# fetch_stage_flat

`config.mk`:
```
export PLATFORM = sky130hd
export DESIGN_NAME = fetch_stage_flat
export DESIGN_NICKNAME = d
export VERILOG_FILES = /design/src/rtl/fetch_stage_pkg.sv /design/src/rtl/fetch_stage_if.sv /design/src/rtl/fetch_stage_if_id_reg.sv /design/src/rtl/fetch_stage.sv /design/src/flat_wrapper.sv
export SDC_FILE = /design/constraint.sdc
export NUM_CORES = 1
export LEC_CHECK = 0
export CORE_ASPECT_RATIO = 1.2
export CORE_MARGIN = 10
export CORE_UTILIZATION = 48
export DETAILED_ROUTE_END_ITERATION = 16
export DONT_BUFFER_PORTS = 1
export PLACE_DENSITY = 0.67
export SYNTH_ARGS = -nofsm -noshare
export SYNTH_HDL_FRONTEND = slang
export SYNTH_HIERARCHICAL = 1
export SYNTH_SLANG_ARGS = --single-unit
```
`constraint.sdc`:
```
create_clock -name clk -period 4.2 [get_ports clk]
set_clock_uncertainty 0.05 [all_clocks]
set_input_delay 0.84 -clock clk [delete_from_list [all_inputs] [get_ports clk]]
set_output_delay 0.84 -clock clk [all_outputs]
set_load 0.02 [all_outputs]
```
`src/rtl/fetch_stage_pkg.sv`:
```
// Shared definitions for the fetch stage: NOP encoding, instruction field
// positions, FSM state encoding and a word-alignment helper.
package fetch_stage_pkg;

  localparam logic [31:0] NOP = 32'h0000_0000;

  localparam int unsigned OPC_HI = 31;
  localparam int unsigned OPC_LO = 27;
  localparam int unsigned RD_HI  = 26;
  localparam int unsigned RD_LO  = 23;
  localparam int unsigned RN_HI  = 22;
  localparam int unsigned RN_LO  = 19;
  localparam int unsigned RM_HI  = 18;
  localparam int unsigned RM_LO  = 15;

  typedef enum logic [1:0] {
    FETCH = 2'd0,
    HOLD  = 2'd1,
    DRAIN = 2'd2
  } fetch_state_e;

  function automatic logic [31:0] align_word(input logic [31:0] addr);
    return {addr[31:2], 2'b00};
  endfunction

endpackage

```
`src/rtl/fetch_stage_if.sv`:
```
// Instruction-memory request/response handshake between fetch and imem.
interface fetch_stage_if;
  logic        imem_req;
  logic [31:0] imem_addr;
  logic [31:0] imem_rdata;
  logic        imem_ready;

  modport master (output imem_req, output imem_addr, input imem_rdata, input imem_ready);
  modport slave  (input imem_req, input imem_addr, output imem_rdata, output imem_ready);
endinterface

```
`src/rtl/fetch_stage_if_id_reg.sv`:
```
// IF/ID pipeline register: flush (insert NOP bubble) wins over write enable.
module if_id_reg
  import fetch_stage_pkg::*;
(
  input  logic        clk,
  input  logic        rst,
  input  logic        write_en,
  input  logic        flush,
  input  logic [31:0] instr_in,
  input  logic [31:0] pc_in,
  output logic [31:0] instr,
  output logic [31:0] pc,
  output logic        valid
);

  always_ff @(posedge clk) begin
    if (rst) begin
      instr <= '0;
      pc    <= '0;
      valid <= 1'b0;
    end else if (flush) begin
      instr <= NOP;
      valid <= 1'b0;
    end else if (write_en) begin
      instr <= instr_in;
      pc    <= pc_in;
      valid <= 1'b1;
    end
  end

endmodule

```
`src/rtl/fetch_stage.sv`:
```
// Instruction fetch stage: PC, FETCH/HOLD/DRAIN FSM and IF/ID register.
// Optional perf counters are built only when FETCH_PERF_CNT_EN is defined.
module fetch_stage
  import fetch_stage_pkg::*;
(
  input  logic                 clk,
  input  logic                 rst,
  input  logic                 pc_write_en,
  input  logic                 if_id_write_en,
  input  logic                 branch_taken_exmem,
  input  logic [31:0]          branch_target_exmem,
  fetch_stage_if.master        imem,
  output logic [31:0]          if_id_instr,
  output logic [31:0]          if_id_pc,
  output logic                 if_id_valid,
  output logic [4:0]           opcode_ifid,
  output logic [3:0]           Rn_ifid,
  output logic [3:0]           Rm_ifid,
  output logic                 fetch_busy,
  output logic [15:0]          stall_cnt,
  output logic [15:0]          flush_cnt
);

  fetch_state_e state;
  logic [31:0]  pc;
  logic [31:0]  hold_buf;
  logic [31:0]  drain_addr;
  logic [31:0]  pc_plus4;
  logic         advance;
  logic         ifid_load;
  logic [31:0]  ifid_instr_in;

  assign pc_plus4 = pc + 32'd4;
  assign advance  = pc_write_en & if_id_write_en;

  always_comb begin
    ifid_load     = 1'b0;
    ifid_instr_in = imem.imem_rdata;
    case (state)
      FETCH: ifid_load = ~branch_taken_exmem & imem.imem_ready & advance;
      HOLD: begin
        ifid_load     = ~branch_taken_exmem & advance;
        ifid_instr_in = hold_buf;
      end
      default: ifid_load = 1'b0;
    endcase
  end

  always_ff @(posedge clk) begin
    if (rst) begin
      state      <= FETCH;
      pc         <= '0;
      hold_buf   <= '0;
      drain_addr <= '0;
    end else if (branch_taken_exmem) begin
      pc <= align_word(branch_target_exmem);
      case (state)
        FETCH: begin
          // An unanswered request must complete on its original address.
          if (!imem.imem_ready) begin
            state      <= DRAIN;
            drain_addr <= pc;
          end
        end
        HOLD:    state <= FETCH;
        default: state <= DRAIN;
      endcase
    end else begin
      case (state)
        FETCH: begin
          if (imem.imem_ready) begin
            if (advance) begin
              pc <= pc_plus4;
            end else begin
              hold_buf <= imem.imem_rdata;
              state    <= HOLD;
            end
          end
        end
        HOLD: begin
          if (advance) begin
            pc    <= pc_plus4;
            state <= FETCH;
          end
        end
        default: begin
          if (imem.imem_ready) state <= FETCH;
        end
      endcase
    end
  end

  assign imem.imem_req  = ~rst & (state != HOLD);
  assign imem.imem_addr = (state == DRAIN) ? drain_addr : pc;
  assign fetch_busy     = (state == DRAIN);

  if_id_reg u_if_id (
    .clk      (clk),
    .rst      (rst),
    .write_en (ifid_load),
    .flush    (branch_taken_exmem),
    .instr_in (ifid_instr_in),
    .pc_in    (pc_plus4),
    .instr    (if_id_instr),
    .pc       (if_id_pc),
    .valid    (if_id_valid)
  );

  assign opcode_ifid = if_id_instr[OPC_HI:OPC_LO];
  assign Rn_ifid     = if_id_instr[RN_HI:RN_LO];
  assign Rm_ifid     = if_id_instr[RM_HI:RM_LO];

`ifdef FETCH_PERF_CNT_EN
  logic [15:0] stall_q;
  logic [15:0] flush_q;

  always_ff @(posedge clk) begin
    if (rst) begin
      stall_q <= '0;
      flush_q <= '0;
    end else begin
      if (!branch_taken_exmem && !if_id_write_en && stall_q != '1) stall_q <= stall_q + 16'd1;
      if (branch_taken_exmem && flush_q != '1) flush_q <= flush_q + 16'd1;
    end
  end

  assign stall_cnt = stall_q;
  assign flush_cnt = flush_q;
`else
  assign stall_cnt = '0;
  assign flush_cnt = '0;
`endif

endmodule
```
`src/flat_wrapper.sv`:
```
// flat-port wrapper written by rule: the top's interface ports become plain ports
module fetch_stage_flat import fetch_stage_pkg::*;
  (clk, rst, pc_write_en, if_id_write_en, branch_taken_exmem, branch_target_exmem, if_id_instr, if_id_pc, if_id_valid, opcode_ifid, Rn_ifid, Rm_ifid, fetch_busy, stall_cnt, flush_cnt, imem_imem_req, imem_imem_addr, imem_imem_rdata, imem_imem_ready);
  fetch_stage_if imem_i ();
  input  logic clk;
  input  logic rst;
  input  logic pc_write_en;
  input  logic if_id_write_en;
  input  logic branch_taken_exmem;
  input  logic [31:0] branch_target_exmem;
  output logic [31:0] if_id_instr;
  output logic [31:0] if_id_pc;
  output logic if_id_valid;
  output logic [4:0] opcode_ifid;
  output logic [3:0] Rn_ifid;
  output logic [3:0] Rm_ifid;
  output logic fetch_busy;
  output logic [15:0] stall_cnt;
  output logic [15:0] flush_cnt;
  output wire logic [$bits(imem_i.imem_req)-1:0] imem_imem_req;
  output wire logic [$bits(imem_i.imem_addr)-1:0] imem_imem_addr;
  input wire logic [$bits(imem_i.imem_rdata)-1:0] imem_imem_rdata;
  input wire logic [$bits(imem_i.imem_ready)-1:0] imem_imem_ready;
  assign imem_imem_req = imem_i.imem_req;
  assign imem_imem_addr = imem_i.imem_addr;
  assign imem_i.imem_rdata = imem_imem_rdata;
  assign imem_i.imem_ready = imem_imem_ready;
  fetch_stage u_core (.clk(clk), .rst(rst), .pc_write_en(pc_write_en), .if_id_write_en(if_id_write_en), .branch_taken_exmem(branch_taken_exmem), .branch_target_exmem(branch_target_exmem), .imem(imem_i), .if_id_instr(if_id_instr), .if_id_pc(if_id_pc), .if_id_valid(if_id_valid), .opcode_ifid(opcode_ifid), .Rn_ifid(Rn_ifid), .Rm_ifid(Rm_ifid), .fetch_busy(fetch_busy), .stall_cnt(stall_cnt), .flush_cnt(flush_cnt));
endmodule
```
Figure 1. Congestion heat map (fetch_stage_flat).
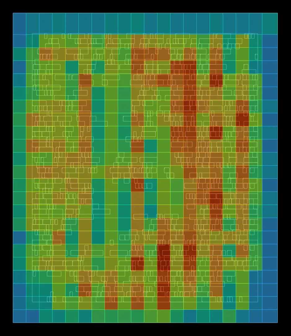
met2 Use GR: 27.86%
met1 Usage GRT: 20.97%
Core Util, Final: 50.61%
total track usage: 17.71%
Top Usage Layer GRT: met2

==> out/metrics.cfg <==
[min_path]
hp-start = u_core/drain_addr[12]
hold_path.class = flop to flop

[synth]
ys_seq_elements = 159
mux_share_pct = 12.44
yosys_warnings = 6
ys_async_sr_fraction_pct = 0
synthAdderAreaFrac_pct = 0.1528
top_logic_kind = simple AND/OR/NAND/NOR gates
yosysMostFrequentCell = dfxtp_1

[sta]
fin_crit_sh_pct = 68.93
tns_ns = 0

[drt]
drt_iter0_markers = 370
avgRoutedWirePerCell_um = 18.68

[floorplanning]
dieHeight_um = 163.1

[worst_setup_path]
cp-end-kind = primary output
critPathCapture = imem_imem_req
critPathTopFamily = simple AND/OR/NAND/NOR gates

[global_route]
antenna_found_initial = 0
grt_pass1_vias = 5785
grt_overflow = 0
grt_max_degree = 161

[status]
status = completed

[power_and_ir_drop]
p_sw_share_pct = 25.55
pg_clk_mw = 1.60
pwr-share-seq_pct = 45.9
power.density_nw_per_um2 = 416.2

[clock_tree]
clk_pin_slew_ns = 0.07
cts_hold_buf = 0

[final_layout]
finalNonFillerCells = 1104
drive_above_1_share_pct = 13.40

[layout make-up]
| type | instances | area (µm²) |
|---|---|---|
| clock inverter | 13 | 161.4 |
| inverter | 6 | 22.52 |
| clock buffer | 19 | 442.9 |
| tap | 216 | 270.3 |
| fill | 1633 | 8290 |
| multi-input combinational | 681 | 4328 |
| timing repair buffer | 10 | 87.58 |
| sequential | 159 | 3183 |
[state kept, by name, summed over array words and instances, names as in the netlist]
signal / cells
u_core/drain_addr: 30
u_core/hold_buf: 32
u_core/pc: 30
u_core/state: 2
u_core/u_if_id/instr: 32
u_core/u_if_id/pc: 32
u_core/u_if_id/valid: 1

# fifo_sync_flags

`src/rtl/fifo_sync_flags.sv`:
```
// Single-clock FIFO with occupancy count, registered threshold flags and optional FWFT read port.
// Define FIFO_ERR_FLAGS_EN to add sticky Overflow/Underflow outputs cleared by ERR_CLR.
module fifo_sync_flags #(
  parameter int DATA_WIDTH = 10,
  parameter int ADDR_WIDTH = 8,
  parameter int AF_THRESH  = 2**ADDR_WIDTH-4,
  parameter int AE_THRESH  = 4,
  parameter int FWFT       = 0
) (
  input  logic                  CLK,
  input  logic                  RST,
  input  logic [DATA_WIDTH-1:0] Din,
  input  logic                  WR_EN,
  input  logic                  RD_EN,
  output logic [DATA_WIDTH-1:0] Dout,
  output logic                  Empty,
  output logic                  Full,
  output logic                  AlmostEmpty,
  output logic                  AlmostFull,
  output logic [ADDR_WIDTH:0]   Count
`ifdef FIFO_ERR_FLAGS_EN
  ,
  input  logic                  ERR_CLR,
  output logic                  Overflow,
  output logic                  Underflow
`endif
);

  localparam int DEPTH = 2**ADDR_WIDTH;
  localparam logic [ADDR_WIDTH:0] ONE     = (ADDR_WIDTH+1)'(1);
  localparam logic [ADDR_WIDTH:0] DEPTH_C = (ADDR_WIDTH+1)'(DEPTH);
  localparam logic [ADDR_WIDTH:0] AF_C    = (ADDR_WIDTH+1)'(AF_THRESH);
  localparam logic [ADDR_WIDTH:0] AE_C    = (ADDR_WIDTH+1)'(AE_THRESH);

  logic [DATA_WIDTH-1:0] mem [DEPTH];
  logic [ADDR_WIDTH:0]   wr_ptr, rd_ptr, count_next;
  logic [DATA_WIDTH-1:0] dout_q;
  logic                  rd_acc, wr_acc;

  // A write into a full FIFO is only safe when the head is leaving this same cycle.
  assign rd_acc = RD_EN & ~Empty;
  assign wr_acc = WR_EN & (~Full | rd_acc);

  always_comb begin
    count_next = Count;
    case ({wr_acc, rd_acc})
      2'b10:   count_next = Count + ONE;
      2'b01:   count_next = Count - ONE;
      default: count_next = Count;
    endcase
  end

  always_ff @(posedge CLK or posedge RST) begin
    if (RST) begin
      wr_ptr      <= '0;
      rd_ptr      <= '0;
      Count       <= '0;
      Empty       <= 1'b1;
      Full        <= 1'b0;
      AlmostEmpty <= 1'b1;
      AlmostFull  <= 1'b0;
      dout_q      <= '0;
    end else begin
      if (wr_acc) wr_ptr <= wr_ptr + ONE;
      if (rd_acc) begin
        rd_ptr <= rd_ptr + ONE;
        dout_q <= mem[rd_ptr[ADDR_WIDTH-1:0]];
      end
      Count       <= count_next;
      Empty       <= (count_next == '0);
      Full        <= (count_next == DEPTH_C);
      AlmostEmpty <= (count_next <= AE_C);
      AlmostFull  <= (count_next >= AF_C);
    end
  end

  // Storage is not reset; contents are only meaningful between the pointers.
  always_ff @(posedge CLK) begin
    if (wr_acc) mem[wr_ptr[ADDR_WIDTH-1:0]] <= Din;
  end

  // FWFT shows the head word directly; when drained it falls back to the last popped word.
  generate
    if (FWFT != 0) begin : g_fwft
      assign Dout = Empty ? dout_q : mem[rd_ptr[ADDR_WIDTH-1:0]];
    end else begin : g_std
      assign Dout = dout_q;
    end
  endgenerate

`ifdef FIFO_ERR_FLAGS_EN
  // Sticky error flags; a new event in the clearing cycle keeps the flag set.
  always_ff @(posedge CLK or posedge RST) begin
    if (RST) begin
      Overflow  <= 1'b0;
      Underflow <= 1'b0;
    end else begin
      Overflow  <= (WR_EN & ~wr_acc) | (Overflow  & ~ERR_CLR);
      Underflow <= (RD_EN & Empty)   | (Underflow & ~ERR_CLR);
    end
  end
`endif

endmodule

```
`config.mk`:
```
export PLATFORM = sky130hd
export DESIGN_NAME = fifo_sync_flags
export DESIGN_NICKNAME = d
export VERILOG_FILES = /design/src/rtl/fifo_sync_flags.sv
export SDC_FILE = /design/constraint.sdc
export NUM_CORES = 2
export LEC_CHECK = 0
export ABC_AREA = 1
export CAP_MARGIN = 5
export CORE_MARGIN = 3
export CORE_UTILIZATION = 25
export CTS_CLUSTER_DIAMETER = 100
export CTS_CLUSTER_SIZE = 40
export DETAILED_ROUTE_END_ITERATION = 10
export SYNTH_ARGS = -nofsm -noshare
export SYNTH_HDL_FRONTEND = slang
export SYNTH_SLANG_ARGS = --single-unit
```
`constraint.sdc`:
```
create_clock -name CLK -period 3.2 [get_ports CLK]
set_input_delay 0.32 -clock CLK [delete_from_list [all_inputs] [get_ports CLK]]
set_output_delay 0.32 -clock CLK [all_outputs]
set_load 0.01 [all_outputs]
```
Figure 2. Signal wires by layer (fifo_sync_flags).
(1 px per µm) Only two layers are drawn.
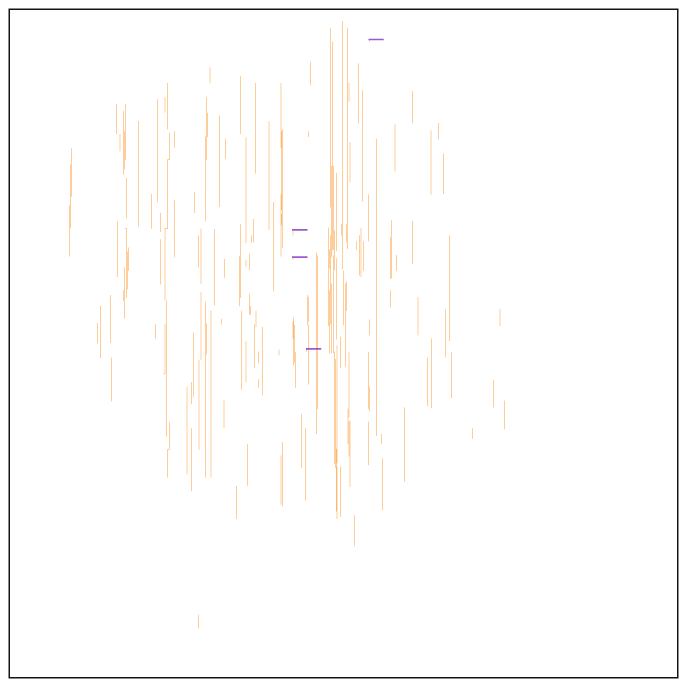
Key: M5 = purple [wire length 55.2 µm]; M4 = orange [wire length 9,620 µm]

Figure 3. A small window of the routed layout (fifo_sync_flags).
Region (319, 452) to (349, 482) µm. Cells in gray, sequential cells in the stronger gray; small squares are vias.
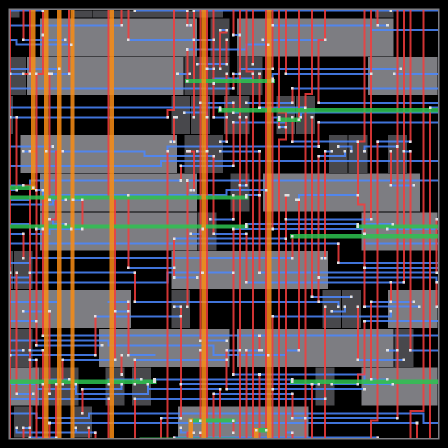
Key: M4 = orange; M2 = red; M3 = green; M1 = blue
41 logic cells have their middle in the window. Sequential cells in the window: 12. Most frequent: nand2_1 (21), edfxtp_1 (9). Netlist names of flops here include mem (9), Dout (3).

## cells in the mapped netlist
cell type  instances
a21boi_0           1
a21oi_1          127
a31oi_1            2
and3_1             7
buf_1             68
buf_12             1
buf_2            194
buf_4             73
buf_6             38
buf_8              4
clkbuf_1         200
clkinv_1          23
dfrtp_1           37
dfstp_2            2
edfxtp_1        2560
ha_1               8
inv_1            760
inv_2              5
nand2_1         2622
nand3_1          905
nand3b_1           1
nand4_1           14
nor2_1          1484
nor2_2             1
nor2_4             2
nor3_1             8
nor4_2             1
o211ai_1         115
o21ai_0          440
o21ai_1          241
or2_2              6
xnor2_1            2
xnor2_2            1
xor2_1            15
==> out/metrics.cfg <==
[clock_tree]
clockRootBuffer = clkbuf_16
clk_pin_slew_ns = 0.14

[drt]
vias = 71820
ant_nets = 0

[status]
status = completed

[worst_setup_path]
worstReg2RegEnd = Dout[4]
path_max_fanout = 23

[synth]
yosys_warnings = 0
ys_sh_aoi_pct = 4.511

[final_layout]
fill_cells = 44370
nNonClkInverters = 788

[sta]
slew_headroom_pct = 40.44
period_needed_ns = 2.900

[floorplanning]
dieArea_um2 = 444900
core.rowCount = 242

[placement]
place_area_um2 = 119700

[global_route]
grt_pass1_vias = 66670

[power_and_ir_drop]
combinationalPower_mw = 39.2


# snax_exercise_bias_pe

$ cat src/rtl/snax_exercise_bias_pe.sv
`default_nettype none
// ============================================================================
// Module   : snax_exercise_bias_pe
// Purpose  : Two-stage valid/ready bias-add PE between the read and write
//            streamers. The 64-bit bias snapshot is taken with each word.
//            Optional macro SNAX_EXERCISE_BIAS_PE_SAT_EN makes the add
//            unsigned-saturating instead of wrap-around.
// Revision : 1.0 - initial release
// ============================================================================
module snax_exercise_bias_pe #(
   parameter int RegDataWidth = 32
) (
   input  logic                      clk_i,
   input  logic                      rst_i,
   input  logic                      acc_ready_i,
   input  logic [RegDataWidth-1:0]   csr_upper_bias_i,
   input  logic [RegDataWidth-1:0]   csr_lower_bias_i,
   input  logic [2*RegDataWidth-1:0] in_data_i,
   input  logic                      in_valid_i,
   output logic                      in_ready_o,
   output logic [2*RegDataWidth-1:0] out_data_o,
   output logic                      out_valid_o,
   input  logic                      out_ready_i,
   output logic                      acc_output_success_o,
   output logic                      pe_idle_o
);

   localparam int DATA_W = 2 * RegDataWidth;

   logic              s1_valid;
   logic              s2_valid;
   logic [DATA_W-1:0] s1_data;
   logic [DATA_W-1:0] s1_bias;
   logic [DATA_W-1:0] s2_data;
   logic [DATA_W-1:0] sum;
   logic              s1_adv;
   logic              s2_adv;
   logic              in_fire;
   logic              s1_move;

   assign s2_adv     = !s2_valid || out_ready_i;
   assign s1_adv     = !s1_valid || s2_adv;
   assign in_ready_o = acc_ready_i && s1_adv;
   assign in_fire    = in_valid_i && in_ready_o;
   assign s1_move    = s1_valid && s2_adv;

`ifdef SNAX_EXERCISE_BIAS_PE_SAT_EN
   logic [DATA_W:0] sum_full;

   assign sum_full = {1'b0, s1_data} + {1'b0, s1_bias};
   assign sum      = sum_full[DATA_W] ? {DATA_W{1'b1}} : sum_full[DATA_W-1:0];
`else
   assign sum = s1_data + s1_bias;
`endif

   // Stage 1: operand plus the bias in force on the cycle it was accepted.
   always_ff @(posedge clk_i or posedge rst_i) begin
      if (rst_i) begin
         s1_valid <= 1'b0;
         s1_data  <= '0;
         s1_bias  <= '0;
      end else if (in_fire) begin
         s1_valid <= 1'b1;
         s1_data  <= in_data_i;
         s1_bias  <= {csr_upper_bias_i, csr_lower_bias_i};
      end else if (s1_move) begin
         s1_valid <= 1'b0;
      end
   end

   // Stage 2 only loads when it is free or being drained, so a stalled
   // result holds its value.
   always_ff @(posedge clk_i or posedge rst_i) begin
      if (rst_i) begin
         s2_valid <= 1'b0;
         s2_data  <= '0;
      end else if (s1_move) begin
         s2_valid <= 1'b1;
         s2_data  <= sum;
      end else if (out_ready_i) begin
         s2_valid <= 1'b0;
      end
   end

   assign out_data_o           = s2_data;
   assign out_valid_o          = s2_valid;
   assign acc_output_success_o = s2_valid && out_ready_i;
   assign pe_idle_o            = !s1_valid && !s2_valid;

endmodule
`default_nettype wire

$ cat config.mk
export PLATFORM = sky130hd
export DESIGN_NAME = snax_exercise_bias_pe
export DESIGN_NICKNAME = d
export VERILOG_FILES = /design/src/rtl/snax_exercise_bias_pe.sv
export SDC_FILE = /design/constraint.sdc
export NUM_CORES = 1
export LEC_CHECK = 0
export CORE_UTILIZATION = 55
export CTS_BUF_LIST = sky130_fd_sc_hd__clkbuf_4 sky130_fd_sc_hd__clkbuf_8
export DETAILED_ROUTE_END_ITERATION = 16
export PLACE_DENSITY = 0.83
export SLEW_MARGIN = 20
export SYNTH_ARGS = -nofsm -noshare
export SYNTH_HDL_FRONTEND = slang
export SYNTH_SLANG_ARGS = --single-unit
$ cat constraint.sdc
create_clock -name clk_i -period 8.8 [get_ports clk_i]
set_input_delay 1.76 -clock clk_i [delete_from_list [all_inputs] [get_ports clk_i]]
set_output_delay 1.76 -clock clk_i [all_outputs]
set_load 0.02 [all_outputs]
==> out/metrics.cfg <==
[status]
status = completed

[final_layout]
finalNonFillerCells = 1473
buffer_area_share_pct = 15.30

[min_path]
hold_path.class = flop to flop

[drt]
drt_iter0_markers = 641

[worst_setup_path]
rr_worst_depth = 12
crit_path_frequent_cell = clkdlybuf4s50_1
worstSetupPathType = primary input to primary output
critPathCapture = in_ready_o

[clock_tree]
cts_hold_buf = 0
cts_max_level = 4

[global_route]
grt_pass1_vias = 8421
antenna_found_initial = 0
grt_pass1_wl_mm = 41.57

[floorplanning]
die_w_um = 141.4
dieHeight_um = 141.4

[placement]
pre_cts_ws_ns = 3.744

[run]
cap_violations = 0

[sta]
grt_setup_unrepaired = no
hold_viol_final = 0
fmax_mhz = 198.0

[synth]
ys_async_sr_fraction_pct = 100.0

-- where the power goes --
part,internal [mW],total (mW),switching [mW]
clock,0.218,0.541,0.323
sequential,1.13,1.29,0.157
combinational,0.807,1.76,0.957
total,2.16,3.59,1.44
-- routing by layer --
| layer | global-route usage (%) | vias up | wire [µm] | part of all wire, % |
|---|---|---|---|---|
| met5 | 0 | - | 0 | 0 |
| met4 | 10.07 | 0 | 687 | 2.7 |
| met3 | 3.679 | 53 | 1146 | 4.5 |
| met2 | 44.14 | 257 | 12240 | 48 |
| met1 | 35.04 | 4019 | 11300 | 45 |
| li1 | - | 4042 | - | - |
Figure 4. Met1 routing (snax_exercise_bias_pe).
(3 px per µm) Supply wires on this layer in gray.
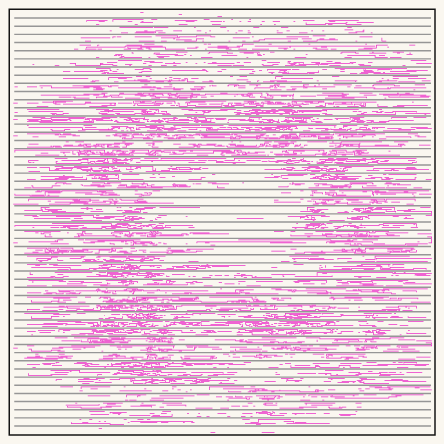
The layer holds 45% of the routed length. 1,267 nets have wire on it. The longest straight run is 40.0 µm. The wires run mostly horizontal.


# cpu_io_bridge

Figure 5. Congestion heat map (cpu_io_bridge).
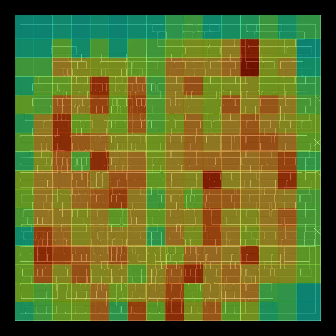
Figure 6. A small window of the routed layout (cpu_io_bridge).
Region (41, 64) to (71, 94) µm. Cells in gray, sequential cells in the stronger gray; small squares are vias.
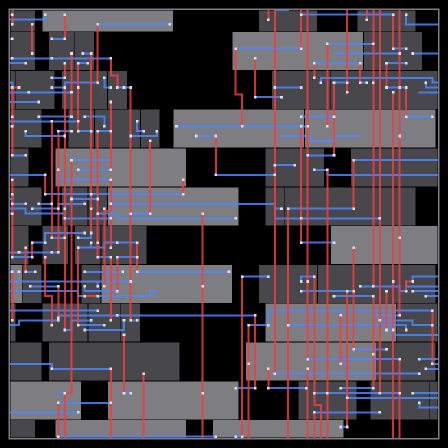
### config.mk
export PLATFORM = sky130hd
export DESIGN_NAME = cpu_io_bridge
export DESIGN_NICKNAME = d
export VERILOG_FILES = /design/src/rtl/cpu_io_bridge.sv
export SDC_FILE = /design/constraint.sdc
export NUM_CORES = 1
export LEC_CHECK = 0
export CAP_MARGIN = 20
export CORE_MARGIN = 1.5
export CORE_UTILIZATION = 55
export CTS_CLUSTER_DIAMETER = 60
export DETAILED_ROUTE_END_ITERATION = 8
export PLACE_DENSITY = 0.78
export REMOVE_ABC_BUFFERS = 1
export SLEW_MARGIN = 30
export SYNTH_ARGS = -nofsm -noshare
export SYNTH_HDL_FRONTEND = slang
export SYNTH_SLANG_ARGS = --single-unit
export TNS_END_PERCENT = 100
### constraint.sdc
create_clock -name clk -period 5.22 [get_ports clk]
set_clock_uncertainty 0.1 [all_clocks]
set_input_delay 1.044 -clock clk [delete_from_list [all_inputs] [get_ports clk]]
set_output_delay 1.044 -clock clk [all_outputs]
set_load 0.02 [all_outputs]
### src/rtl/cpu_io_bridge.sv
// CPU memory-port bridge: a 16-byte I/O window holds the console TX FIFO, the RX byte
// latch, a prescaled timer and a status register; every other address goes to external RAM.
module cpu_io_bridge #(
  parameter logic [15:0] IO_BASE    = 16'hFFF0,
  parameter int          FIFO_DEPTH = 8,
  parameter int          TIMER_DIV  = 1
) (
  input  logic        clk,
  input  logic        rst,
  input  logic [15:0] cpu_addr,
  input  logic [7:0]  cpu_wdata,
  input  logic        cpu_we,
  input  logic        cpu_re,
  output logic [7:0]  cpu_rdata,
  output logic [15:0] ram_addr,
  output logic [7:0]  ram_wdata,
  output logic        ram_we,
  input  logic [7:0]  ram_rdata,
  output logic [7:0]  tx_data,
  output logic        tx_valid,
  input  logic        tx_ready,
  input  logic [7:0]  rx_data_in,
  input  logic        rx_valid_in
);

  localparam int              AW         = $clog2(FIFO_DEPTH);
  localparam int              CW         = AW + 1;
  localparam logic [CW-1:0]   FULL_CNT   = CW'(FIFO_DEPTH);
  localparam logic [15:0]     PRESC_LAST = 16'(TIMER_DIV - 1);

  typedef enum logic [3:0] {
    REG_TX_DATA  = 4'd0,
    REG_STATUS   = 4'd1,
    REG_RX_DATA  = 4'd2,
    REG_TIMER_LO = 4'd3,
    REG_TIMER_HI = 4'd4,
    REG_TX_COUNT = 4'd5
  } reg_e;

  logic [7:0]    fifo_q [FIFO_DEPTH];
  logic [AW-1:0] rd_ptr_q, rd_ptr_d, wr_ptr_q, wr_ptr_d;
  logic [CW-1:0] count_q, count_d;
  logic [7:0]    rx_byte_q, rx_byte_d;
  logic          rx_valid_q, rx_valid_d;
  logic          tx_ovf_q, tx_ovf_d;
  logic          rx_ovr_q, rx_ovr_d;
  logic [15:0]   timer_q, timer_d;
  logic [15:0]   presc_q, presc_d;
  logic [7:0]    shadow_q, shadow_d;

  logic io_hit, tx_full, tx_empty, pop, push;
  logic wr_tx, wr_status, wr_timer, rd_rx, rd_timer_lo;
  reg_e reg_off;

  assign io_hit   = (cpu_addr[15:4] == IO_BASE[15:4]);
  assign reg_off  = reg_e'(cpu_addr[3:0]);
  assign ram_addr  = cpu_addr;
  assign ram_wdata = cpu_wdata;
  assign ram_we    = cpu_we & ~io_hit;

  assign wr_tx       = cpu_we & io_hit & (reg_off == REG_TX_DATA);
  assign wr_status   = cpu_we & io_hit & (reg_off == REG_STATUS);
  assign wr_timer    = cpu_we & io_hit & (reg_off == REG_TIMER_LO);
  assign rd_rx       = cpu_re & io_hit & (reg_off == REG_RX_DATA);
  assign rd_timer_lo = cpu_re & io_hit & (reg_off == REG_TIMER_LO);

  assign tx_full  = (count_q == FULL_CNT);
  assign tx_empty = (count_q == '0);
  assign tx_valid = ~tx_empty;
  assign tx_data  = fifo_q[rd_ptr_q];
  assign pop      = tx_valid & tx_ready;
  // A full FIFO still takes a push when the head leaves in the same cycle.
  assign push     = wr_tx & (~tx_full | pop);

  always_comb begin
    // NOTE: every signal gets a default first so no path leaves it unassigned (no latch).
    cpu_rdata = ram_rdata;
    if (io_hit) begin
      case (reg_off)
        REG_STATUS:   cpu_rdata = {3'b000, rx_ovr_q, tx_ovf_q, rx_valid_q, tx_empty, tx_full};
        REG_RX_DATA:  cpu_rdata = rx_byte_q;
        REG_TIMER_LO: cpu_rdata = timer_q[7:0];
        REG_TIMER_HI: cpu_rdata = shadow_q;
        REG_TX_COUNT: cpu_rdata = 8'(count_q);
        default:      cpu_rdata = 8'h00;
      endcase
    end
  end

  always_comb begin
    rd_ptr_d = pop  ? rd_ptr_q + AW'(1) : rd_ptr_q;
    wr_ptr_d = push ? wr_ptr_q + AW'(1) : wr_ptr_q;
    count_d  = count_q;
    if (push && !pop)      count_d = count_q + CW'(1);
    else if (pop && !push) count_d = count_q - CW'(1);

    // Sticky flags: a set event in the same cycle as a W1C wins.
    tx_ovf_d = (wr_tx & tx_full & ~pop) | (tx_ovf_q & ~(wr_status & cpu_wdata[3]));
    rx_ovr_d = (rx_valid_in & rx_valid_q & ~rd_rx) | (rx_ovr_q & ~(wr_status & cpu_wdata[4]));

    rx_byte_d  = rx_valid_in ? rx_data_in : rx_byte_q;
    rx_valid_d = rx_valid_in | (rx_valid_q & ~rd_rx);

    shadow_d = rd_timer_lo ? timer_q[15:8] : shadow_q;
    timer_d  = timer_q;
    presc_d  = presc_q + 16'd1;
    if (wr_timer) begin
      timer_d = 16'h0000;
      presc_d = 16'h0000;
    end else if (presc_q == PRESC_LAST) begin
      timer_d = timer_q + 16'd1;
      presc_d = 16'h0000;
    end
  end

  // NOTE: sequential state uses non-blocking assignments so every register samples pre-edge values.
  always_ff @(posedge clk or posedge rst) begin
    if (rst) begin
      // NOTE: FIFO storage is reset too, so tx_data reads 0 out of reset and nothing queued survives.
      for (int i = 0; i < FIFO_DEPTH; i++) fifo_q[i] <= 8'h00;
      rd_ptr_q   <= '0;
      wr_ptr_q   <= '0;
      count_q    <= '0;
      rx_byte_q  <= 8'h00;
      rx_valid_q <= 1'b0;
      tx_ovf_q   <= 1'b0;
      rx_ovr_q   <= 1'b0;
      timer_q    <= 16'h0000;
      presc_q    <= 16'h0000;
      shadow_q   <= 8'h00;
    end else begin
      if (push) fifo_q[wr_ptr_q] <= cpu_wdata;
      rd_ptr_q   <= rd_ptr_d;
      wr_ptr_q   <= wr_ptr_d;
      count_q    <= count_d;
      rx_byte_q  <= rx_byte_d;
      rx_valid_q <= rx_valid_d;
      tx_ovf_q   <= tx_ovf_d;
      rx_ovr_q   <= rx_ovr_d;
      timer_q    <= timer_d;
      presc_q    <= presc_d;
      shadow_q   <= shadow_d;
    end
  end

endmodule

==> out/metrics.cfg <==
[floorplanning]
dieHeight_um = 112.3
dieArea_um2 = 12600

[synth]
top_cells_by_area = dfrtp_1, mux2_2, mux4_2
top_logic_kind = multiplexers
ys_sh_simple_pct = 13.76
ff_type = dfrtp_1
edf_count = 0

[sta]
tns_ns = 0
whs_ns = 0.3889

[power_and_ir_drop]
ir_drop_v = 0.0002965

[final_layout]
drive_above_1_share_pct = 26.28
final_common_cell = dfrtp_1

[status]
status = finished, violations left
violations = design-rule violations

[worst_setup_path]
cp.depth = 6

[clock_tree]
cts_hold_buf = 0

[drt]
drc = 4

About Figure 5:
Core Util, Final: 69.57%
total track usage: 24.97%
met3 GRT Util: 6.048%

About Figure 6:
Key: M1 = blue; M2 = red
52 logic cells have their middle in the window. Sequential cells in the window: 12. Netlist names of flops here include fifo_q (6), presc_q (5). Most frequent: dfrtp_1 (12), mux2_2 (10).

==> area by class of cell <==
type | instances | area [µm²]
fillers | 827 | 3505
repair buffers | 97 | 949.7
multi-input cells | 358 | 3109
clock buffers | 21 | 450.4
clock inverters | 10 | 140.1
well taps | 143 | 178.9
inverters | 13 | 53.80
flip-flops and latches | 125 | 3129
==> where the power goes <==
part           total, mW  internal (mW)  leakage (nW)  switching, mW
clock network       1.18          0.760         0.280          0.419
registers           1.16           1.02          1.69          0.146
logic              0.349          0.203          1.52          0.147
total               2.69           1.98          3.49          0.712

# obstacle_index_sequencer

Figure 7. Met1 routing (obstacle_index_sequencer).
(4 px per µm) Supply wires on this layer in gray.
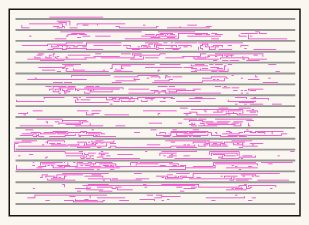
Figure 8. A small window of the routed layout (obstacle_index_sequencer).
Region (21, 21) to (51, 51) µm. Cells in gray, sequential cells in the stronger gray; small squares are vias.
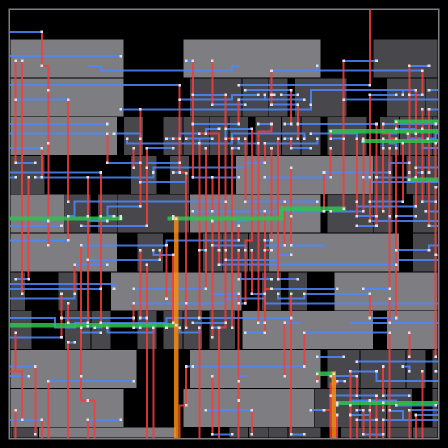
$ cat src/rtl/race_pkg.sv
// Shared types and constants for the race game blocks: state encoding,
// LFSR polynomial, obstacle pattern decode and lane/row screen positions.
package race_pkg;

    localparam int          INDEX_W      = 3;
    localparam int          NUM_PATTERNS = 6;
    localparam logic [15:0] LFSR_TAPS    = 16'hB400;

    // Impossible index, so the first draw after a (re)start is never nudged.
    localparam logic [INDEX_W-1:0] NO_INDEX = 3'd7;

    localparam logic [9:0] LANE_X0 = 10'h0C5;
    localparam logic [9:0] LANE_X1 = 10'h117;
    localparam logic [9:0] LANE_X2 = 10'h169;
    localparam logic [9:0] ROW_Y   = 10'h262;

    typedef enum logic [1:0] {
        IDLE,
        ISSUE,
        OFFER,
        WAIT
    } seq_state_t;

    function automatic logic [15:0] lfsr_step(input logic [15:0] value);
        return (value >> 1) ^ (value[0] ? LFSR_TAPS : 16'h0000);
    endfunction

    // Fold 0..7 onto 0..5, then bump to the next pattern if it would repeat.
    function automatic logic [INDEX_W-1:0] pick_index(input logic [15:0]        value,
                                                      input logic [INDEX_W-1:0] prev);
        logic [INDEX_W-1:0] raw;
        logic [INDEX_W-1:0] cand;
        raw  = value[INDEX_W-1:0];
        cand = (raw >= INDEX_W'(NUM_PATTERNS)) ? raw - INDEX_W'(NUM_PATTERNS) : raw;
        if (cand == prev) begin
            cand = (cand == INDEX_W'(NUM_PATTERNS - 1)) ? '0 : cand + 1'b1;
        end
        return cand;
    endfunction

endpackage

$ cat src/rtl/game_lfsr16.sv
// 16-bit Galois LFSR with seed reload and advance enable; shared by game blocks.
module game_lfsr16
    import race_pkg::*;
#(
    parameter logic [15:0] SEED = 16'hACE1
) (
    input  logic        clk,
    input  logic        reset,
    input  logic        load,
    input  logic        advance,
    output logic [15:0] value
);

    // An all-zero state would lock up the register forever.
    localparam logic [15:0] SAFE_SEED = (SEED == 16'h0000) ? 16'h0001 : SEED;

    always_ff @(posedge clk or posedge reset) begin
        if (reset) begin
            value <= SAFE_SEED;
        end else if (load) begin
            value <= SAFE_SEED;
        end else if (advance) begin
            value <= lfsr_step(value);
        end
    end

endmodule

$ cat src/rtl/obstacle_index_sequencer.sv
// Issues one pseudo-random obstacle pattern index per wave over a valid/ack
// handshake, pacing waves by a frame-tick counter.
module obstacle_index_sequencer
    import race_pkg::*;
#(
    parameter logic [15:0] LFSR_SEED       = 16'hACE1,
    parameter int          FRAMES_PER_WAVE = 60
) (
    input  logic               clk,
    input  logic               reset,
    input  logic               start,
    input  logic               stop,
    input  logic               pause,
    input  logic               frame_tick,
    input  logic               index_ack,
    output logic [INDEX_W-1:0] index,
    output logic               index_valid,
    output logic [7:0]         wave_count,
    output logic               busy
);

    localparam logic [7:0] LAST_FRAME = 8'(FRAMES_PER_WAVE - 1);

    seq_state_t         state;
    seq_state_t         state_next;
    logic [15:0]        lfsr_value;
    logic [INDEX_W-1:0] prev_index;
    logic [INDEX_W-1:0] drawn;
    logic [7:0]         frame_cnt;
    logic               lfsr_load;
    logic               lfsr_advance;
    logic               handshake;
    logic               count_frame;
    logic               last_frame;

    game_lfsr16 #(
        .SEED(LFSR_SEED)
    ) u_lfsr (
        .clk    (clk),
        .reset  (reset),
        .load   (lfsr_load),
        .advance(lfsr_advance),
        .value  (lfsr_value)
    );

    assign drawn      = pick_index(lfsr_step(lfsr_value), prev_index);
    assign last_frame = (frame_cnt == LAST_FRAME);

    always_ff @(posedge clk or posedge reset) begin
        if (reset) begin
            state <= IDLE;
        end else begin
            state <= state_next;
        end
    end

    // stop overrides every other input in every state.
    always_comb begin
        state_next = state;
        if (stop) begin
            state_next = IDLE;
        end else begin
            case (state)
                IDLE:    if (start) state_next = ISSUE;
                ISSUE:   state_next = OFFER;
                OFFER:   if (index_ack) state_next = WAIT;
                WAIT:    if (frame_tick && !pause && last_frame) state_next = ISSUE;
                default: state_next = IDLE;
            endcase
        end
    end

    always_comb begin
        busy         = (state != IDLE);
        index_valid  = (state == OFFER);
        lfsr_load    = (state == IDLE)  && start && !stop;
        lfsr_advance = (state == ISSUE) && !stop;
        handshake    = (state == OFFER) && index_ack && !stop;
        count_frame  = (state == WAIT)  && frame_tick && !pause && !stop;
    end

    always_ff @(posedge clk or posedge reset) begin
        if (reset) begin
            index      <= '0;
            prev_index <= NO_INDEX;
            wave_count <= '0;
            frame_cnt  <= '0;
        end else begin
            if (lfsr_load) begin
                prev_index <= NO_INDEX;
                wave_count <= '0;
            end
            if (lfsr_advance) begin
                index      <= drawn;
                prev_index <= drawn;
            end
            if (handshake) begin
                frame_cnt <= '0;
                if (wave_count != 8'hFF) begin
                    wave_count <= wave_count + 8'd1;
                end
            end
            if (count_frame) begin
                frame_cnt <= last_frame ? 8'd0 : frame_cnt + 8'd1;
            end
        end
    end

endmodule

$ cat config.mk
export PLATFORM = sky130hd
export DESIGN_NAME = obstacle_index_sequencer
export DESIGN_NICKNAME = d
export VERILOG_FILES = /design/src/rtl/race_pkg.sv /design/src/rtl/game_lfsr16.sv /design/src/rtl/obstacle_index_sequencer.sv
export SDC_FILE = /design/constraint.sdc
export NUM_CORES = 1
export LEC_CHECK = 0
export CORE_ASPECT_RATIO = 0.7
export CORE_UTILIZATION = 61
export CTS_CLUSTER_DIAMETER = 80
export CTS_CLUSTER_SIZE = 20
export DETAILED_ROUTE_END_ITERATION = 8
export PLACE_DENSITY_LB_ADDON = 0.05
export SYNTH_ARGS = -nofsm -noshare
export SYNTH_HDL_FRONTEND = slang
export SYNTH_SLANG_ARGS = --single-unit
$ cat constraint.sdc
create_clock -name clk -period 3.7 [get_ports clk]
set_input_delay 0.555 -clock clk [delete_from_list [all_inputs] [get_ports clk]]
set_output_delay 0.555 -clock clk [all_outputs]
set_load 0.01 [all_outputs]
==> out/metrics.cfg <==
[worst_setup_path]
regToRegStartpoint = state[0]

[synth]
yosysMostFrequentCell = nand2_1
edf_count = 0
ys_cells = 225
top_logic_kind = simple AND/OR/NAND/NOR gates
yosys.area.top_type_share_pct = 34.36
largest_area_cell = dfrtp_1
common_cells = nand2_1, dfrtp_1, a21oi_1

[drt]
drc = 0
avgRoutedWirePerCell_um = 15.14
totalWireLength_mm = 4.390
drt-met1-wl_mm = 2.073

[final_layout]
largest_reg_flops = 16
nNonClkInverters = 7
signal_buffers = 22
reg_top3 = u_lfsr.value (16), frame_cnt (8), wave_count (8)
synthToLayoutAreaGrowth_pct = 14.04
fill_cells = 231
final_util_pct = 74.50

[clock_tree]
clockRootBuffer = clkbuf_8
cts_buffers = 5
postCtsSetupBuffers = 0
clk_latency_ns = 0.30
cts_max_level = 2
post_cts_resized = 0

[power_and_ir_drop]
power.density_nw_per_um2 = 617.2
power_leader = registers
combPwrFrac_pct = 31.9
sequentialPower_mw = 0.732

[floorplanning]
ios = 20

[run]
warnings = 30

[sta]
period_needed_ns = 2.232
hold_viol_final = 0
setup_violations = 0
tns_ns = 0
fin_crit_sh_pct = 60.33
fin_skew_ns = 0.007192
grt_setup_unrepaired = no

[min_path]
min_to = u_lfsr.value[6]

[status]
status = completed

## Picture notes: Figure 7
The wires run mostly horizontal. The longest straight run is 28.1 µm.

## Picture notes: Figure 8
Key: M2 = red; M3 = green; M4 = orange; M1 = blue
Netlist names of flops here include u_lfsr.value (7), prev_index (3), frame_cnt (2). Most frequent: nand2_1 (18), dfrtp_1 (9), dfstp_2 (6). Sequential cells in the window: 15. 64 logic cells have their middle in the window.

-- metrics by stage --
step	area, µm²	worst slack (ns)
final	2409	1.468
after global routing	2409	1.406
after CTS	2409	1.475
after detailed placement	2327	1.377
after global placement	2327	1.458
after floorplan	2112	2.120
-- worst max-delay path, stage by stage, from the launching register on --
cell             delay (ns)
dfrtp_1                0.41
inv_1                  0.10
ha_1                   0.25
inv_1                  0.09
clkdlybuf4s50_1        0.54
-- layer usage --
metal  global-route usage, %  up-vias
li1                        -      824
met1                   36.64      847
met2                   42.52       43
met3                   5.325        7
met4                   10.78        0
met5                       0        -

# fb_fill_dma

===== src/rtl/fb_fill_dma.sv =====
// fb_fill_dma: register-programmed framebuffer fill engine.
//
// The CPU programs a destination word address, a word count and a 16-bit fill
// value through four 32-bit I/O registers, then sets START. The engine issues
// one 16-bit SDRAM write per word to the arbiter. It keeps at most one write
// in flight and waits for the arbiter's ack before it advances to the next
// word.
//
// Ports
//   clk_i, rst_ni        system clock (rising edge), async active-low reset
//   io_write_valid_i     one-cycle register write strobe
//   io_read_valid_i      one-cycle register read strobe
//   io_addr_i[3:0]       byte offset; [3:2] = 0 DST, 1 LEN, 2 VALUE, 3 CTRL/STATUS
//   io_wdata_i[31:0]     register write data
//   io_rdata_o[31:0]     registered read data, valid the cycle after the strobe
//   sdram_wr             write request, high for the single accepted cycle
//   sdram_rdy            arbiter ready to accept a request
//   sdram_ack            one-cycle write-complete pulse
//   sdram_addr_x16       word address of the current write
//   sdram_wdata          data of the current write
//   sdram_wmask          byte enables, always both bytes
//   irq_o                done AND irq_en (level)
//   dbg_state            current FSM state (0 IDLE, 1 REQ, 2 WAIT_ACK)
//
// Handshake: a request is transferred in a cycle where sdram_wr and sdram_rdy
// are both high. sdram_wr is only ever driven in such a cycle. After that, no
// new request is made until sdram_ack has been seen in WAIT_ACK. Address and
// data do not change from REQ entry until that ack.
//
// CTRL write bits: 0 START, 1 CLR_DONE, 2 INC, 3 ABORT, 4 IRQ_EN.
// STATUS read: {27'b0, irq_en, inc, aborted, done, busy}.

module fb_fill_dma #(
    parameter int ADDR_W = 24,
    parameter int CNT_W  = 16
) (
    input  logic              clk_i,
    input  logic              rst_ni,
    input  logic              io_write_valid_i,
    input  logic              io_read_valid_i,
    input  logic [3:0]        io_addr_i,
    input  logic [31:0]       io_wdata_i,
    output logic [31:0]       io_rdata_o,
    output logic              sdram_wr,
    input  logic              sdram_rdy,
    input  logic              sdram_ack,
    output logic [ADDR_W-1:0] sdram_addr_x16,
    output logic [15:0]       sdram_wdata,
    output logic [1:0]        sdram_wmask,
    output logic              irq_o,
    output logic [1:0]        dbg_state
);

    typedef enum logic [1:0] {
        IDLE     = 2'd0,
        REQ      = 2'd1,
        WAIT_ACK = 2'd2
    } state_t;

    state_t state_q, state_d;

    // Programming registers
    logic [ADDR_W-1:0] dst_q;
    logic [CNT_W-1:0]  len_q;
    logic [15:0]       value_q;
    logic              inc_q;
    logic              irq_en_q;
    logic              done_q;
    logic              aborted_q;
    logic              abort_pend_q;

    // Working counters; address and data drive the SDRAM port directly
    logic [ADDR_W-1:0] addr_q;
    logic [15:0]       wdata_q;
    logic [CNT_W-1:0]  rem_q;

    // Register write decode
    logic wr_dst, wr_len, wr_value, wr_ctrl;
    logic busy;
    logic start, start_go, start_zero;
    logic clr_done, abort_now, abort_hit;
    logic ack_take, last_word, fin_done, fin_abort;
    logic [31:0] rd_mux;

    assign wr_dst   = io_write_valid_i && (io_addr_i[3:2] == 2'd0);
    assign wr_len   = io_write_valid_i && (io_addr_i[3:2] == 2'd1);
    assign wr_value = io_write_valid_i && (io_addr_i[3:2] == 2'd2);
    assign wr_ctrl  = io_write_valid_i && (io_addr_i[3:2] == 2'd3);

    assign busy       = (state_q != IDLE);
    assign start      = wr_ctrl && io_wdata_i[0] && !busy;
    assign start_go   = start && (len_q != '0);
    assign start_zero = start && (len_q == '0);
    assign clr_done   = wr_ctrl && io_wdata_i[1];
    assign abort_now  = wr_ctrl && io_wdata_i[3];

    // An abort written in the same cycle as the ack counts as pending.
    assign abort_hit = abort_pend_q || abort_now;

    assign ack_take  = (state_q == WAIT_ACK) && sdram_ack;
    assign last_word = (rem_q == CNT_W'(1));
    assign fin_done  = ack_take && last_word;
    // A finished transfer wins over a pending abort; in REQ the abort is immediate.
    assign fin_abort = (ack_take && !last_word && abort_hit) ||
                       ((state_q == REQ) && abort_now);

    assign sdram_addr_x16 = addr_q;
    assign sdram_wdata    = wdata_q;
    assign sdram_wmask    = 2'b11;
    assign irq_o          = done_q && irq_en_q;
    assign dbg_state      = state_q;

    // FSM state register
    always_ff @(posedge clk_i or negedge rst_ni) begin
        if (!rst_ni) begin
            state_q <= IDLE;
        end else begin
            state_q <= state_d;
        end
    end

    // FSM next state and request strobe
    always_comb begin
        state_d  = state_q;
        sdram_wr = 1'b0;
        case (state_q)
            IDLE: begin
                if (start_go) begin
                    state_d = REQ;
                end
            end
            REQ: begin
                if (abort_now) begin
                    state_d = IDLE;
                end else if (sdram_rdy) begin
                    sdram_wr = 1'b1;
                    state_d  = WAIT_ACK;
                end
            end
            WAIT_ACK: begin
                if (sdram_ack) begin
                    if (last_word || abort_hit) begin
                        state_d = IDLE;
                    end else begin
                        state_d = REQ;
                    end
                end
            end
            default: state_d = IDLE;
        endcase
    end

    // Programming registers and status flags
    always_ff @(posedge clk_i or negedge rst_ni) begin
        if (!rst_ni) begin
            dst_q        <= '0;
            len_q        <= '0;
            value_q      <= '0;
            inc_q        <= 1'b0;
            irq_en_q     <= 1'b0;
            done_q       <= 1'b0;
            aborted_q    <= 1'b0;
            abort_pend_q <= 1'b0;
        end else begin
            if (wr_dst && !busy) begin
                dst_q <= io_wdata_i[ADDR_W-1:0];
            end
            if (wr_len && !busy) begin
                len_q <= io_wdata_i[CNT_W-1:0];
            end
            if (wr_value && !busy) begin
                value_q <= io_wdata_i[15:0];
            end
            if (wr_ctrl) begin
                irq_en_q <= io_wdata_i[4];
                if (!busy) begin
                    inc_q <= io_wdata_i[2];
                end
            end

            // START beats CLR_DONE in the same write.
            if (start_go) begin
                done_q <= 1'b0;
            end else if (start_zero || fin_done) begin
                done_q <= 1'b1;
            end else if (clr_done) begin
                done_q <= 1'b0;
            end

            if (start_go) begin
                aborted_q <= 1'b0;
            end else if (fin_abort) begin
                aborted_q <= 1'b1;
            end

            if (state_d == IDLE) begin
                abort_pend_q <= 1'b0;
            end else if (abort_now && (state_q == WAIT_ACK)) begin
                abort_pend_q <= 1'b1;
            end
        end
    end

    // Working counters
    always_ff @(posedge clk_i or negedge rst_ni) begin
        if (!rst_ni) begin
            addr_q  <= '0;
            wdata_q <= '0;
            rem_q   <= '0;
        end else if (start_go) begin
            addr_q  <= dst_q;
            wdata_q <= value_q;
            rem_q   <= len_q;
        end else if (ack_take) begin
            addr_q  <= addr_q + 1'b1;
            rem_q   <= rem_q - 1'b1;
            if (inc_q) begin
                wdata_q <= wdata_q + 16'd1;
            end
        end
    end

    // Register read path
    always_comb begin
        rd_mux = '0;
        case (io_addr_i[3:2])
            2'd0:    rd_mux = 32'(dst_q);
            2'd1:    rd_mux = 32'(len_q);
            2'd2:    rd_mux = {16'd0, value_q};
            default: rd_mux = {27'd0, irq_en_q, inc_q, aborted_q, done_q, busy};
        endcase
    end

    always_ff @(posedge clk_i or negedge rst_ni) begin
        if (!rst_ni) begin
            io_rdata_o <= '0;
        end else if (io_read_valid_i) begin
            io_rdata_o <= rd_mux;
        end
    end

    // Byte-offset low bits and upper write-data bits carry no information here.
    logic unused_bits;
    assign unused_bits = ^{io_addr_i[1:0], io_wdata_i};

endmodule


===== config.mk =====
export PLATFORM = sky130hd
export DESIGN_NAME = fb_fill_dma
export DESIGN_NICKNAME = d
export VERILOG_FILES = /design/src/rtl/fb_fill_dma.sv
export SDC_FILE = /design/constraint.sdc
export NUM_CORES = 1
export LEC_CHECK = 0
export ABC_CLOCK_PERIOD_IN_PS = 3920
export CORE_MARGIN = 4
export CORE_UTILIZATION = 57
export DETAILED_ROUTE_END_ITERATION = 10
export GPL_ROUTABILITY_DRIVEN = 0
export GPL_TIMING_DRIVEN = 0
export MAX_ROUTING_LAYER = met4
export PLACE_DENSITY = 0.85
export SYNTH_ARGS = -nofsm -noshare
export SYNTH_HDL_FRONTEND = slang
export SYNTH_SLANG_ARGS = --single-unit

===== constraint.sdc =====
create_clock -name clk_i -period 3.92 [get_ports clk_i]
set_input_delay 1.176 -clock clk_i [delete_from_list [all_inputs] [get_ports clk_i]]
set_output_delay 1.176 -clock clk_i [all_outputs]
set_load 0.05 [all_outputs]

Figure 9. Selected gate families (fb_fill_dma).
(4 px per µm)
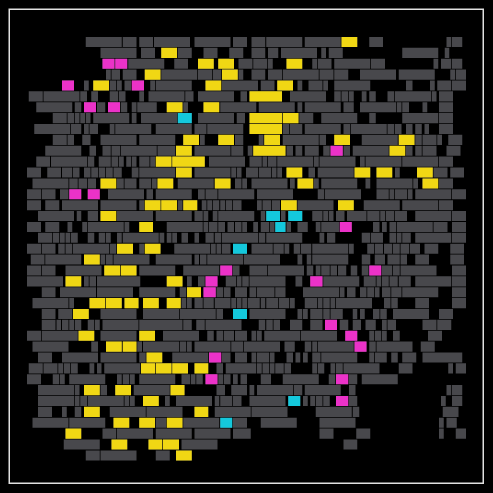
Key: non-inverting ao/oa cells = cyan [cells 8]; xor and xnor cells = magenta [cells 22]; mux cells = yellow [cells 80]

==> out/metrics.cfg <==
[status]
status = completed

[synth]
avgSynthCellArea_um2 = 10.56
netlist_area_um2 = 6917
yosysMostFrequentCell = dfrtp_1
synth_seq_share_pct = 51.74
ys_sh_aoi_pct = 11.45
synthAdderAreaFrac_pct = 0.7236

[clock_tree]
clk_pin_slew_ns = 0.06

[global_route]
grt_max_degree = 106
grt_pass1_vias = 6109

[drt]
drc = 0
drt_iter0_markers = 868
totalWireLength_mm = 20.27

[worst_setup_path]
crit_required_ns = 2.74
slowest_delay_ns = 0.51
regToRegStartpoint = dbg_state[1]

[sta]
worst_slack_ns = 0.02314
setup_violations = 0
whs_ns = 0.5084
fin_skew_ns = 0.01078

[final_layout]
nNonClkInverters = 15
lay_top_cells = dfrtp_1, clkdlybuf4s50_1, nand2_1
synthToLayoutAreaGrowth_pct = 26.34
fill_cells = 749

[power_and_ir_drop]
power_mw = 7.214
combinationalPower_mw = 2.75
combPwrFrac_pct = 38.1

[worst max-delay path, delay by kind of cell]
kind,cells,cell delay (ns)
simple gates,4,0.78
buf+inv,2,0.77
[per-stage QoR]
stage / util, % / TNS [ns] / cell area [µm²] / std cells
3_3_place_gp: 69.51 / -535.32 / 8107 / 904
2_1_floorplan: - / 0 / 6947 / 663
3_5_place_dp: 69.76 / -0.4841 / 8135 / 905
4_1_cts: 74.91 / 0 / 8736 / 937
5_1_grt: 74.93 / 0 / 8738 / 937
6_report: 74.93 / 0 / 8738 / 937

# alpaca_mac_requant_axis

Figure 10. Signal wires by layer (alpaca_mac_requant_axis).
(3 px per µm) Only two layers are drawn.
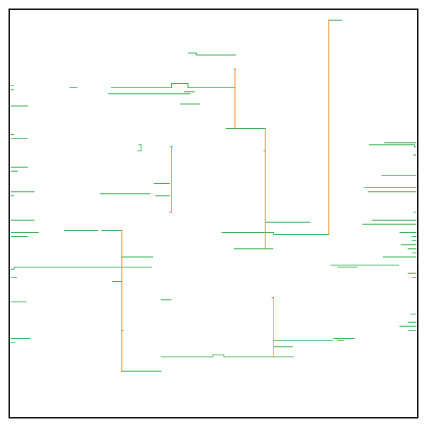
--- src/rtl/alpaca_mac_requant_axis.sv ---
// alpaca_mac_requant_axis
// Requantises a signed MAC result (FRAC_WIDTH+COEFF_FRAC_WID fractional bits)
// down to a WIDTH-bit sample with FRAC_WIDTH fractional bits: round half up,
// then saturate. AXI-Stream on both sides with tlast/tuser carried alongside.
// Datapath: input register -> skid register -> stage 1 (add rounding constant)
// -> stage 2 (shift + saturate, drives m_axis). s_axis_tready is a register, so
// m_axis_tready never reaches it combinationally. Saturated output beats are
// counted in a sticky flag and a saturating 16-bit counter.
module alpaca_mac_requant_axis #(
  parameter int WIDTH          = 16,
  parameter int FRAC_WIDTH     = 15,
  parameter int COEFF_WID      = 16,
  parameter int COEFF_FRAC_WID = 15,
  parameter int TUSER_W        = 8,
  localparam int MW            = WIDTH + COEFF_WID + 1,
  localparam int SH            = COEFF_FRAC_WID
) (
  input  logic               clk,
  input  logic               rst,
  input  logic [MW-1:0]      s_axis_tdata,
  input  logic               s_axis_tvalid,
  input  logic               s_axis_tlast,
  input  logic [TUSER_W-1:0] s_axis_tuser,
  output logic               s_axis_tready,
  output logic [WIDTH-1:0]   m_axis_tdata,
  output logic               m_axis_tvalid,
  output logic               m_axis_tlast,
  output logic [TUSER_W-1:0] m_axis_tuser,
  input  logic               m_axis_tready,
  input  logic               ovf_clr,
  output logic               ovf_sticky,
  output logic [15:0]        ovf_count
);

  // The output format must fit inside the sample word and the shift must be non-zero.
  if (FRAC_WIDTH >= WIDTH || SH < 1) begin : g_bad_params
    $error("alpaca_mac_requant_axis: unsupported FRAC_WIDTH/COEFF_FRAC_WID");
  end

  // Half an output LSB expressed at MAC scale, and the sample range at shifted scale.
  localparam logic [MW:0]        RND   = (MW+1)'(1) << (SH - 1);
  localparam logic signed [MW:0] R_MAX = (MW+1)'((64'd1 << (WIDTH - 1)) - 64'd1);
  localparam logic signed [MW:0] R_MIN = ~R_MAX;

  logic               ready_q, ready_d;
  logic               in_valid_q, in_valid_d;
  logic [MW-1:0]      in_data_q;
  logic               in_last_q;
  logic [TUSER_W-1:0] in_user_q;
  logic               skid_valid_q, skid_valid_d;
  logic [MW-1:0]      skid_data_q;
  logic               skid_last_q;
  logic [TUSER_W-1:0] skid_user_q;
  logic               s1_valid_q, s1_valid_d;
  logic signed [MW:0] s1_r_q;
  logic               s1_last_q;
  logic [TUSER_W-1:0] s1_user_q;
  logic               s2_valid_q, s2_valid_d;
  logic [WIDTH-1:0]   s2_data_q;
  logic               s2_last_q;
  logic [TUSER_W-1:0] s2_user_q;
  logic               s2_sat_q;
  logic               ovf_sticky_q, ovf_sticky_d;
  logic [15:0]        ovf_count_q, ovf_count_d;

  logic               accept, s2_adv, s1_adv, in_move, in_to_skid, ovf_fire;
  logic [MW-1:0]      src_data;
  logic               src_last;
  logic [TUSER_W-1:0] src_user;
  logic signed [MW:0] r_d, r_sh;
  logic [WIDTH-1:0]   q_d;
  logic               sat_d;

  // Handshake and occupancy: the skid entry is older than the input register, so it feeds stage 1 first.
  always_comb begin
    accept       = s_axis_tvalid && ready_q;
    s2_adv       = !s2_valid_q || m_axis_tready;
    s1_adv       = !s1_valid_q || s2_adv;
    in_move      = in_valid_q && (s1_adv || !skid_valid_q);
    in_to_skid   = in_valid_q && (s1_adv ? skid_valid_q : !skid_valid_q);
    skid_valid_d = in_to_skid || (skid_valid_q && !s1_adv);
    in_valid_d   = accept || (in_valid_q && !in_move);
    s1_valid_d   = s1_adv ? (skid_valid_q || in_valid_q) : s1_valid_q;
    s2_valid_d   = s2_adv ? s1_valid_q : s2_valid_q;
    // Ready only when a new beat is guaranteed a free input register next cycle.
    ready_d      = !(in_valid_d && skid_valid_d);
  end

  // Arithmetic: stage 1 adds the rounding constant, stage 2 shifts and clamps.
  always_comb begin
    src_data = skid_valid_q ? skid_data_q : in_data_q;
    src_last = skid_valid_q ? skid_last_q : in_last_q;
    src_user = skid_valid_q ? skid_user_q : in_user_q;
    r_d      = $signed({src_data[MW-1], src_data} + RND);
    r_sh     = s1_r_q >>> SH;
    sat_d    = 1'b0;
    q_d      = r_sh[WIDTH-1:0];
    if (r_sh > R_MAX) begin
      q_d   = {1'b0, {(WIDTH-1){1'b1}}};
      sat_d = 1'b1;
    end else if (r_sh < R_MIN) begin
      q_d   = {1'b1, {(WIDTH-1){1'b0}}};
      sat_d = 1'b1;
    end
  end

  // Overflow status: a clear request overrides a coincident saturated beat.
  always_comb begin
    ovf_fire     = s2_valid_q && m_axis_tready && s2_sat_q;
    ovf_sticky_d = ovf_sticky_q;
    ovf_count_d  = ovf_count_q;
    if (ovf_clr) begin
      ovf_sticky_d = 1'b0;
      ovf_count_d  = '0;
    end else if (ovf_fire) begin
      ovf_sticky_d = 1'b1;
      if (ovf_count_q != 16'hFFFF) ovf_count_d = ovf_count_q + 16'd1;
    end
  end

  // Control state: valids, ready, output tlast and overflow status are reset.
  always_ff @(posedge clk) begin
    if (rst) begin
      ready_q      <= 1'b0;
      in_valid_q   <= 1'b0;
      skid_valid_q <= 1'b0;
      s1_valid_q   <= 1'b0;
      s2_valid_q   <= 1'b0;
      s2_last_q    <= 1'b0;
      ovf_sticky_q <= 1'b0;
      ovf_count_q  <= '0;
    end else begin
      ready_q      <= ready_d;
      in_valid_q   <= in_valid_d;
      skid_valid_q <= skid_valid_d;
      s1_valid_q   <= s1_valid_d;
      s2_valid_q   <= s2_valid_d;
      if (s2_adv) s2_last_q <= s1_last_q;
      ovf_sticky_q <= ovf_sticky_d;
      ovf_count_q  <= ovf_count_d;
    end
  end

  // Payload registers: no reset needed, qualified by the valid bits above.
  always_ff @(posedge clk) begin
    if (accept) begin
      in_data_q <= s_axis_tdata;
      in_last_q <= s_axis_tlast;
      in_user_q <= s_axis_tuser;
    end
    if (in_to_skid) begin
      skid_data_q <= in_data_q;
      skid_last_q <= in_last_q;
      skid_user_q <= in_user_q;
    end
    if (s1_adv) begin
      s1_r_q    <= r_d;
      s1_last_q <= src_last;
      s1_user_q <= src_user;
    end
    if (s2_adv) begin
      s2_data_q <= q_d;
      s2_user_q <= s1_user_q;
      s2_sat_q  <= sat_d;
    end
  end

  assign s_axis_tready = ready_q;
  assign m_axis_tdata  = s2_data_q;
  assign m_axis_tvalid = s2_valid_q;
  assign m_axis_tlast  = s2_last_q;
  assign m_axis_tuser  = s2_user_q;
  assign ovf_sticky    = ovf_sticky_q;
  assign ovf_count     = ovf_count_q;

endmodule

--- config.mk ---
export PLATFORM = sky130hd
export DESIGN_NAME = alpaca_mac_requant_axis
export DESIGN_NICKNAME = d
export VERILOG_FILES = /design/src/rtl/alpaca_mac_requant_axis.sv
export SDC_FILE = /design/constraint.sdc
export NUM_CORES = 1
export LEC_CHECK = 0
export CAP_MARGIN = 40
export CORE_UTILIZATION = 30
export CTS_CLUSTER_SIZE = 12
export DETAILED_ROUTE_END_ITERATION = 10
export GPL_TIMING_DRIVEN = 0
export SYNTH_ARGS = -nofsm -noshare
export SYNTH_HDL_FRONTEND = slang
export SYNTH_SLANG_ARGS = --single-unit
--- constraint.sdc ---
create_clock -name clk -period 4.3 [get_ports clk]
set_clock_uncertainty 0.15 [all_clocks]
set_input_delay 0.645 -clock clk [delete_from_list [all_inputs] [get_ports clk]]
set_output_delay 0.645 -clock clk [all_outputs]
set_load 0.005 [all_outputs]
==> out/metrics.cfg <==
[floorplanning]
tapCellCount = 225
coreArea_um2 = 17360
dieHeight_um = 135.7

[synth]
top_cells_by_area = edfxtp_1, dfxtp_1, xnor2_1
avgSynthCellArea_um2 = 14.57

[drt]
ant_nets = 0
wl_met2_mm = 4.789
drc = 0

[min_path]
hp-start = s1_user_q[1]

[sta]
grt_setup_unrepaired = no
fin_crit_sh_pct = 72.19

[placement]
portBuffers = 75
place_inst = 672

[final_layout]
final-comb-area_um2 = 1536
seqCellArea_um2 = 3734
final_util_pct = 40.96
finalNonFillerCells = 704

[status]
status = completed

[power_and_ir_drop]
pg_clk_mw = 1.48

About Figure 10:
Key: M3 = green [wire length 628 µm]; M4 = orange [wire length 220 µm]

-- kinds of logic after synthesis --
logic type / synth area share (%)
AOI/OAI and AO/OA: 7.443
DFF: 69.62
and+or+nand+nor: 10.78
muxes: 5.156
xor gates and xnor gates: 4.573
adders and majority gates: 0.7000
buffers and inverters: 1.727
-- registers in the layout (all words and copies together) (netlist names), 8 cells and up --
signal and flops:
s1_r_q 19, s1_user_q 8, skid_user_q 8, m_axis_tuser 8, skid_data_q 19, ovf_count 16, in_data_q 19, in_user_q 8
m_axis_tdata 16

# mac_sequencer

[config.mk]
export PLATFORM = sky130hd
export DESIGN_NAME = mac_sequencer
export DESIGN_NICKNAME = d
export VERILOG_FILES = /design/src/rtl/esn_pkg.sv /design/src/rtl/multy.sv /design/src/rtl/mac_sequencer.sv
export SDC_FILE = /design/constraint.sdc
export NUM_CORES = 1
export LEC_CHECK = 0
export ABC_CLOCK_PERIOD_IN_PS = 9400
export CAP_MARGIN = 20
export CELL_PAD_IN_SITES_DETAIL_PLACEMENT = 1
export CELL_PAD_IN_SITES_GLOBAL_PLACEMENT = 1
export CORE_MARGIN = 5
export CORE_UTILIZATION = 50
export CTS_BUF_LIST = sky130_fd_sc_hd__clkbuf_4 sky130_fd_sc_hd__clkbuf_8
export DETAILED_ROUTE_END_ITERATION = 12
export DONT_BUFFER_PORTS = 1
export MAX_ROUTING_LAYER = met4
export PLACE_DENSITY_LB_ADDON = 0.25
export RECOVER_POWER = 100
export SLEW_MARGIN = 25
export SYNTH_ARGS = -nofsm -noshare
export SYNTH_HDL_FRONTEND = slang
export SYNTH_HIERARCHICAL = 1
export SYNTH_SLANG_ARGS = --single-unit
[constraint.sdc]
create_clock -name iClk -period 9.4 [get_ports iClk]
set_input_delay 2.82 -clock iClk [delete_from_list [all_inputs] [get_ports iClk]]
set_output_delay 2.82 -clock iClk [all_outputs]
set_load 0.1 [all_outputs]
[src/rtl/esn_pkg.sv]
// Shared FSM encodings and two's-complement saturation limits for the MAC datapath.
package esn_pkg;

    typedef enum logic [1:0] {
        ST_IDLE  = 2'd0,
        ST_RUN   = 2'd1,
        ST_DRAIN = 2'd2,
        ST_DONE  = 2'd3
    } state_t;

    localparam int SAT_MAX_W = 64;

    // Limits are returned 64 bits wide; callers truncate to their accumulator width.
    function automatic logic [SAT_MAX_W-1:0] sat_pos(input int w);
        return (64'd1 << (w - 1)) - 64'd1;
    endfunction

    function automatic logic [SAT_MAX_W-1:0] sat_neg(input int w);
        return ~sat_pos(w);
    endfunction

endpackage

[src/rtl/multy.sv]
// Combinational sign-magnitude multiplier: product is {signA^signB, |A|*|B|}.
// Zero latency, no flow control; a zero magnitude may carry either sign.
module multy #(
    parameter int demention_dataa = 8,
    parameter int demention_datab = 8
) (
    input  logic [demention_dataa-1:0]                 dataa_i,
    input  logic [demention_datab-1:0]                 datab_i,
    output logic [demention_dataa+demention_datab-2:0] product_o
);

    localparam int MAG_W = demention_dataa + demention_datab - 2;

    logic [MAG_W-1:0] mag;

    always_comb begin
        mag       = MAG_W'(dataa_i[demention_dataa-2:0]) * MAG_W'(datab_i[demention_datab-2:0]);
        product_o = {dataa_i[demention_dataa-1] ^ datab_i[demention_datab-1], mag};
    end

endmodule

[src/rtl/mac_sequencer.sv]
// Sequenced sign-magnitude dot product with saturating two's-complement accumulator.
// Result pulses L+2 cycles after start (1 for L=0); starts are ignored while busy.
module mac_sequencer
    import esn_pkg::*;
#(
    parameter int demention_data = 8,
    parameter int demention_acc  = 24,
    parameter int demention_len  = 8
) (
    input  logic                      iClk,
    input  logic                      iRst,
    input  logic                      iStart,
    input  logic [demention_len-1:0]  iLength,
    output logic                      oRdEn,
    output logic [demention_len-1:0]  oAddr,
    input  logic [demention_data-1:0] iDataa,
    input  logic [demention_data-1:0] iDatab,
    output logic                      oBusy,
    output logic                      oValid,
    output logic [demention_acc-1:0]  oResult,
    output logic                      oOverflow
);

    localparam int PROD_W = 2 * demention_data - 1;
    localparam int MAG_W  = PROD_W - 1;
    localparam logic [demention_acc-1:0] SAT_POS = demention_acc'(sat_pos(demention_acc));
    localparam logic [demention_acc-1:0] SAT_NEG = demention_acc'(sat_neg(demention_acc));

    state_t                     state_q, state_d;
    logic [demention_len-1:0]   len_q, len_d;
    logic [demention_len-1:0]   addr_q, addr_d;
    logic                       drain_q, drain_d;
    logic                       data_vld_q;
    logic                       prod_vld_q;
    logic [PROD_W-1:0]          prod_q;
    logic [demention_acc-1:0]   acc_q, acc_d;
    logic [demention_acc-1:0]   result_q, result_d;
    logic                       ovf_q, ovf_d;

    logic                       accept;
    logic [PROD_W-1:0]          sm_prod;
    logic [PROD_W-1:0]          prod_tc;
    logic [demention_acc-1:0]   prod_ext;
    logic [demention_acc:0]     sum;

    multy #(
        .demention_dataa (demention_data),
        .demention_datab (demention_data)
    ) u_multy (
        .dataa_i   (iDataa),
        .datab_i   (iDatab),
        .product_o (sm_prod)
    );

    assign accept = (state_q == ST_IDLE) && iStart;

    always_ff @(posedge iClk) begin
        if (iRst) begin
            state_q <= ST_IDLE;
        end else begin
            state_q <= state_d;
        end
    end

    // An empty vector skips RUN and enters the last DRAIN cycle directly.
    always_comb begin
        state_d = state_q;
        case (state_q)
            ST_IDLE:  if (iStart) state_d = (iLength == '0) ? ST_DRAIN : ST_RUN;
            ST_RUN:   if (addr_q == len_q - demention_len'(1)) state_d = ST_DRAIN;
            ST_DRAIN: if (drain_q) state_d = ST_DONE;
            ST_DONE:  state_d = ST_IDLE;
            default:  state_d = ST_IDLE;
        endcase
    end

    always_comb begin
        oRdEn     = (state_q == ST_RUN);
        oAddr     = oRdEn ? addr_q : '0;
        oBusy     = (state_q == ST_RUN) || (state_q == ST_DRAIN);
        oValid    = (state_q == ST_DONE);
        oResult   = result_q;
        oOverflow = ovf_q;
    end

    always_comb begin
        len_d   = accept ? iLength : len_q;
        addr_d  = ((state_q == ST_RUN) && (state_d == ST_RUN)) ? addr_q + demention_len'(1) : '0;
        drain_d = (state_q == ST_DRAIN) || (accept && (iLength == '0));
    end

    // Zero magnitude maps to +0 so a "-0" operand never perturbs the sum.
    always_comb begin
        prod_tc = '0;
        if (sm_prod[MAG_W-1:0] != '0) begin
            prod_tc = sm_prod[PROD_W-1] ? -{1'b0, sm_prod[MAG_W-1:0]} : {1'b0, sm_prod[MAG_W-1:0]};
        end
    end

    always_comb begin
        prod_ext = {{(demention_acc - PROD_W){prod_q[PROD_W-1]}}, prod_q};
        sum      = {acc_q[demention_acc-1], acc_q} + {prod_ext[demention_acc-1], prod_ext};
        acc_d    = acc_q;
        ovf_d    = ovf_q;
        if (accept) begin
            acc_d = '0;
            ovf_d = 1'b0;
        end else if (prod_vld_q) begin
            if (sum[demention_acc] != sum[demention_acc-1]) begin
                acc_d = sum[demention_acc] ? SAT_NEG : SAT_POS;
                ovf_d = 1'b1;
            end else begin
                acc_d = sum[demention_acc-1:0];
            end
        end
        result_d = ((state_q == ST_DRAIN) && (state_d == ST_DONE)) ? acc_d : result_q;
    end

    always_ff @(posedge iClk) begin
        if (iRst) begin
            len_q      <= '0;
            addr_q     <= '0;
            drain_q    <= 1'b0;
            data_vld_q <= 1'b0;
            prod_vld_q <= 1'b0;
            prod_q     <= '0;
            acc_q      <= '0;
            result_q   <= '0;
            ovf_q      <= 1'b0;
        end else begin
            len_q      <= len_d;
            addr_q     <= addr_d;
            drain_q    <= drain_d;
            data_vld_q <= oRdEn;
            prod_vld_q <= data_vld_q;
            prod_q     <= data_vld_q ? prod_tc : '0;
            acc_q      <= acc_d;
            result_q   <= result_d;
            ovf_q      <= ovf_d;
        end
    end

endmodule

Figure 11. Congestion heat map (mac_sequencer).
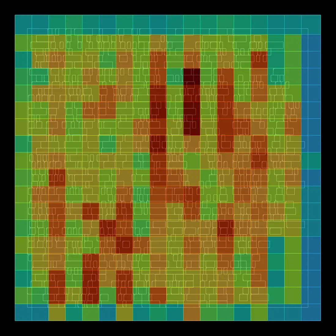
met3 GRT Util: 3.753%
Top Usage Layer GRT: met2
met1 Usage GRT: 27.24%
total track usage: 24.47%
Core Util, Final: 52.76%

==> out/metrics.cfg <==
[status]
status = finished, violations left
violations = max-capacitance violations, max-slew violations

[worst_setup_path]
cp-end-kind = flop
worstSetupPathType = primary input to flop
cp-start-kind = primary input
worstReg2RegEnd = acc_q[21]

[clock_tree]
cts_hold_buf = 0

[power_and_ir_drop]
sequentialPower_mw = 0.388
power_leader = combinational cells
combinationalPower_mw = 0.434
power_mw = 1.089

[global_route]
grt_pass1_vias = 6393
antenna_found_initial = 0

[final_layout]
synthToLayoutAreaGrowth_pct = 4.351
seqCellArea_um2 = 1702
clk_share_pct = 2.852

[run]
cap_violations = 2

[floorplanning]
dieHeight_um = 125.3
die_w_um = 125.3
ios = 63
core.rowCount = 42

[synth]
top_cells_by_area = dfxtp_1, ha_1, fa_1
largest_area_cell = dfxtp_1
ff_type = dfxtp_1

[drt]
highest_layer = met4
ant_nets = 0

[sta]
maxSlewViolCount = 45
worst_slack_ns = 1.775
fmax_mhz = 131.2

Figure 12. Selected gate families (mac_sequencer).
(4 px per µm)
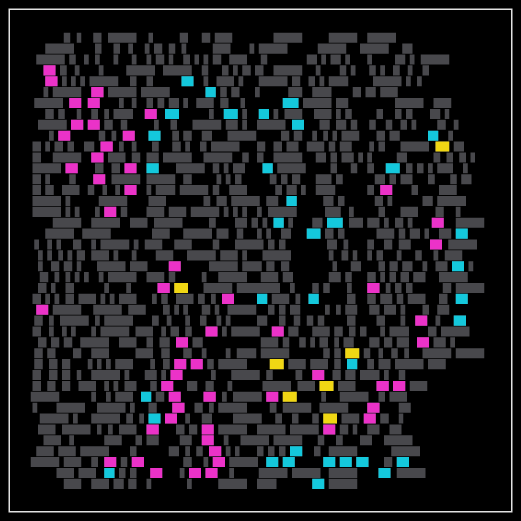
Key: xor and xnor cells = magenta [cells 55, where all over the die]; non-inverting ao/oa cells = cyan [cells 35]; mux cells = yellow [cells 7]

-- how the worst max path moves through the flow --
stage / end / depth (start not counted)
finish: prod_q[4] / 18
global route: prod_q[7] / 18
CTS: prod_q[13] / 18
detailed placement: prod_q[13] / 18
global placement: prod_q[4] / 18
floorplan: prod_q[10] / 18
-- cells by family after synthesis --
kind of cell	count (synthesis)	share of synthesized area [%]
flops	85	25.62
fa+ha+maj	89	19.59
compound gates	205	20.34
xor+xnor	55	7.252
simple gates	292	21.62
mux	7	1.055
buf+inv	69	4.521

# disp_arbiter_flat

**src/rtl/disp_arbiter_if.sv**
```systemverilog
// Bundles the requester-side handshake and display-driver outputs of disp_arbiter.
interface disp_arbiter_if;
   logic        req0;
   logic [15:0] data0;
   logic        req1;
   logic [15:0] data1;
   logic        gnt0;
   logic        gnt1;
   logic [3:0]  dig1;
   logic [3:0]  dig2;
   logic [3:0]  dig3;
   logic [3:0]  dig4;
   logic        blank;

   // Requester / display side: raises requests, observes grants and digits.
   modport master (
      output req0, data0, req1, data1,
      input  gnt0, gnt1, dig1, dig2, dig3, dig4, blank
   );

   // Arbiter side.
   modport slave (
      input  req0, data0, req1, data1,
      output gnt0, gnt1, dig1, dig2, dig3, dig4, blank
   );
endinterface

```
**src/rtl/disp_arbiter.sv**
```systemverilog
// Round-robin arbiter sharing the 4-digit display between two requesters.
// The owner keeps the display for at least HOLD cycles before the other
// requester may preempt it; digits and blank follow the next owner with the
// same one-cycle latency as the grants.
module disp_arbiter #(
   parameter int unsigned HOLD = 25_000_000,
   parameter int unsigned CW   = 25
) (
   input  logic           clk,
   input  logic           rst,
   disp_arbiter_if.slave  bus
);

   typedef enum logic [1:0] {IDLE, OWN0, OWN1} state_t;

   localparam logic [CW-1:0] LP_MAX = CW'(HOLD - 1);
   localparam logic [CW-1:0] LP_ONE = CW'(1);

   state_t          r_state;
   state_t          w_next;
   logic [CW-1:0]   r_cnt;
   logic            r_ptr;      // 0 favours req0, 1 favours req1
   logic [15:0]     r_dig;
   logic            r_blank;
   logic            w_enter;
   logic [15:0]     w_data;

   // Next-state selection, entry detection and next-owner data mux.
   always_comb begin
      w_next  = r_state;
      w_enter = 1'b0;
      w_data  = '0;
      case (r_state)
         IDLE: begin
            if (bus.req0 && bus.req1) w_next = r_ptr ? OWN1 : OWN0;
            else if (bus.req0)        w_next = OWN0;
            else if (bus.req1)        w_next = OWN1;
         end
         OWN0: begin
            if (!bus.req0)                       w_next = bus.req1 ? OWN1 : IDLE;
            else if (bus.req1 && r_cnt == LP_MAX) w_next = OWN1;
         end
         OWN1: begin
            if (!bus.req1)                       w_next = bus.req0 ? OWN0 : IDLE;
            else if (bus.req0 && r_cnt == LP_MAX) w_next = OWN0;
         end
         default: w_next = IDLE;
      endcase
      w_enter = (w_next != r_state) && (w_next != IDLE);
      case (w_next)
         OWN0:    w_data = bus.data0;
         OWN1:    w_data = bus.data1;
         default: w_data = '0;
      endcase
   end

   // State, dwell counter, round-robin pointer and registered display outputs.
   always_ff @(posedge clk) begin
      if (rst) begin
         r_state <= IDLE;
         r_cnt   <= '0;
         r_ptr   <= 1'b0;
         r_dig   <= '0;
         r_blank <= 1'b1;
      end else begin
         r_state <= w_next;
         if (w_enter)
            r_cnt <= '0;
         else if (r_state != IDLE && r_cnt != LP_MAX)
            r_cnt <= r_cnt + LP_ONE;
         if (w_enter)
            r_ptr <= (w_next == OWN0);
         r_dig   <= w_data;
         r_blank <= (w_next == IDLE);
      end
   end

   assign bus.gnt0  = (r_state == OWN0);
   assign bus.gnt1  = (r_state == OWN1);
   assign bus.dig1  = r_dig[15:12];
   assign bus.dig2  = r_dig[11:8];
   assign bus.dig3  = r_dig[7:4];
   assign bus.dig4  = r_dig[3:0];
   assign bus.blank = r_blank;

endmodule
```
**src/flat_wrapper.sv**
```systemverilog
// flat-port wrapper written by rule: the top's interface ports become plain ports
module disp_arbiter_flat 
#(
   parameter int unsigned HOLD = 25_000_000,
   parameter int unsigned CW   = 25
)
  (clk, rst, bus_req0, bus_data0, bus_req1, bus_data1, bus_gnt0, bus_gnt1, bus_dig1, bus_dig2, bus_dig3, bus_dig4, bus_blank);
  disp_arbiter_if bus_i ();
  input  logic clk;
  input  logic rst;
  input wire logic [$bits(bus_i.req0)-1:0] bus_req0;
  input wire logic [$bits(bus_i.data0)-1:0] bus_data0;
  input wire logic [$bits(bus_i.req1)-1:0] bus_req1;
  input wire logic [$bits(bus_i.data1)-1:0] bus_data1;
  output wire logic [$bits(bus_i.gnt0)-1:0] bus_gnt0;
  output wire logic [$bits(bus_i.gnt1)-1:0] bus_gnt1;
  output wire logic [$bits(bus_i.dig1)-1:0] bus_dig1;
  output wire logic [$bits(bus_i.dig2)-1:0] bus_dig2;
  output wire logic [$bits(bus_i.dig3)-1:0] bus_dig3;
  output wire logic [$bits(bus_i.dig4)-1:0] bus_dig4;
  output wire logic [$bits(bus_i.blank)-1:0] bus_blank;
  assign bus_i.req0 = bus_req0;
  assign bus_i.data0 = bus_data0;
  assign bus_i.req1 = bus_req1;
  assign bus_i.data1 = bus_data1;
  assign bus_gnt0 = bus_i.gnt0;
  assign bus_gnt1 = bus_i.gnt1;
  assign bus_dig1 = bus_i.dig1;
  assign bus_dig2 = bus_i.dig2;
  assign bus_dig3 = bus_i.dig3;
  assign bus_dig4 = bus_i.dig4;
  assign bus_blank = bus_i.blank;
  disp_arbiter #(.HOLD(HOLD), .CW(CW)) u_core (.clk(clk), .rst(rst), .bus(bus_i));
endmodule
```
**config.mk**
```make
export PLATFORM = sky130hd
export DESIGN_NAME = disp_arbiter_flat
export DESIGN_NICKNAME = d
export VERILOG_FILES = /design/src/rtl/disp_arbiter_if.sv /design/src/rtl/disp_arbiter.sv /design/src/flat_wrapper.sv
export SDC_FILE = /design/constraint.sdc
export NUM_CORES = 1
export LEC_CHECK = 0
export ABC_AREA = 1
export CAP_MARGIN = 30
export CORE_AREA = 2 2 70 72
export DETAILED_ROUTE_END_ITERATION = 10
export DIE_AREA = 0 0 72 74
export GPL_ROUTABILITY_DRIVEN = 0
export PLACE_DENSITY_LB_ADDON = 0.25
export RECOVER_POWER = 50
export REMOVE_ABC_BUFFERS = 1
export SYNTH_ARGS = -nofsm -noshare
export SYNTH_HDL_FRONTEND = slang
export SYNTH_SLANG_ARGS = --single-unit
```
**constraint.sdc**
```tcl
create_clock -name clk -period 4.05 [get_ports clk]
set_input_delay 0.81 -clock clk [delete_from_list [all_inputs] [get_ports clk]]
set_output_delay 0.81 -clock clk [all_outputs]
set_load 0.02 [all_outputs]
```
Figure 13. A small window of the routed layout (disp_arbiter_flat).
Region (21, 37) to (51, 67) µm. Cells in gray, sequential cells in the stronger gray; small squares are vias.
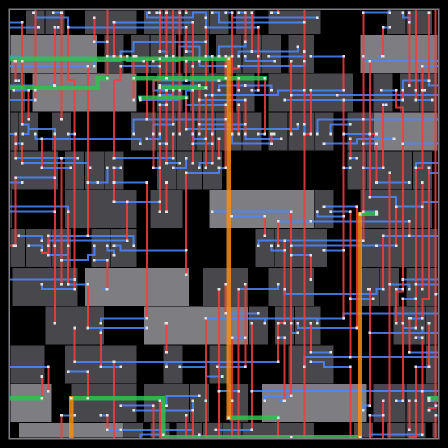
Key: M4 = orange; M1 = blue; M3 = green; M2 = red
Sequential cells in the window: 8. 91 logic cells have their middle in the window. Most frequent: nand2_1 (16), inv_1 (14), nor2_1 (14). Netlist names of flops here include u_core.r_cnt (5), u_core.r_state (2).

==> out/metrics.cfg <==
[min_path]
min_to = u_core.r_ptr

[final_layout]
fill_cells = 439
n_antenna_cell = 0
final_area_um2 = 3017
lay_top_cells = nand2_1, nor2_1, dfxtp_1

[status]
status = completed

[power_and_ir_drop]
pwr-share-seq_pct = 41.6
combPwrFrac_pct = 28.3
pg_clk_mw = 0.357
combinationalPower_mw = 0.335
power_mw = 1.187
power.switching_mw = 0.3849

[synth]
ys_sh_simple_pct = 34.81
yosys_warnings = 0
synthAdderAreaFrac_pct = 2.110
avgSynthCellArea_um2 = 6.977
ys_seq_elements = 45
top_logic_kind = simple AND/OR/NAND/NOR gates

[sta]
whs_ns = 0.5282
tns_ns = 0
slew_headroom_pct = 54.15
worst_slack_ns = 1.141
grt_setup_unrepaired = no
maxSlewViolCount = 0
period_needed_ns = 2.909

[placement]
pre_cts_ws_ns = 1.222
place_inst = 438
place_area_um2 = 2917

[drt]
via_per_inst = 5.036
drt-met1-wl_mm = 2.154
totalWireLength_mm = 5.259
firstDrtPassIters = 4
avgRoutedWirePerCell_um = 11.79
vias = 2246
met3WireLength_um = 525
ant_nets = 0

[clock_tree]
cts_max_level = 2
clkSinkCount = 45

[run]
warnings = 27

[worst_setup_path]
cp.depth = 13
worstSetupPathType = flop to flop

[global_route]
grt_pass1_vias = 2086

[floorplanning]
ios = 55

Figure 14. Congestion heat map (disp_arbiter_flat).
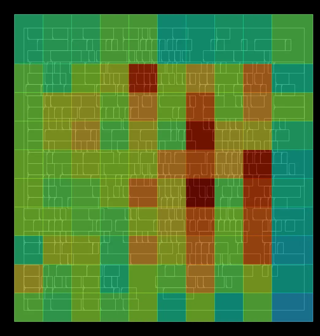
met3 GRT Util: 8.130%
met1 Usage GRT: 21.19%
Top Usage Layer GRT: met2
met2 Use GR: 34.77%

## registers in the layout, summed over array words and instances (netlist names)
signal,cells
u_core.bus.blank,1
u_core.r_cnt,25
u_core.r_dig,16
u_core.r_ptr,1
u_core.r_state,2
## cell type report
type / instances / share of cell area, %
multi-input cells: 243 / 40.77
repair buffers: 54 / 17.92
clock buffers: 6 / 2.737
inverters: 42 / 5.226
flip-flops and latches: 45 / 29.86
clock inverters: 2 / 1.244
well taps: 54 / 2.240
## metal layers
layer  GRT usage, %  up-vias
li1               -     1163
met1          21.19      997
met2          34.77       77
met3          8.130        9
met4          9.853        0
met5              0        -

# msdap_serial_rx

Figure 15. Met1 routing (msdap_serial_rx).
(3 px per µm) Supply wires on this layer in gray.
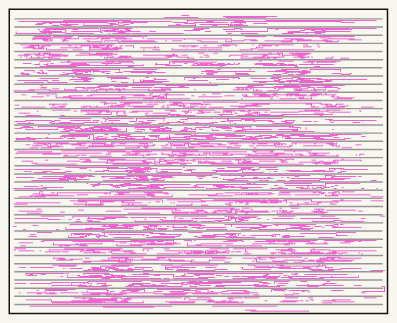
Figure 16. Selected gate families (msdap_serial_rx).
(4 px per µm)
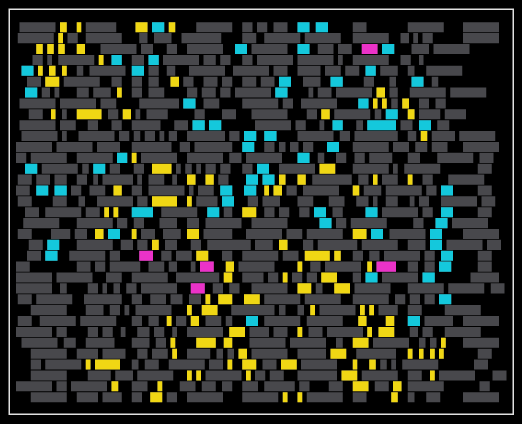
$ cat src/rtl/msdap_serial_rx.sv
// MSDAP serial front-end: syncs DCLK/Frame/InputL/InputR into Sclk, deserializes stereo words, tags Rj/coef/data, flags silence.
// Latency: SYNC_STAGES + 2 Sclk after the last DCLK fall of a word; no backpressure, word_valid is a one-shot strobe.
module msdap_serial_rx #(
    parameter int WORD_W      = 16,
    parameter int RJ_COUNT    = 16,
    parameter int COEF_COUNT  = 512,
    parameter int SYNC_STAGES = 2,
    parameter int ZERO_RUN    = 800
) (
    input  logic              Sclk,
    input  logic              Reset_n,
    input  logic              Start,
    input  logic              DCLK,
    input  logic              Frame,
    input  logic              InputL,
    input  logic              InputR,
    output logic              word_valid,
    output logic [WORD_W-1:0] word_l,
    output logic [WORD_W-1:0] word_r,
    output logic [1:0]        word_type,
    output logic [9:0]        word_index,
    output logic              load_done,
    output logic              frame_err,
    output logic              sleep
);

    localparam int BW = $clog2(WORD_W + 1);
    localparam int ZW = $clog2(ZERO_RUN + 1);
    localparam logic [9:0]    RJ_LAST   = 10'(RJ_COUNT - 1);
    localparam logic [9:0]    COEF_LAST = 10'(COEF_COUNT - 1);
    localparam logic [BW-1:0] LAST_BIT  = BW'(WORD_W - 1);

    typedef enum logic [1:0] {
        S_RJ   = 2'b00,
        S_COEF = 2'b01,
        S_DATA = 2'b10
    } state_t;

    logic [SYNC_STAGES-1:0] dclkSync, frameSync, lSync, rSync;
    logic                   dclkPrev;
    logic                   dclkS, frameS, lS, rS, dclkFall;

    state_t            state;
    logic [BW-1:0]     bitCnt;
    logic [WORD_W-1:0] shregL, shregR;
    logic [WORD_W-1:0] nextL, nextR;
    logic [9:0]        idx;
    logic [ZW-1:0]     zeroCnt;
    logic              wordDone;

    assign dclkS    = dclkSync[SYNC_STAGES-1];
    assign frameS   = frameSync[SYNC_STAGES-1];
    assign lS       = lSync[SYNC_STAGES-1];
    assign rS       = rSync[SYNC_STAGES-1];
    assign dclkFall = dclkPrev & ~dclkS;
    assign nextL    = {shregL[WORD_W-2:0], lS};
    assign nextR    = {shregR[WORD_W-2:0], rS};
    assign wordDone = dclkFall && !frameS && (bitCnt == LAST_BIT);

    // All four inputs share one chain depth so each sampled bit lines up with its DCLK edge.
    always_ff @(posedge Sclk or negedge Reset_n) begin
        if (!Reset_n) begin
            dclkSync  <= '0;
            frameSync <= '0;
            lSync     <= '0;
            rSync     <= '0;
            dclkPrev  <= 1'b0;
        end else begin
            dclkSync  <= {dclkSync[SYNC_STAGES-2:0], DCLK};
            frameSync <= {frameSync[SYNC_STAGES-2:0], Frame};
            lSync     <= {lSync[SYNC_STAGES-2:0], InputL};
            rSync     <= {rSync[SYNC_STAGES-2:0], InputR};
            dclkPrev  <= dclkS;
        end
    end

    always_ff @(posedge Sclk or negedge Reset_n) begin
        if (!Reset_n) begin
            state      <= S_RJ;
            bitCnt     <= '0;
            shregL     <= '0;
            shregR     <= '0;
            idx        <= '0;
            zeroCnt    <= '0;
            word_valid <= 1'b0;
            word_l     <= '0;
            word_r     <= '0;
            word_type  <= 2'b00;
            word_index <= '0;
            load_done  <= 1'b0;
            frame_err  <= 1'b0;
            sleep      <= 1'b0;
        end else if (Start) begin
            state      <= S_RJ;
            bitCnt     <= '0;
            shregL     <= '0;
            shregR     <= '0;
            idx        <= '0;
            zeroCnt    <= '0;
            word_valid <= 1'b0;
            word_l     <= '0;
            word_r     <= '0;
            word_type  <= 2'b00;
            word_index <= '0;
            load_done  <= 1'b0;
            frame_err  <= 1'b0;
            sleep      <= 1'b0;
        end else begin
            word_valid <= 1'b0;
            frame_err  <= 1'b0;
            if (dclkFall) begin
                if (frameS) begin
                    // A Frame bit always opens a fresh word; a partial one in flight is dropped.
                    shregL <= {{(WORD_W-1){1'b0}}, lS};
                    shregR <= {{(WORD_W-1){1'b0}}, rS};
                    bitCnt <= BW'(1);
                    if (bitCnt != '0)
                        frame_err <= 1'b1;
                end else if (bitCnt != '0) begin
                    shregL <= nextL;
                    shregR <= nextR;
                    bitCnt <= wordDone ? '0 : bitCnt + 1'b1;
                end
            end

            if (wordDone) begin
                word_valid <= 1'b1;
                word_l     <= nextL;
                word_r     <= nextR;
                word_type  <= state;
                word_index <= idx;
                case (state)
                    S_RJ: begin
                        if (idx == RJ_LAST) begin
                            state <= S_COEF;
                            idx   <= '0;
                        end else begin
                            idx <= idx + 1'b1;
                        end
                    end
                    S_COEF: begin
                        if (idx == COEF_LAST) begin
                            state     <= S_DATA;
                            idx       <= '0;
                            load_done <= 1'b1;
                        end else begin
                            idx <= idx + 1'b1;
                        end
                    end
                    S_DATA: begin
                        idx <= idx + 1'b1;
                        if (nextL == '0 && nextR == '0) begin
                            if (zeroCnt != ZW'(ZERO_RUN))
                                zeroCnt <= zeroCnt + 1'b1;
                            if (zeroCnt >= ZW'(ZERO_RUN - 1))
                                sleep <= 1'b1;
                        end else begin
                            zeroCnt <= '0;
                            sleep   <= 1'b0;
                        end
                    end
                    default: state <= S_RJ;
                endcase
            end
        end
    end

endmodule

$ cat config.mk
export PLATFORM = sky130hd
export DESIGN_NAME = msdap_serial_rx
export DESIGN_NICKNAME = d
export VERILOG_FILES = /design/src/rtl/msdap_serial_rx.sv
export SDC_FILE = /design/constraint.sdc
export NUM_CORES = 1
export LEC_CHECK = 0
export CAP_MARGIN = 10
export CELL_PAD_IN_SITES_DETAIL_PLACEMENT = 1
export CELL_PAD_IN_SITES_GLOBAL_PLACEMENT = 1
export CORE_ASPECT_RATIO = 0.8
export CORE_UTILIZATION = 40
export CTS_BUF_LIST = sky130_fd_sc_hd__clkbuf_4 sky130_fd_sc_hd__clkbuf_8 sky130_fd_sc_hd__clkbuf_16
export CTS_CLUSTER_DIAMETER = 100
export DETAILED_ROUTE_END_ITERATION = 10
export PLACE_DENSITY = 0.72
export SLEW_MARGIN = 20
export SYNTH_ARGS = -nofsm -noshare
export SYNTH_HDL_FRONTEND = slang
export SYNTH_SLANG_ARGS = --single-unit
$ cat constraint.sdc
create_clock -name Sclk -period 1.9 [get_ports Sclk]
set_input_delay 0.285 -clock Sclk [delete_from_list [all_inputs] [get_ports Sclk]]
set_output_delay 0.285 -clock Sclk [all_outputs]
set_load 0.01 [all_outputs]
==> out/metrics.cfg <==
[status]
status = finished, violations left
violations = design-rule violations, negative setup slack

[synth]
ys_area_um2 = 4888
avgSynthCellArea_um2 = 10.94

[worst_setup_path]
path_cells = nor4_2 -> nand4_1 -> or4_4 -> or4_4 -> o21ai_2
arrival_ns = 2.53
path_max_fanout = 5
crit_path_frequent_cell = or4_4
timing.critical_path.buf_inv = 0

[sta]
worst_slack_ns = -0.2721
setup_violations = 58
fin_skew_ns = 0.01479

[final_layout]
reg_top3 = word_l (16), word_r (16)
finalNetCount = 638
synthToLayoutAreaGrowth_pct = 62.55
lay_top_cells = dfrtp_1, buf_4, a22o_1, clkdlybuf4s50_1, nand2_1
comb.multi_input.count = 299
final_common_cell = dfrtp_1
largest_class = sequential cells

[drt]
drc = 1

[power_and_ir_drop]
p_sw_share_pct = 24.05

## Picture notes: Figure 15
605 nets have wire on it. The layer carries 9,290 µm of wire.

## Picture notes: Figure 16
Key: non-inverting ao/oa cells = cyan [cells 61]; nand cells = yellow [cells 109, where all over the die]; mux cells = magenta [cells 5]

-- kinds of logic after synthesis --
group | count (synthesis) | synth area share (%)
simple gates | 178 | 18.84
flops | 114 | 58.36
compound gates | 105 | 16.18
buf+inv | 34 | 2.918
fa+ha+maj | 9 | 2.304
mux | 5 | 1.049
xor+xnor | 2 | 0.3584
-- stage by stage --
stage,cells,area [µm²],setup TNS (ns)
floorplan,447,4957,-0.9831
detailed placement,718,6329,-26.95
finish,782,7946,-8.101
global route,782,7946,-10.83
CTS,768,7555,-2.537
global placement,718,6329,-24.07

# pclk_phase_seq

Figure 17. Congestion heat map (pclk_phase_seq).
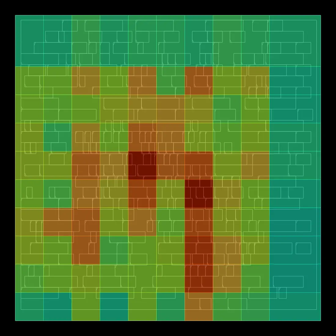
Figure 18. Signal wires by layer (pclk_phase_seq).
(4 px per µm) Only two layers are drawn.
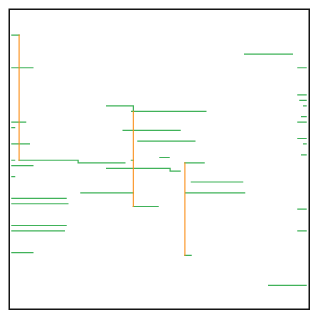
`src/rtl/pclk_phase_seq.sv`:
```
// pclk_phase_seq: four-phase trapezoidal power-clock sequencer.
// It generates quantised level codes and per-phase state codes for four
// supply phases spaced one quarter apart. It also handles startup and
// graceful drain, so a phase never falls from a level it did not reach.
// Optional macro PCLK_FREEZE_EN adds a freeze input. While freeze is high,
// all sequencing state holds.
module pclk_phase_seq #(
  parameter int RAMP_STEPS = 8,
  parameter int STEP_CYC   = 4,
  parameter int CNT_W      = 16,
  localparam int LVL_W     = $clog2(RAMP_STEPS+1)
) (
  input  logic               clk,
  input  logic               rst_n,
`ifdef PCLK_FREEZE_EN
  input  logic               freeze,
`endif
  input  logic               run,
  output logic [4*LVL_W-1:0] lvl,
  output logic [7:0]         phs,
  output logic               qtick,
  output logic               busy,
  output logic [CNT_W-1:0]   cyc_cnt
);
  localparam int TW = (STEP_CYC   > 1) ? $clog2(STEP_CYC)   : 1;
  localparam int SW = (RAMP_STEPS > 1) ? $clog2(RAMP_STEPS) : 1;
  localparam logic [TW-1:0] T_MAX = TW'(STEP_CYC-1);
  localparam logic [SW-1:0] S_MAX = SW'(RAMP_STEPS-1);
  localparam logic [1:0] PH_IDLE = 2'b00, PH_RISE = 2'b01,
                         PH_HOLD = 2'b10, PH_FALL = 2'b11;

  typedef enum logic [1:0] {ST_STOP, ST_RUN, ST_DRAIN} state_t;

  state_t            r_state, w_nstate;
  logic [TW-1:0]     r_t, w_nt;
  logic [SW-1:0]     r_s, w_ns;
  logic [1:0]        r_q, w_nq, w_q_inc;
  logic [3:0]        r_arm, w_narm, w_arm_clr;
  logic [3:0][1:0]   w_xi, w_xn;
  logic              w_frz, w_active, w_start, w_qb;
  logic [4*LVL_W-1:0] w_lvl;
  logic [7:0]        w_phs;
  logic [1:0]        w_ph;

`ifdef PCLK_FREEZE_EN
  assign w_frz = freeze;
`else
  assign w_frz = 1'b0;
`endif

  assign w_active = (r_state != ST_STOP);
  assign w_start  = (r_state == ST_STOP) && run;
  assign w_qb     = w_active && (r_t == T_MAX) && (r_s == S_MAX);
  assign w_q_inc  = r_q + 2'd1;

  // Next-state: FSM, counters, arm bits, and the output codes they imply.
  always_comb begin
    // At a boundary, drop arm bits whose phase is scheduled into IDLE.
    // The DRAIN->STOP decision is based on what remains armed.
    w_arm_clr = r_arm;
    for (int k = 0; k < 4; k++) begin
      w_xi[k] = w_q_inc - 2'(k);
      if (w_qb && w_xi[k] == 2'd3) w_arm_clr[k] = 1'b0;
    end

    w_nstate = r_state;
    case (r_state)
      ST_STOP:  w_nstate = run ? ST_RUN : ST_STOP;
      ST_RUN:   w_nstate = run ? ST_RUN : ST_DRAIN;
      ST_DRAIN: begin
        if (run)                         w_nstate = ST_RUN;
        else if (w_qb && w_arm_clr == '0) w_nstate = ST_STOP;
        else                             w_nstate = ST_DRAIN;
      end
      default:  w_nstate = ST_STOP;
    endcase

    // A start sequence and a transition to STOP both zero the counters.
    if (w_nstate == ST_STOP || w_start) begin
      w_nt = '0;
      w_ns = '0;
      w_nq = '0;
    end else begin
      w_nt = (r_t == T_MAX) ? '0 : r_t + TW'(1);
      w_ns = (r_t == T_MAX) ? ((r_s == S_MAX) ? '0 : r_s + SW'(1)) : r_s;
      w_nq = w_qb ? w_q_inc : r_q;
    end

    // Arm only at a phase's own RISE boundary, and only in RUN.
    w_narm = r_arm;
    if (w_nstate == ST_STOP) w_narm = '0;
    else if (w_start)        w_narm = 4'b0001;
    else if (w_qb) begin
      w_narm = w_arm_clr;
      for (int k = 0; k < 4; k++)
        if (w_xi[k] == 2'd0 && w_nstate == ST_RUN) w_narm[k] = 1'b1;
    end

    // Scheduled slot x maps 0..3 to RISE,HOLD,FALL,IDLE, which is x+1 mod 4.
    w_lvl = '0;
    w_phs = '0;
    for (int k = 0; k < 4; k++) begin
      w_xn[k] = w_nq - 2'(k);
      w_ph    = w_narm[k] ? (w_xn[k] + 2'd1) : PH_IDLE;
      w_phs[2*k +: 2] = w_ph;
      case (w_ph)
        PH_RISE: w_lvl[k*LVL_W +: LVL_W] = LVL_W'(w_ns) + LVL_W'(1);
        PH_HOLD: w_lvl[k*LVL_W +: LVL_W] = LVL_W'(RAMP_STEPS);
        PH_FALL: w_lvl[k*LVL_W +: LVL_W] = LVL_W'(RAMP_STEPS-1) - LVL_W'(w_ns);
        default: w_lvl[k*LVL_W +: LVL_W] = '0;
      endcase
    end
  end

  // State and registered outputs. Freeze holds everything except qtick.
  always_ff @(posedge clk or negedge rst_n) begin
    if (!rst_n) begin
      r_state <= ST_STOP;
      r_t     <= '0;
      r_s     <= '0;
      r_q     <= '0;
      r_arm   <= '0;
      lvl     <= '0;
      phs     <= '0;
      qtick   <= 1'b0;
      busy    <= 1'b0;
      cyc_cnt <= '0;
    end else if (w_frz) begin
      qtick   <= 1'b0;
    end else begin
      r_state <= w_nstate;
      r_t     <= w_nt;
      r_s     <= w_ns;
      r_q     <= w_nq;
      r_arm   <= w_narm;
      lvl     <= w_lvl;
      phs     <= w_phs;
      qtick   <= (w_nstate != ST_STOP) && (w_start || w_qb);
      busy    <= (w_nstate != ST_STOP);
      if (w_qb && r_q == 2'd3) cyc_cnt <= cyc_cnt + CNT_W'(1);
    end
  end
endmodule
```
`config.mk`:
```
export PLATFORM = sky130hd
export DESIGN_NAME = pclk_phase_seq
export DESIGN_NICKNAME = d
export VERILOG_FILES = /design/src/rtl/pclk_phase_seq.sv
export SDC_FILE = /design/constraint.sdc
export NUM_CORES = 1
export LEC_CHECK = 0
export ABC_CLOCK_PERIOD_IN_PS = 3000
export CAP_MARGIN = 30
export CORE_UTILIZATION = 47
export CTS_CLUSTER_SIZE = 20
export DETAILED_ROUTE_END_ITERATION = 6
export GPL_TIMING_DRIVEN = 0
export HOLD_SLACK_MARGIN = 0.06
export PLACE_DENSITY_LB_ADDON = 0.12
export SYNTH_ARGS = -nofsm -noshare
export SYNTH_HDL_FRONTEND = slang
export SYNTH_SLANG_ARGS = --single-unit
```
`constraint.sdc`:
```
create_clock -name clk -period 3 [get_ports clk]
set_clock_uncertainty 0.1 [all_clocks]
set_input_delay 0.6 -clock clk [delete_from_list [all_inputs] [get_ports clk]]
set_output_delay 0.6 -clock clk [all_outputs]
set_load 0.01 [all_outputs]
```
==> out/metrics.cfg <==
[floorplanning]
ios = 45
coreArea_um2 = 5107
tapCellCount = 70
initial_core_util_pct = 48.53

[global_route]
grt_pass1_wl_mm = 8.390
grt_use_met3_pct = 5.489
grt_overflow = 0
use_met2_pct = 32.73
grt_max_degree = 36

[final_layout]
finalNetCount = 301
synthToLayoutAreaGrowth_pct = 30.69
buffer_area_share_pct = 18.31
final_area_um2 = 3239
n_antenna_cell = 0
fill_cells = 438
comb_share_pct = 32.37
reg_top3 = cyc_cnt (16), lvl (16), phs (8)
sh_seq_area_pct = 42.53
final-comb-area_um2 = 1049

[status]
status = completed

[sta]
fin_crit_sh_pct = 94.85
period_needed_ns = 2.846
worst_slack_ns = 0.1544

[min_path]
hold_path.class = primary input to asynchronous set/reset pin

[worst_setup_path]
slowest_delay_ns = 0.46
cp-end-kind = flop

[placement]
hpwl_mm = 3.686
place_inst = 340

[synth]
synthAdderAreaFrac_pct = 5.957
syn_inst = 225
ys_types = 43
mux_share_pct = 3.937
ys_sh_xor_pct = 6.714
synth_seq_share_pct = 55.53

[clock_tree]
clk_latency_ns = 0.30

[run]
cap_violations = 0

[drt]
met3WireLength_um = 277
drt_iter0_markers = 109

[power_and_ir_drop]
power.density_nw_per_um2 = 442.2

Notes on Figure 17 above:
total track usage: 20.45%
Core Util, Final: 63.42%
met1 Usage GRT: 27.46%

Notes on Figure 18 above:
Key: M3 = green [wire length 278 µm]; M4 = orange [wire length 78.2 µm]

## how the worst max path moves through the flow
stage               endpoint  slack [ns]
finish                lvl[2]        0.15
global route          lvl[2]       0.009
CTS                   lvl[2]       0.004
detailed placement    lvl[2]       -0.51
global placement      lvl[2]       -0.53
floorplan             lvl[2]        0.18
## power groups by stage
stage          registers, mW  logic, mW  clock network (mW)
6_report               0.788      0.230               0.414
5_1_grt                0.792      0.252               0.455
4_1_cts                0.786      0.212               0.429
3_5_place_dp           0.801      0.192                   0
3_3_place_gp           0.801      0.189                   0
2_1_floorplan          0.804      0.108                   0

# gray_burst_sched

## src/rtl/gray_sched_pkg.sv

```systemverilog
// rtl/gray_sched_pkg.sv - shared types and helpers for gray_burst_sched
//
// Purpose: opcode and FSM state encodings plus the binary-to-Gray helper
//          used by the scheduler.
// Ports:   none (package).
package gray_sched_pkg;

  typedef enum logic [1:0] {
    OP_CLEAR  = 2'b00,
    OP_LOAD   = 2'b01,
    OP_RUN_UP = 2'b10,
    OP_RUN_DN = 2'b11
  } op_e;

  typedef enum logic [1:0] {
    IDLE = 2'd0,
    RUN  = 2'd1,
    FIN  = 2'd2
  } state_e;

  localparam int GRAY_MAX_W = 32;

  // Works for any counter width up to GRAY_MAX_W: callers zero-extend into
  // the wide argument and cast the result back to their own width. The zero
  // fill makes the top Gray bit equal the top binary bit, as required.
  function automatic logic [GRAY_MAX_W-1:0] bin2gray(input logic [GRAY_MAX_W-1:0] bin);
    return bin ^ (bin >> 1);
  endfunction

endpackage

```

## src/rtl/gray_burst_sched_rr_arb2.sv

```systemverilog
// rtl/gray_burst_sched_rr_arb2.sv - two-request round-robin arbiter
//
// Purpose: grants one of two requesters; on a tie the requester that did not
//          win the most recent accepted grant wins.
// Ports:
//   clk, rst_n  clock, asynchronous active-low reset
//   req[1:0]    request lines (valid from each requester)
//   accept      the current grant was taken this cycle; advances the pointer
//   grant[1:0]  one-hot grant, combinational from req and the pointer
//   ptr         index of the last accepted winner
module rr_arb2 (
  input  logic       clk,
  input  logic       rst_n,
  input  logic [1:0] req,
  input  logic       accept,
  output logic [1:0] grant,
  output logic       ptr
);

  logic r_last;

  always_comb begin
    grant = 2'b00;
    case (req)
      2'b01:   grant = 2'b01;
      2'b10:   grant = 2'b10;
      2'b11:   grant = r_last ? 2'b01 : 2'b10;
      default: grant = 2'b00;
    endcase
  end

  // Reset value 1 makes requester 0 the winner of the first tie.
  always_ff @(posedge clk or negedge rst_n) begin
    if (!rst_n) begin
      r_last <= 1'b1;
    end else if (accept) begin
      r_last <= grant[1];
    end
  end

  assign ptr = r_last;

endmodule

```

## src/rtl/gray_burst_sched.sv

```systemverilog
// rtl/gray_burst_sched.sv - two-requester command scheduler for the Gray counter
//
// Purpose: accepts clear/load/count-up/count-down commands from two
//          round-robin arbitrated requesters and sequences a binary counter
//          whose Gray code is presented on a register.
// Optional: define GRAY_SCHED_ABORT_EN to add the abort input and aborted
//           output; without it every burst runs its full length.
// Ports:
//   clk, rst_n              clock, asynchronous active-low reset
//   reqN_valid/ready        command handshake for requester N (N = 0, 1)
//   reqN_op, reqN_arg       opcode and argument (load value or burst length)
//   abort, aborted          (GRAY_SCHED_ABORT_EN only) stop a burst early
//   gray_out                registered Gray code of the internal count
//   busy                    a command is executing
//   done                    one-cycle pulse when a command completes
//   owner                   requester whose command was last accepted
module gray_burst_sched
  import gray_sched_pkg::*;
#(
  parameter int WIDTH = 8
) (
  input  logic             clk,
  input  logic             rst_n,
  input  logic             req0_valid,
  output logic             req0_ready,
  input  logic [1:0]       req0_op,
  input  logic [WIDTH-1:0] req0_arg,
  input  logic             req1_valid,
  output logic             req1_ready,
  input  logic [1:0]       req1_op,
  input  logic [WIDTH-1:0] req1_arg,
`ifdef GRAY_SCHED_ABORT_EN
  input  logic             abort,
  output logic             aborted,
`endif
  output logic [WIDTH-1:0] gray_out,
  output logic             busy,
  output logic             done,
  output logic             owner
);

  state_e           r_state;
  state_e           w_state_nxt;
  op_e              r_op;
  logic [WIDTH-1:0] r_bin;
  logic [WIDTH-1:0] r_gray;
  logic [WIDTH-1:0] r_rem;
  logic             r_done;
  logic             r_seen;
  logic [WIDTH-1:0] w_bin_nxt;
  logic [WIDTH-1:0] w_gray_nxt;
  logic [1:0]       w_grant;
  logic             w_ptr;
  logic             w_idle;
  logic             w_accept;
  logic             w_abort;
  op_e              w_cmd_op;
  logic [WIDTH-1:0] w_cmd_arg;

  assign w_idle = (r_state == IDLE);

  rr_arb2 u_arb (
    .clk    (clk),
    .rst_n  (rst_n),
    .req    ({req1_valid, req0_valid}),
    .accept (w_accept),
    .grant  (w_grant),
    .ptr    (w_ptr)
  );

  assign req0_ready = w_idle & w_grant[0];
  assign req1_ready = w_idle & w_grant[1];
  // A grant is only ever given to a valid requester, so ready alone means accept.
  assign w_accept   = req0_ready | req1_ready;
  assign w_cmd_op   = op_e'(w_grant[1] ? req1_op : req0_op);
  assign w_cmd_arg  = w_grant[1] ? req1_arg : req0_arg;

`ifdef GRAY_SCHED_ABORT_EN
  assign w_abort = abort;
`else
  assign w_abort = 1'b0;
`endif

  // r_rem doubles as the latched load value for LOAD, applied in FIN.
  always_comb begin
    w_state_nxt = r_state;
    w_bin_nxt   = r_bin;
    case (r_state)
      IDLE: begin
        if (w_accept) begin
          if ((w_cmd_op == OP_RUN_UP || w_cmd_op == OP_RUN_DN) && (w_cmd_arg != '0)) begin
            w_state_nxt = RUN;
          end else begin
            w_state_nxt = FIN;
          end
        end
      end
      RUN: begin
        if (w_abort) begin
          w_state_nxt = FIN;
        end else begin
          w_bin_nxt = (r_op == OP_RUN_DN) ? (r_bin - WIDTH'(1)) : (r_bin + WIDTH'(1));
          if (r_rem == WIDTH'(1)) begin
            w_state_nxt = FIN;
          end
        end
      end
      FIN: begin
        if (r_op == OP_CLEAR) begin
          w_bin_nxt = '0;
        end else if (r_op == OP_LOAD) begin
          w_bin_nxt = r_rem;
        end
        w_state_nxt = IDLE;
      end
      default: w_state_nxt = IDLE;
    endcase
  end

  // Gray register is loaded from the next binary value so it never lags.
  assign w_gray_nxt = WIDTH'(bin2gray(GRAY_MAX_W'(w_bin_nxt)));

  always_ff @(posedge clk or negedge rst_n) begin
    if (!rst_n) begin
      r_state <= IDLE;
      r_op    <= OP_CLEAR;
      r_bin   <= '0;
      r_gray  <= '0;
      r_rem   <= '0;
      r_done  <= 1'b0;
      r_seen  <= 1'b0;
    end else begin
      r_state <= w_state_nxt;
      r_bin   <= w_bin_nxt;
      r_gray  <= w_gray_nxt;
      // Registered from FIN so done lines up with the cycle the FSM is back in IDLE.
      r_done  <= (r_state == FIN);
      if (w_accept) begin
        r_op   <= w_cmd_op;
        r_rem  <= w_cmd_arg;
        r_seen <= 1'b1;
      end else if (r_state == RUN && !w_abort) begin
        r_rem <= r_rem - WIDTH'(1);
      end
    end
  end

`ifdef GRAY_SCHED_ABORT_EN
  logic r_abort_pend;
  logic r_aborted;

  // The abort is remembered through FIN so aborted rises together with done.
  always_ff @(posedge clk or negedge rst_n) begin
    if (!rst_n) begin
      r_abort_pend <= 1'b0;
      r_aborted    <= 1'b0;
    end else if (w_accept) begin
      r_abort_pend <= 1'b0;
      r_aborted    <= 1'b0;
    end else begin
      if (r_state == RUN && abort) begin
        r_abort_pend <= 1'b1;
      end
      if (r_state == FIN && r_abort_pend) begin
        r_aborted    <= 1'b1;
        r_abort_pend <= 1'b0;
      end
    end
  end

  assign aborted = r_aborted;
`endif

  assign gray_out = r_gray;
  assign busy     = ~w_idle;
  assign done     = r_done;
  // The arbiter pointer resets to 1 for tie priority; owner must read 0 until
  // something has actually been accepted.
  assign owner    = r_seen & w_ptr;

endmodule

```

## config.mk

```make
export PLATFORM = sky130hd
export DESIGN_NAME = gray_burst_sched
export DESIGN_NICKNAME = d
export VERILOG_FILES = /design/src/rtl/gray_sched_pkg.sv /design/src/rtl/gray_burst_sched_rr_arb2.sv /design/src/rtl/gray_burst_sched.sv
export SDC_FILE = /design/constraint.sdc
export NUM_CORES = 1
export LEC_CHECK = 0
export ABC_CLOCK_PERIOD_IN_PS = 2800
export CAP_MARGIN = 20
export CELL_PAD_IN_SITES_DETAIL_PLACEMENT = 1
export CELL_PAD_IN_SITES_GLOBAL_PLACEMENT = 1
export CORE_UTILIZATION = 41
export CTS_BUF_LIST = sky130_fd_sc_hd__clkbuf_2 sky130_fd_sc_hd__clkbuf_4 sky130_fd_sc_hd__clkbuf_8
export CTS_CLUSTER_SIZE = 8
export DETAILED_ROUTE_END_ITERATION = 16
export GPL_ROUTABILITY_DRIVEN = 0
export HOLD_SLACK_MARGIN = 0.12
export PLACE_DENSITY_LB_ADDON = 0.15
export REMOVE_ABC_BUFFERS = 1
export SLEW_MARGIN = 0
export SYNTH_ARGS = -nofsm -noshare
export SYNTH_HDL_FRONTEND = slang
export SYNTH_HIERARCHICAL = 1
export SYNTH_SLANG_ARGS = --single-unit
```

## constraint.sdc

```tcl
create_clock -name clk -period 2.8 [get_ports clk]
set_clock_uncertainty 0.15 [all_clocks]
set_input_delay 0.56 -clock clk [delete_from_list [all_inputs] [get_ports clk]]
set_output_delay 0.56 -clock clk [all_outputs]
set_load 0.03 [all_outputs]
```

==> out/metrics.cfg <==
[status]
status = completed

[sta]
worst_slack_ns = 0.3477
setup_violations = 0

[final_layout]
largest_class = multi-input combinational cells
nClkBuffers = 8
clk_share_pct = 3.558
finalNonFillerCells = 334
ff_count = 30

[min_path]
hp-start = r_seen

[power_and_ir_drop]
cell_internal_pwr_mw = 0.6768

[drt]
vias = 1791
drt_iter0_markers = 98

[synth]
top_logic_kind = simple AND/OR/NAND/NOR gates
ys_area_um2 = 2056
edf_count = 0
mux_share_pct = 5.660

[floorplanning]
core.rowCount = 25

[clock_tree]
clkSinkCount = 30

==> sequential cells by signal, summed over array words and instances, names as in the netlist <==
signal	count
gray_out	7
r_seen	1
done	1
r_rem	8
r_op	2
u_arb/ptr	1
r_state	2
r_bin	8
==> power groups by stage <==
stage               Combinational (mW)  Clock, mW  Sequential, mW
finish                          0.0623      0.358           0.434
global route                    0.0687      0.387           0.433
CTS                             0.0635      0.366           0.434
detailed placement              0.0635          0           0.441
global placement                0.0631          0           0.441
floorplan                       0.0140          0           0.442
Figure 19. A small window of the routed layout (gray_burst_sched).
Region (21, 36) to (51, 66) µm. Cells in gray, sequential cells in the stronger gray; small squares are vias.
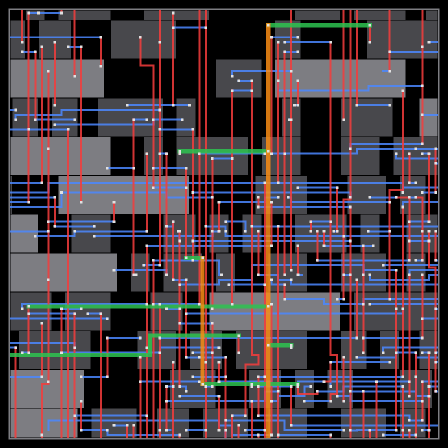
Key: M2 = red; M3 = green; M4 = orange; M1 = blue
Netlist names of flops here include r_rem (2), r_state (2). 63 logic cells have their middle in the window. Most frequent: nand2_1 (8), dfrtp_1 (8), inv_1 (5). Sequential cells in the window: 8.

Figure 20. Signal wires by layer (gray_burst_sched).
(4 px per µm) Only two layers are drawn.
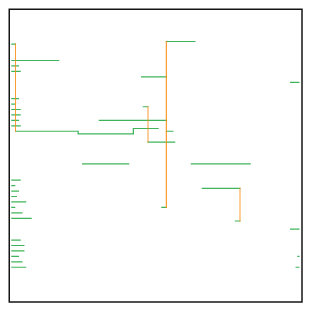
Key: M4 = orange [wire length 80.2 µm]; M3 = green [wire length 179 µm]


# div32_iter

**src/rtl/div32_iter_pkg.sv**
```systemverilog
// Shared definitions for the iterative RV32M divider.
package div32_iter_pkg;

    // funct3[1:0] encodings of the divide/remainder instructions
    typedef enum logic [1:0] {
        OP_DIV  = 2'b00,
        OP_DIVU = 2'b01,
        OP_REM  = 2'b10,
        OP_REMU = 2'b11
    } div_op_e;

    typedef enum logic [1:0] {
        S_IDLE = 2'b00,
        S_RUN  = 2'b01,
        S_FIX  = 2'b10,
        S_DONE = 2'b11
    } div_state_e;

    localparam logic [31:0] DIV_BY_ZERO_Q = 32'hFFFF_FFFF;
    localparam logic [31:0] INT_MIN       = 32'h8000_0000;
    localparam int unsigned ITER_COUNT    = 32;

    // op[0]=0 selects the signed flavours (DIV, REM)
    function automatic logic op_is_signed(input logic [1:0] op);
        return ~op[0];
    endfunction

endpackage

```
**src/rtl/div32_iter_sub.sv**
```systemverilog
// Plain two's-complement subtractor: diff_o = x_i - y_i (mod 2^W).
module div32_iter_sub #(
    parameter int W = 32
) (
    input  logic [W-1:0] x_i,
    input  logic [W-1:0] y_i,
    output logic [W-1:0] diff_o
);

    // Combinational difference, wraps modulo 2^W
    always_comb begin
        diff_o = x_i - y_i;
    end

endmodule

```
**src/rtl/div32_iter.sv**
```systemverilog
// Iterative restoring divider for DIV/DIVU/REM/REMU, one quotient bit per cycle.
// Works on magnitudes; signs are reapplied in a single FIX cycle.
module div32_iter
    import div32_iter_pkg::*;
#(
    parameter int XLEN = 32          // only 32 is supported
) (
    input  logic            clk,
    input  logic            rst_n,
    input  logic            in_valid,
    output logic            in_ready,
    input  logic [1:0]      op,
    input  logic [XLEN-1:0] dividend,
    input  logic [XLEN-1:0] divisor,
    input  logic            kill,
    output logic            out_valid,
    input  logic            out_ready,
    output logic [XLEN-1:0] result
);

    div_state_e      state_q, state_d;
    logic            rem_sel_q, rem_sel_d;   // 1: return remainder
    logic            neg_quo_q, neg_quo_d;
    logic            neg_rem_q, neg_rem_d;
    logic [XLEN-1:0] rem_q, rem_d;
    logic [XLEN-1:0] quo_q, quo_d;
    logic [XLEN-1:0] dvs_q, dvs_d;
    logic [XLEN-1:0] res_q, res_d;
    logic [5:0]      cnt_q, cnt_d;

    logic            accept;
    logic            sgn, a_neg, b_neg;
    logic            div0, ovf;
    logic [XLEN-1:0] neg_a_y, neg_a, neg_b;
    logic [XLEN-1:0] a_mag, b_mag;
    logic [XLEN:0]   trial;

    // Kill blocks acceptance in the same cycle
    assign accept = in_valid & in_ready & ~kill;

    assign sgn   = op_is_signed(op);
    assign a_neg = sgn & dividend[XLEN-1];
    assign b_neg = sgn & divisor[XLEN-1];
    assign div0  = (divisor == '0);
    assign ovf   = sgn & (dividend == INT_MIN) & (divisor == DIV_BY_ZERO_Q);

    // The dividend negator doubles as the result negator in FIX
    assign neg_a_y = (state_q == S_FIX) ? (rem_sel_q ? rem_q : quo_q) : dividend;

    div32_iter_sub #(.W(XLEN)) u_neg_a (
        .x_i    ('0),
        .y_i    (neg_a_y),
        .diff_o (neg_a)
    );

    div32_iter_sub #(.W(XLEN)) u_neg_b (
        .x_i    ('0),
        .y_i    (divisor),
        .diff_o (neg_b)
    );

    assign a_mag = a_neg ? neg_a : dividend;
    assign b_mag = b_neg ? neg_b : divisor;

    // Trial subtraction of the divisor from the shifted partial remainder
    assign trial = {rem_q, quo_q[XLEN-1]} - {1'b0, dvs_q};

    // State register
    always_ff @(posedge clk or negedge rst_n) begin
        if (!rst_n) state_q <= S_IDLE;
        else        state_q <= state_d;
    end

    // Next-state decode; kill overrides everything
    always_comb begin
        state_d = state_q;
        if (kill) begin
            state_d = S_IDLE;
        end else begin
            case (state_q)
                S_IDLE: if (in_valid) state_d = (div0 | ovf) ? S_DONE : S_RUN;
                S_RUN:  if (cnt_q == 6'(ITER_COUNT - 1)) state_d = S_FIX;
                S_FIX:  state_d = S_DONE;
                S_DONE: if (out_ready) state_d = S_IDLE;
                default: state_d = S_IDLE;
            endcase
        end
    end

    // Handshake outputs decoded from state
    always_comb begin
        in_ready  = (state_q == S_IDLE);
        out_valid = (state_q == S_DONE);
    end

    // Datapath next-state: capture, iterate, sign fix
    always_comb begin
        rem_sel_d = rem_sel_q;
        neg_quo_d = neg_quo_q;
        neg_rem_d = neg_rem_q;
        rem_d     = rem_q;
        quo_d     = quo_q;
        dvs_d     = dvs_q;
        res_d     = res_q;
        cnt_d     = cnt_q;
        case (state_q)
            S_IDLE: begin
                if (accept) begin
                    rem_sel_d = op[1];
                    neg_quo_d = a_neg ^ b_neg;
                    neg_rem_d = a_neg;
                    rem_d     = '0;
                    quo_d     = a_mag;
                    dvs_d     = b_mag;
                    cnt_d     = '0;
                    if (div0)     res_d = op[1] ? dividend : DIV_BY_ZERO_Q;
                    else if (ovf) res_d = op[1] ? '0 : INT_MIN;
                end
            end
            S_RUN: begin
                if (!trial[XLEN]) begin
                    rem_d = trial[XLEN-1:0];
                    quo_d = {quo_q[XLEN-2:0], 1'b1};
                end else begin
                    rem_d = {rem_q[XLEN-2:0], quo_q[XLEN-1]};
                    quo_d = {quo_q[XLEN-2:0], 1'b0};
                end
                cnt_d = cnt_q + 6'd1;
            end
            S_FIX: begin
                if (rem_sel_q) res_d = neg_rem_q ? neg_a : rem_q;
                else           res_d = neg_quo_q ? neg_a : quo_q;
            end
            default: ;
        endcase
    end

    // Datapath registers
    always_ff @(posedge clk or negedge rst_n) begin
        if (!rst_n) begin
            rem_sel_q <= 1'b0;
            neg_quo_q <= 1'b0;
            neg_rem_q <= 1'b0;
            rem_q     <= '0;
            quo_q     <= '0;
            dvs_q     <= '0;
            res_q     <= '0;
            cnt_q     <= '0;
        end else begin
            rem_sel_q <= rem_sel_d;
            neg_quo_q <= neg_quo_d;
            neg_rem_q <= neg_rem_d;
            rem_q     <= rem_d;
            quo_q     <= quo_d;
            dvs_q     <= dvs_d;
            res_q     <= res_d;
            cnt_q     <= cnt_d;
        end
    end

    assign result = res_q;

endmodule

```
**config.mk**
```make
export PLATFORM = sky130hd
export DESIGN_NAME = div32_iter
export DESIGN_NICKNAME = d
export VERILOG_FILES = /design/src/rtl/div32_iter_pkg.sv /design/src/rtl/div32_iter_sub.sv /design/src/rtl/div32_iter.sv
export SDC_FILE = /design/constraint.sdc
export NUM_CORES = 1
export LEC_CHECK = 0
export CORE_MARGIN = 2
export CORE_UTILIZATION = 23
export DETAILED_ROUTE_END_ITERATION = 10
export PLACE_DENSITY_LB_ADDON = 0.25
export SETUP_SLACK_MARGIN = 0.1
export SKIP_LAST_GASP = 1
export SYNTH_ARGS = -nofsm -noshare
export SYNTH_HDL_FRONTEND = slang
export SYNTH_HIERARCHICAL = 1
export SYNTH_SLANG_ARGS = --single-unit
```
**constraint.sdc**
```tcl
create_clock -name clk -period 5.3 [get_ports clk]
set_input_delay 0.795 -clock clk [delete_from_list [all_inputs] [get_ports clk]]
set_output_delay 0.795 -clock clk [all_outputs]
set_load 0.03 [all_outputs]
```
Figure 21. A small window of the routed layout (div32_iter).
Region (110, 160) to (140, 190) µm. Cells in gray, sequential cells in the stronger gray; small squares are vias.
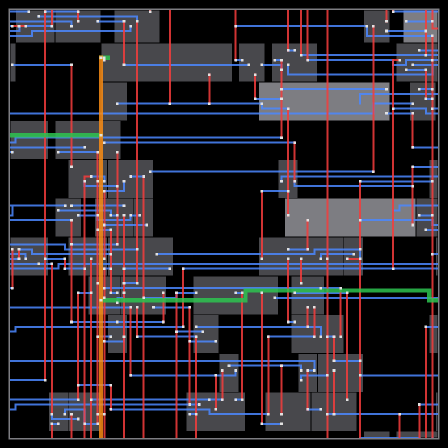
Key: M2 = red; M3 = green; M4 = orange; M1 = blue
Most frequent: o21ai_1 (4), xnor2_1 (4). 40 logic cells have their middle in the window. Sequential cells in the window: 2. Netlist names of flops here include rem_q (2).

Figure 22. Met1 routing (div32_iter).
(1.5 px per µm) Supply wires on this layer in gray.
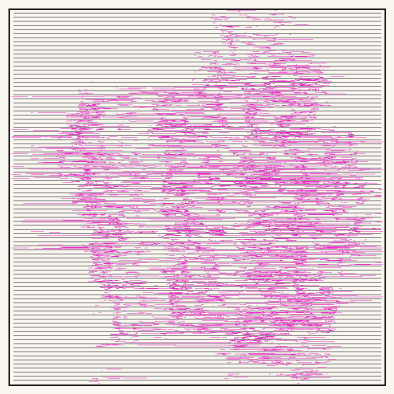
The longest straight run is 75.9 µm. The layer carries 23.7 mm of wire. The layer holds 50% of the routed length. 1,991 nets have wire on it. The wires run mostly horizontal.

==> out/metrics.cfg <==
[status]
status = completed

[final_layout]
comb.multi_input.count = 1536
final_common_cell = nor2_1

[synth]
avgSynthCellArea_um2 = 7.604
ys_types = 83
edf_count = 0

[placement]
place_area_um2 = 15920
hpwl_mm = 36.72

[drt]
drt_iter0_markers = 704
via_per_inst = 4.845

[worst_setup_path]
cp-start-kind = flop
path_max_fanout = 42
critPathLaunch = state_q[0]
crit_path_frequent_cell = o21ai_0

[sta]
fmax_mhz = 222.3
worst_slew_pin_slew_ns = 1.165
grt_setup_unrepaired = no

[power_and_ir_drop]
pwr-share-seq_pct = 23.6
power_leader = combinational cells

[min_path]
hold_path.class = primary input to asynchronous set/reset pin

==> metal layers <==
layer | part of all wire [%] | global-route usage, % | vias to the layer above | routed length (µm)
li1 | - | - | 6673 | -
met1 | 50 | 21.10 | 6255 | 23650
met2 | 45 | 24.54 | 249 | 21460
met3 | 3.1 | 1.836 | 46 | 1474
met4 | 1.8 | 4.182 | 0 | 867
met5 | 0 | 0 | - | 0
==> cell families after synthesis <==
family	synth area share (%)
AND/OR/NAND/NOR	20.00
adder cells (fa/ha/maj)	9.359
multiplexers	7.601
buffers and inverters	6.374
AND-OR/OR-AND	25.52
flip-flops	25.07
other	0.02702
XOR/XNOR	6.059


==> gallery <==
A small window of the routed layout.
(a)
Region (53, 80) to (83, 110) µm. Cells in gray, sequential cells in the stronger gray; small squares are vias.
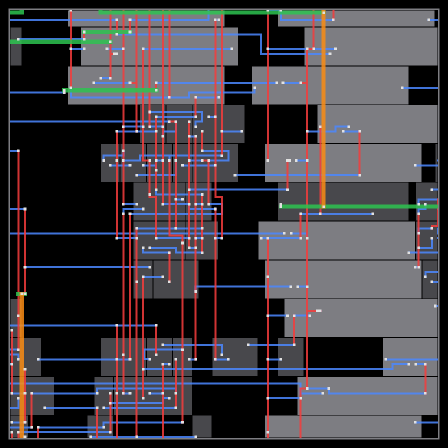
(b)
Region (48, 56) to (78, 86) µm. Cells in gray, sequential cells in the stronger gray; small squares are vias.
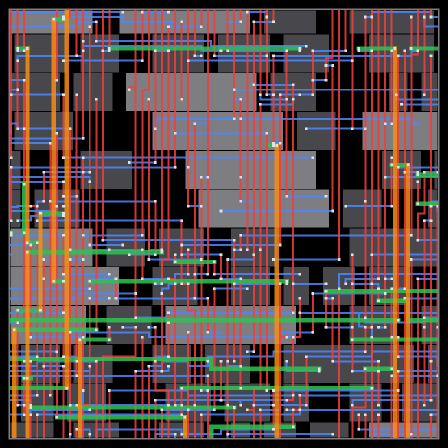
(c)
Region (44, 68) to (74, 98) µm. Cells in gray, sequential cells in the stronger gray; small squares are vias.
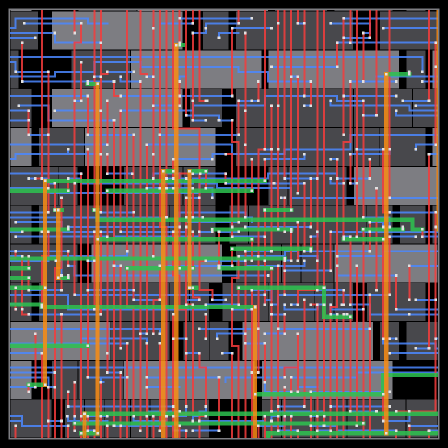
(d)
Region (48, 73) to (78, 103) µm. Cells in gray, sequential cells in the stronger gray; small squares are vias.
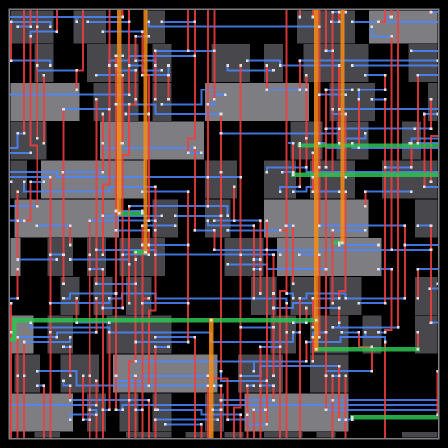
(e)
Region (56, 84) to (86, 114) µm. Cells in gray, sequential cells in the stronger gray; small squares are vias.
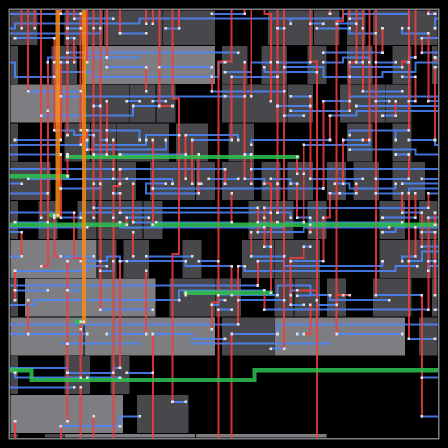
(f)
Region (55, 99) to (85, 129) µm. Cells in gray, sequential cells in the stronger gray; small squares are vias.
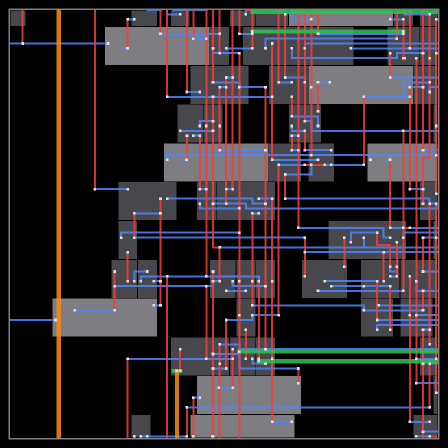
| picture | from |
|---|---|
| (d) | mac_sequencer |
| (e) | snax_exercise_bias_pe |
| (c) | fb_fill_dma |
| (b) | msdap_serial_rx |
| (f) | fetch_stage_flat |
| (a) | alpaca_mac_requant_axis |


==> gallery <==
Signal wires by layer.
panel A
(3 px per µm) Only two layers are drawn.
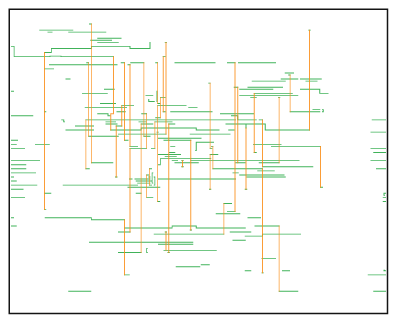
panel B
(3 px per µm) Only two layers are drawn.
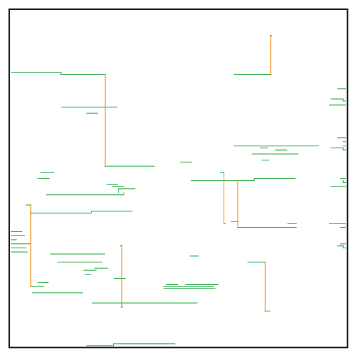
panel C
(3 px per µm) Only two layers are drawn.
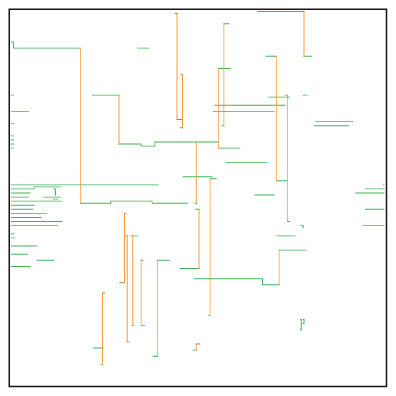
panel D
(2 px per µm) Only two layers are drawn.
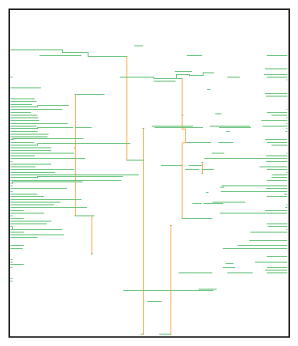
panel E
(3 px per µm) Only two layers are drawn.
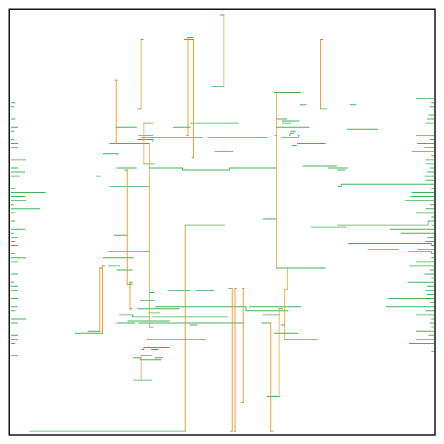
panel F
(1.5 px per µm) Only two layers are drawn.
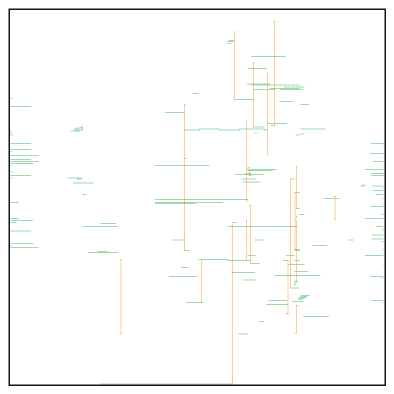
| from | picture |
|---|---|
| cpu_io_bridge | panel B |
| fetch_stage_flat | panel D |
| snax_exercise_bias_pe | panel E |
| mac_sequencer | panel C |
| div32_iter | panel F |
| msdap_serial_rx | panel A |
- least wire: panel B
- largest die: panel F

No activity file was given, so power comes from the tool's default toggle rates.
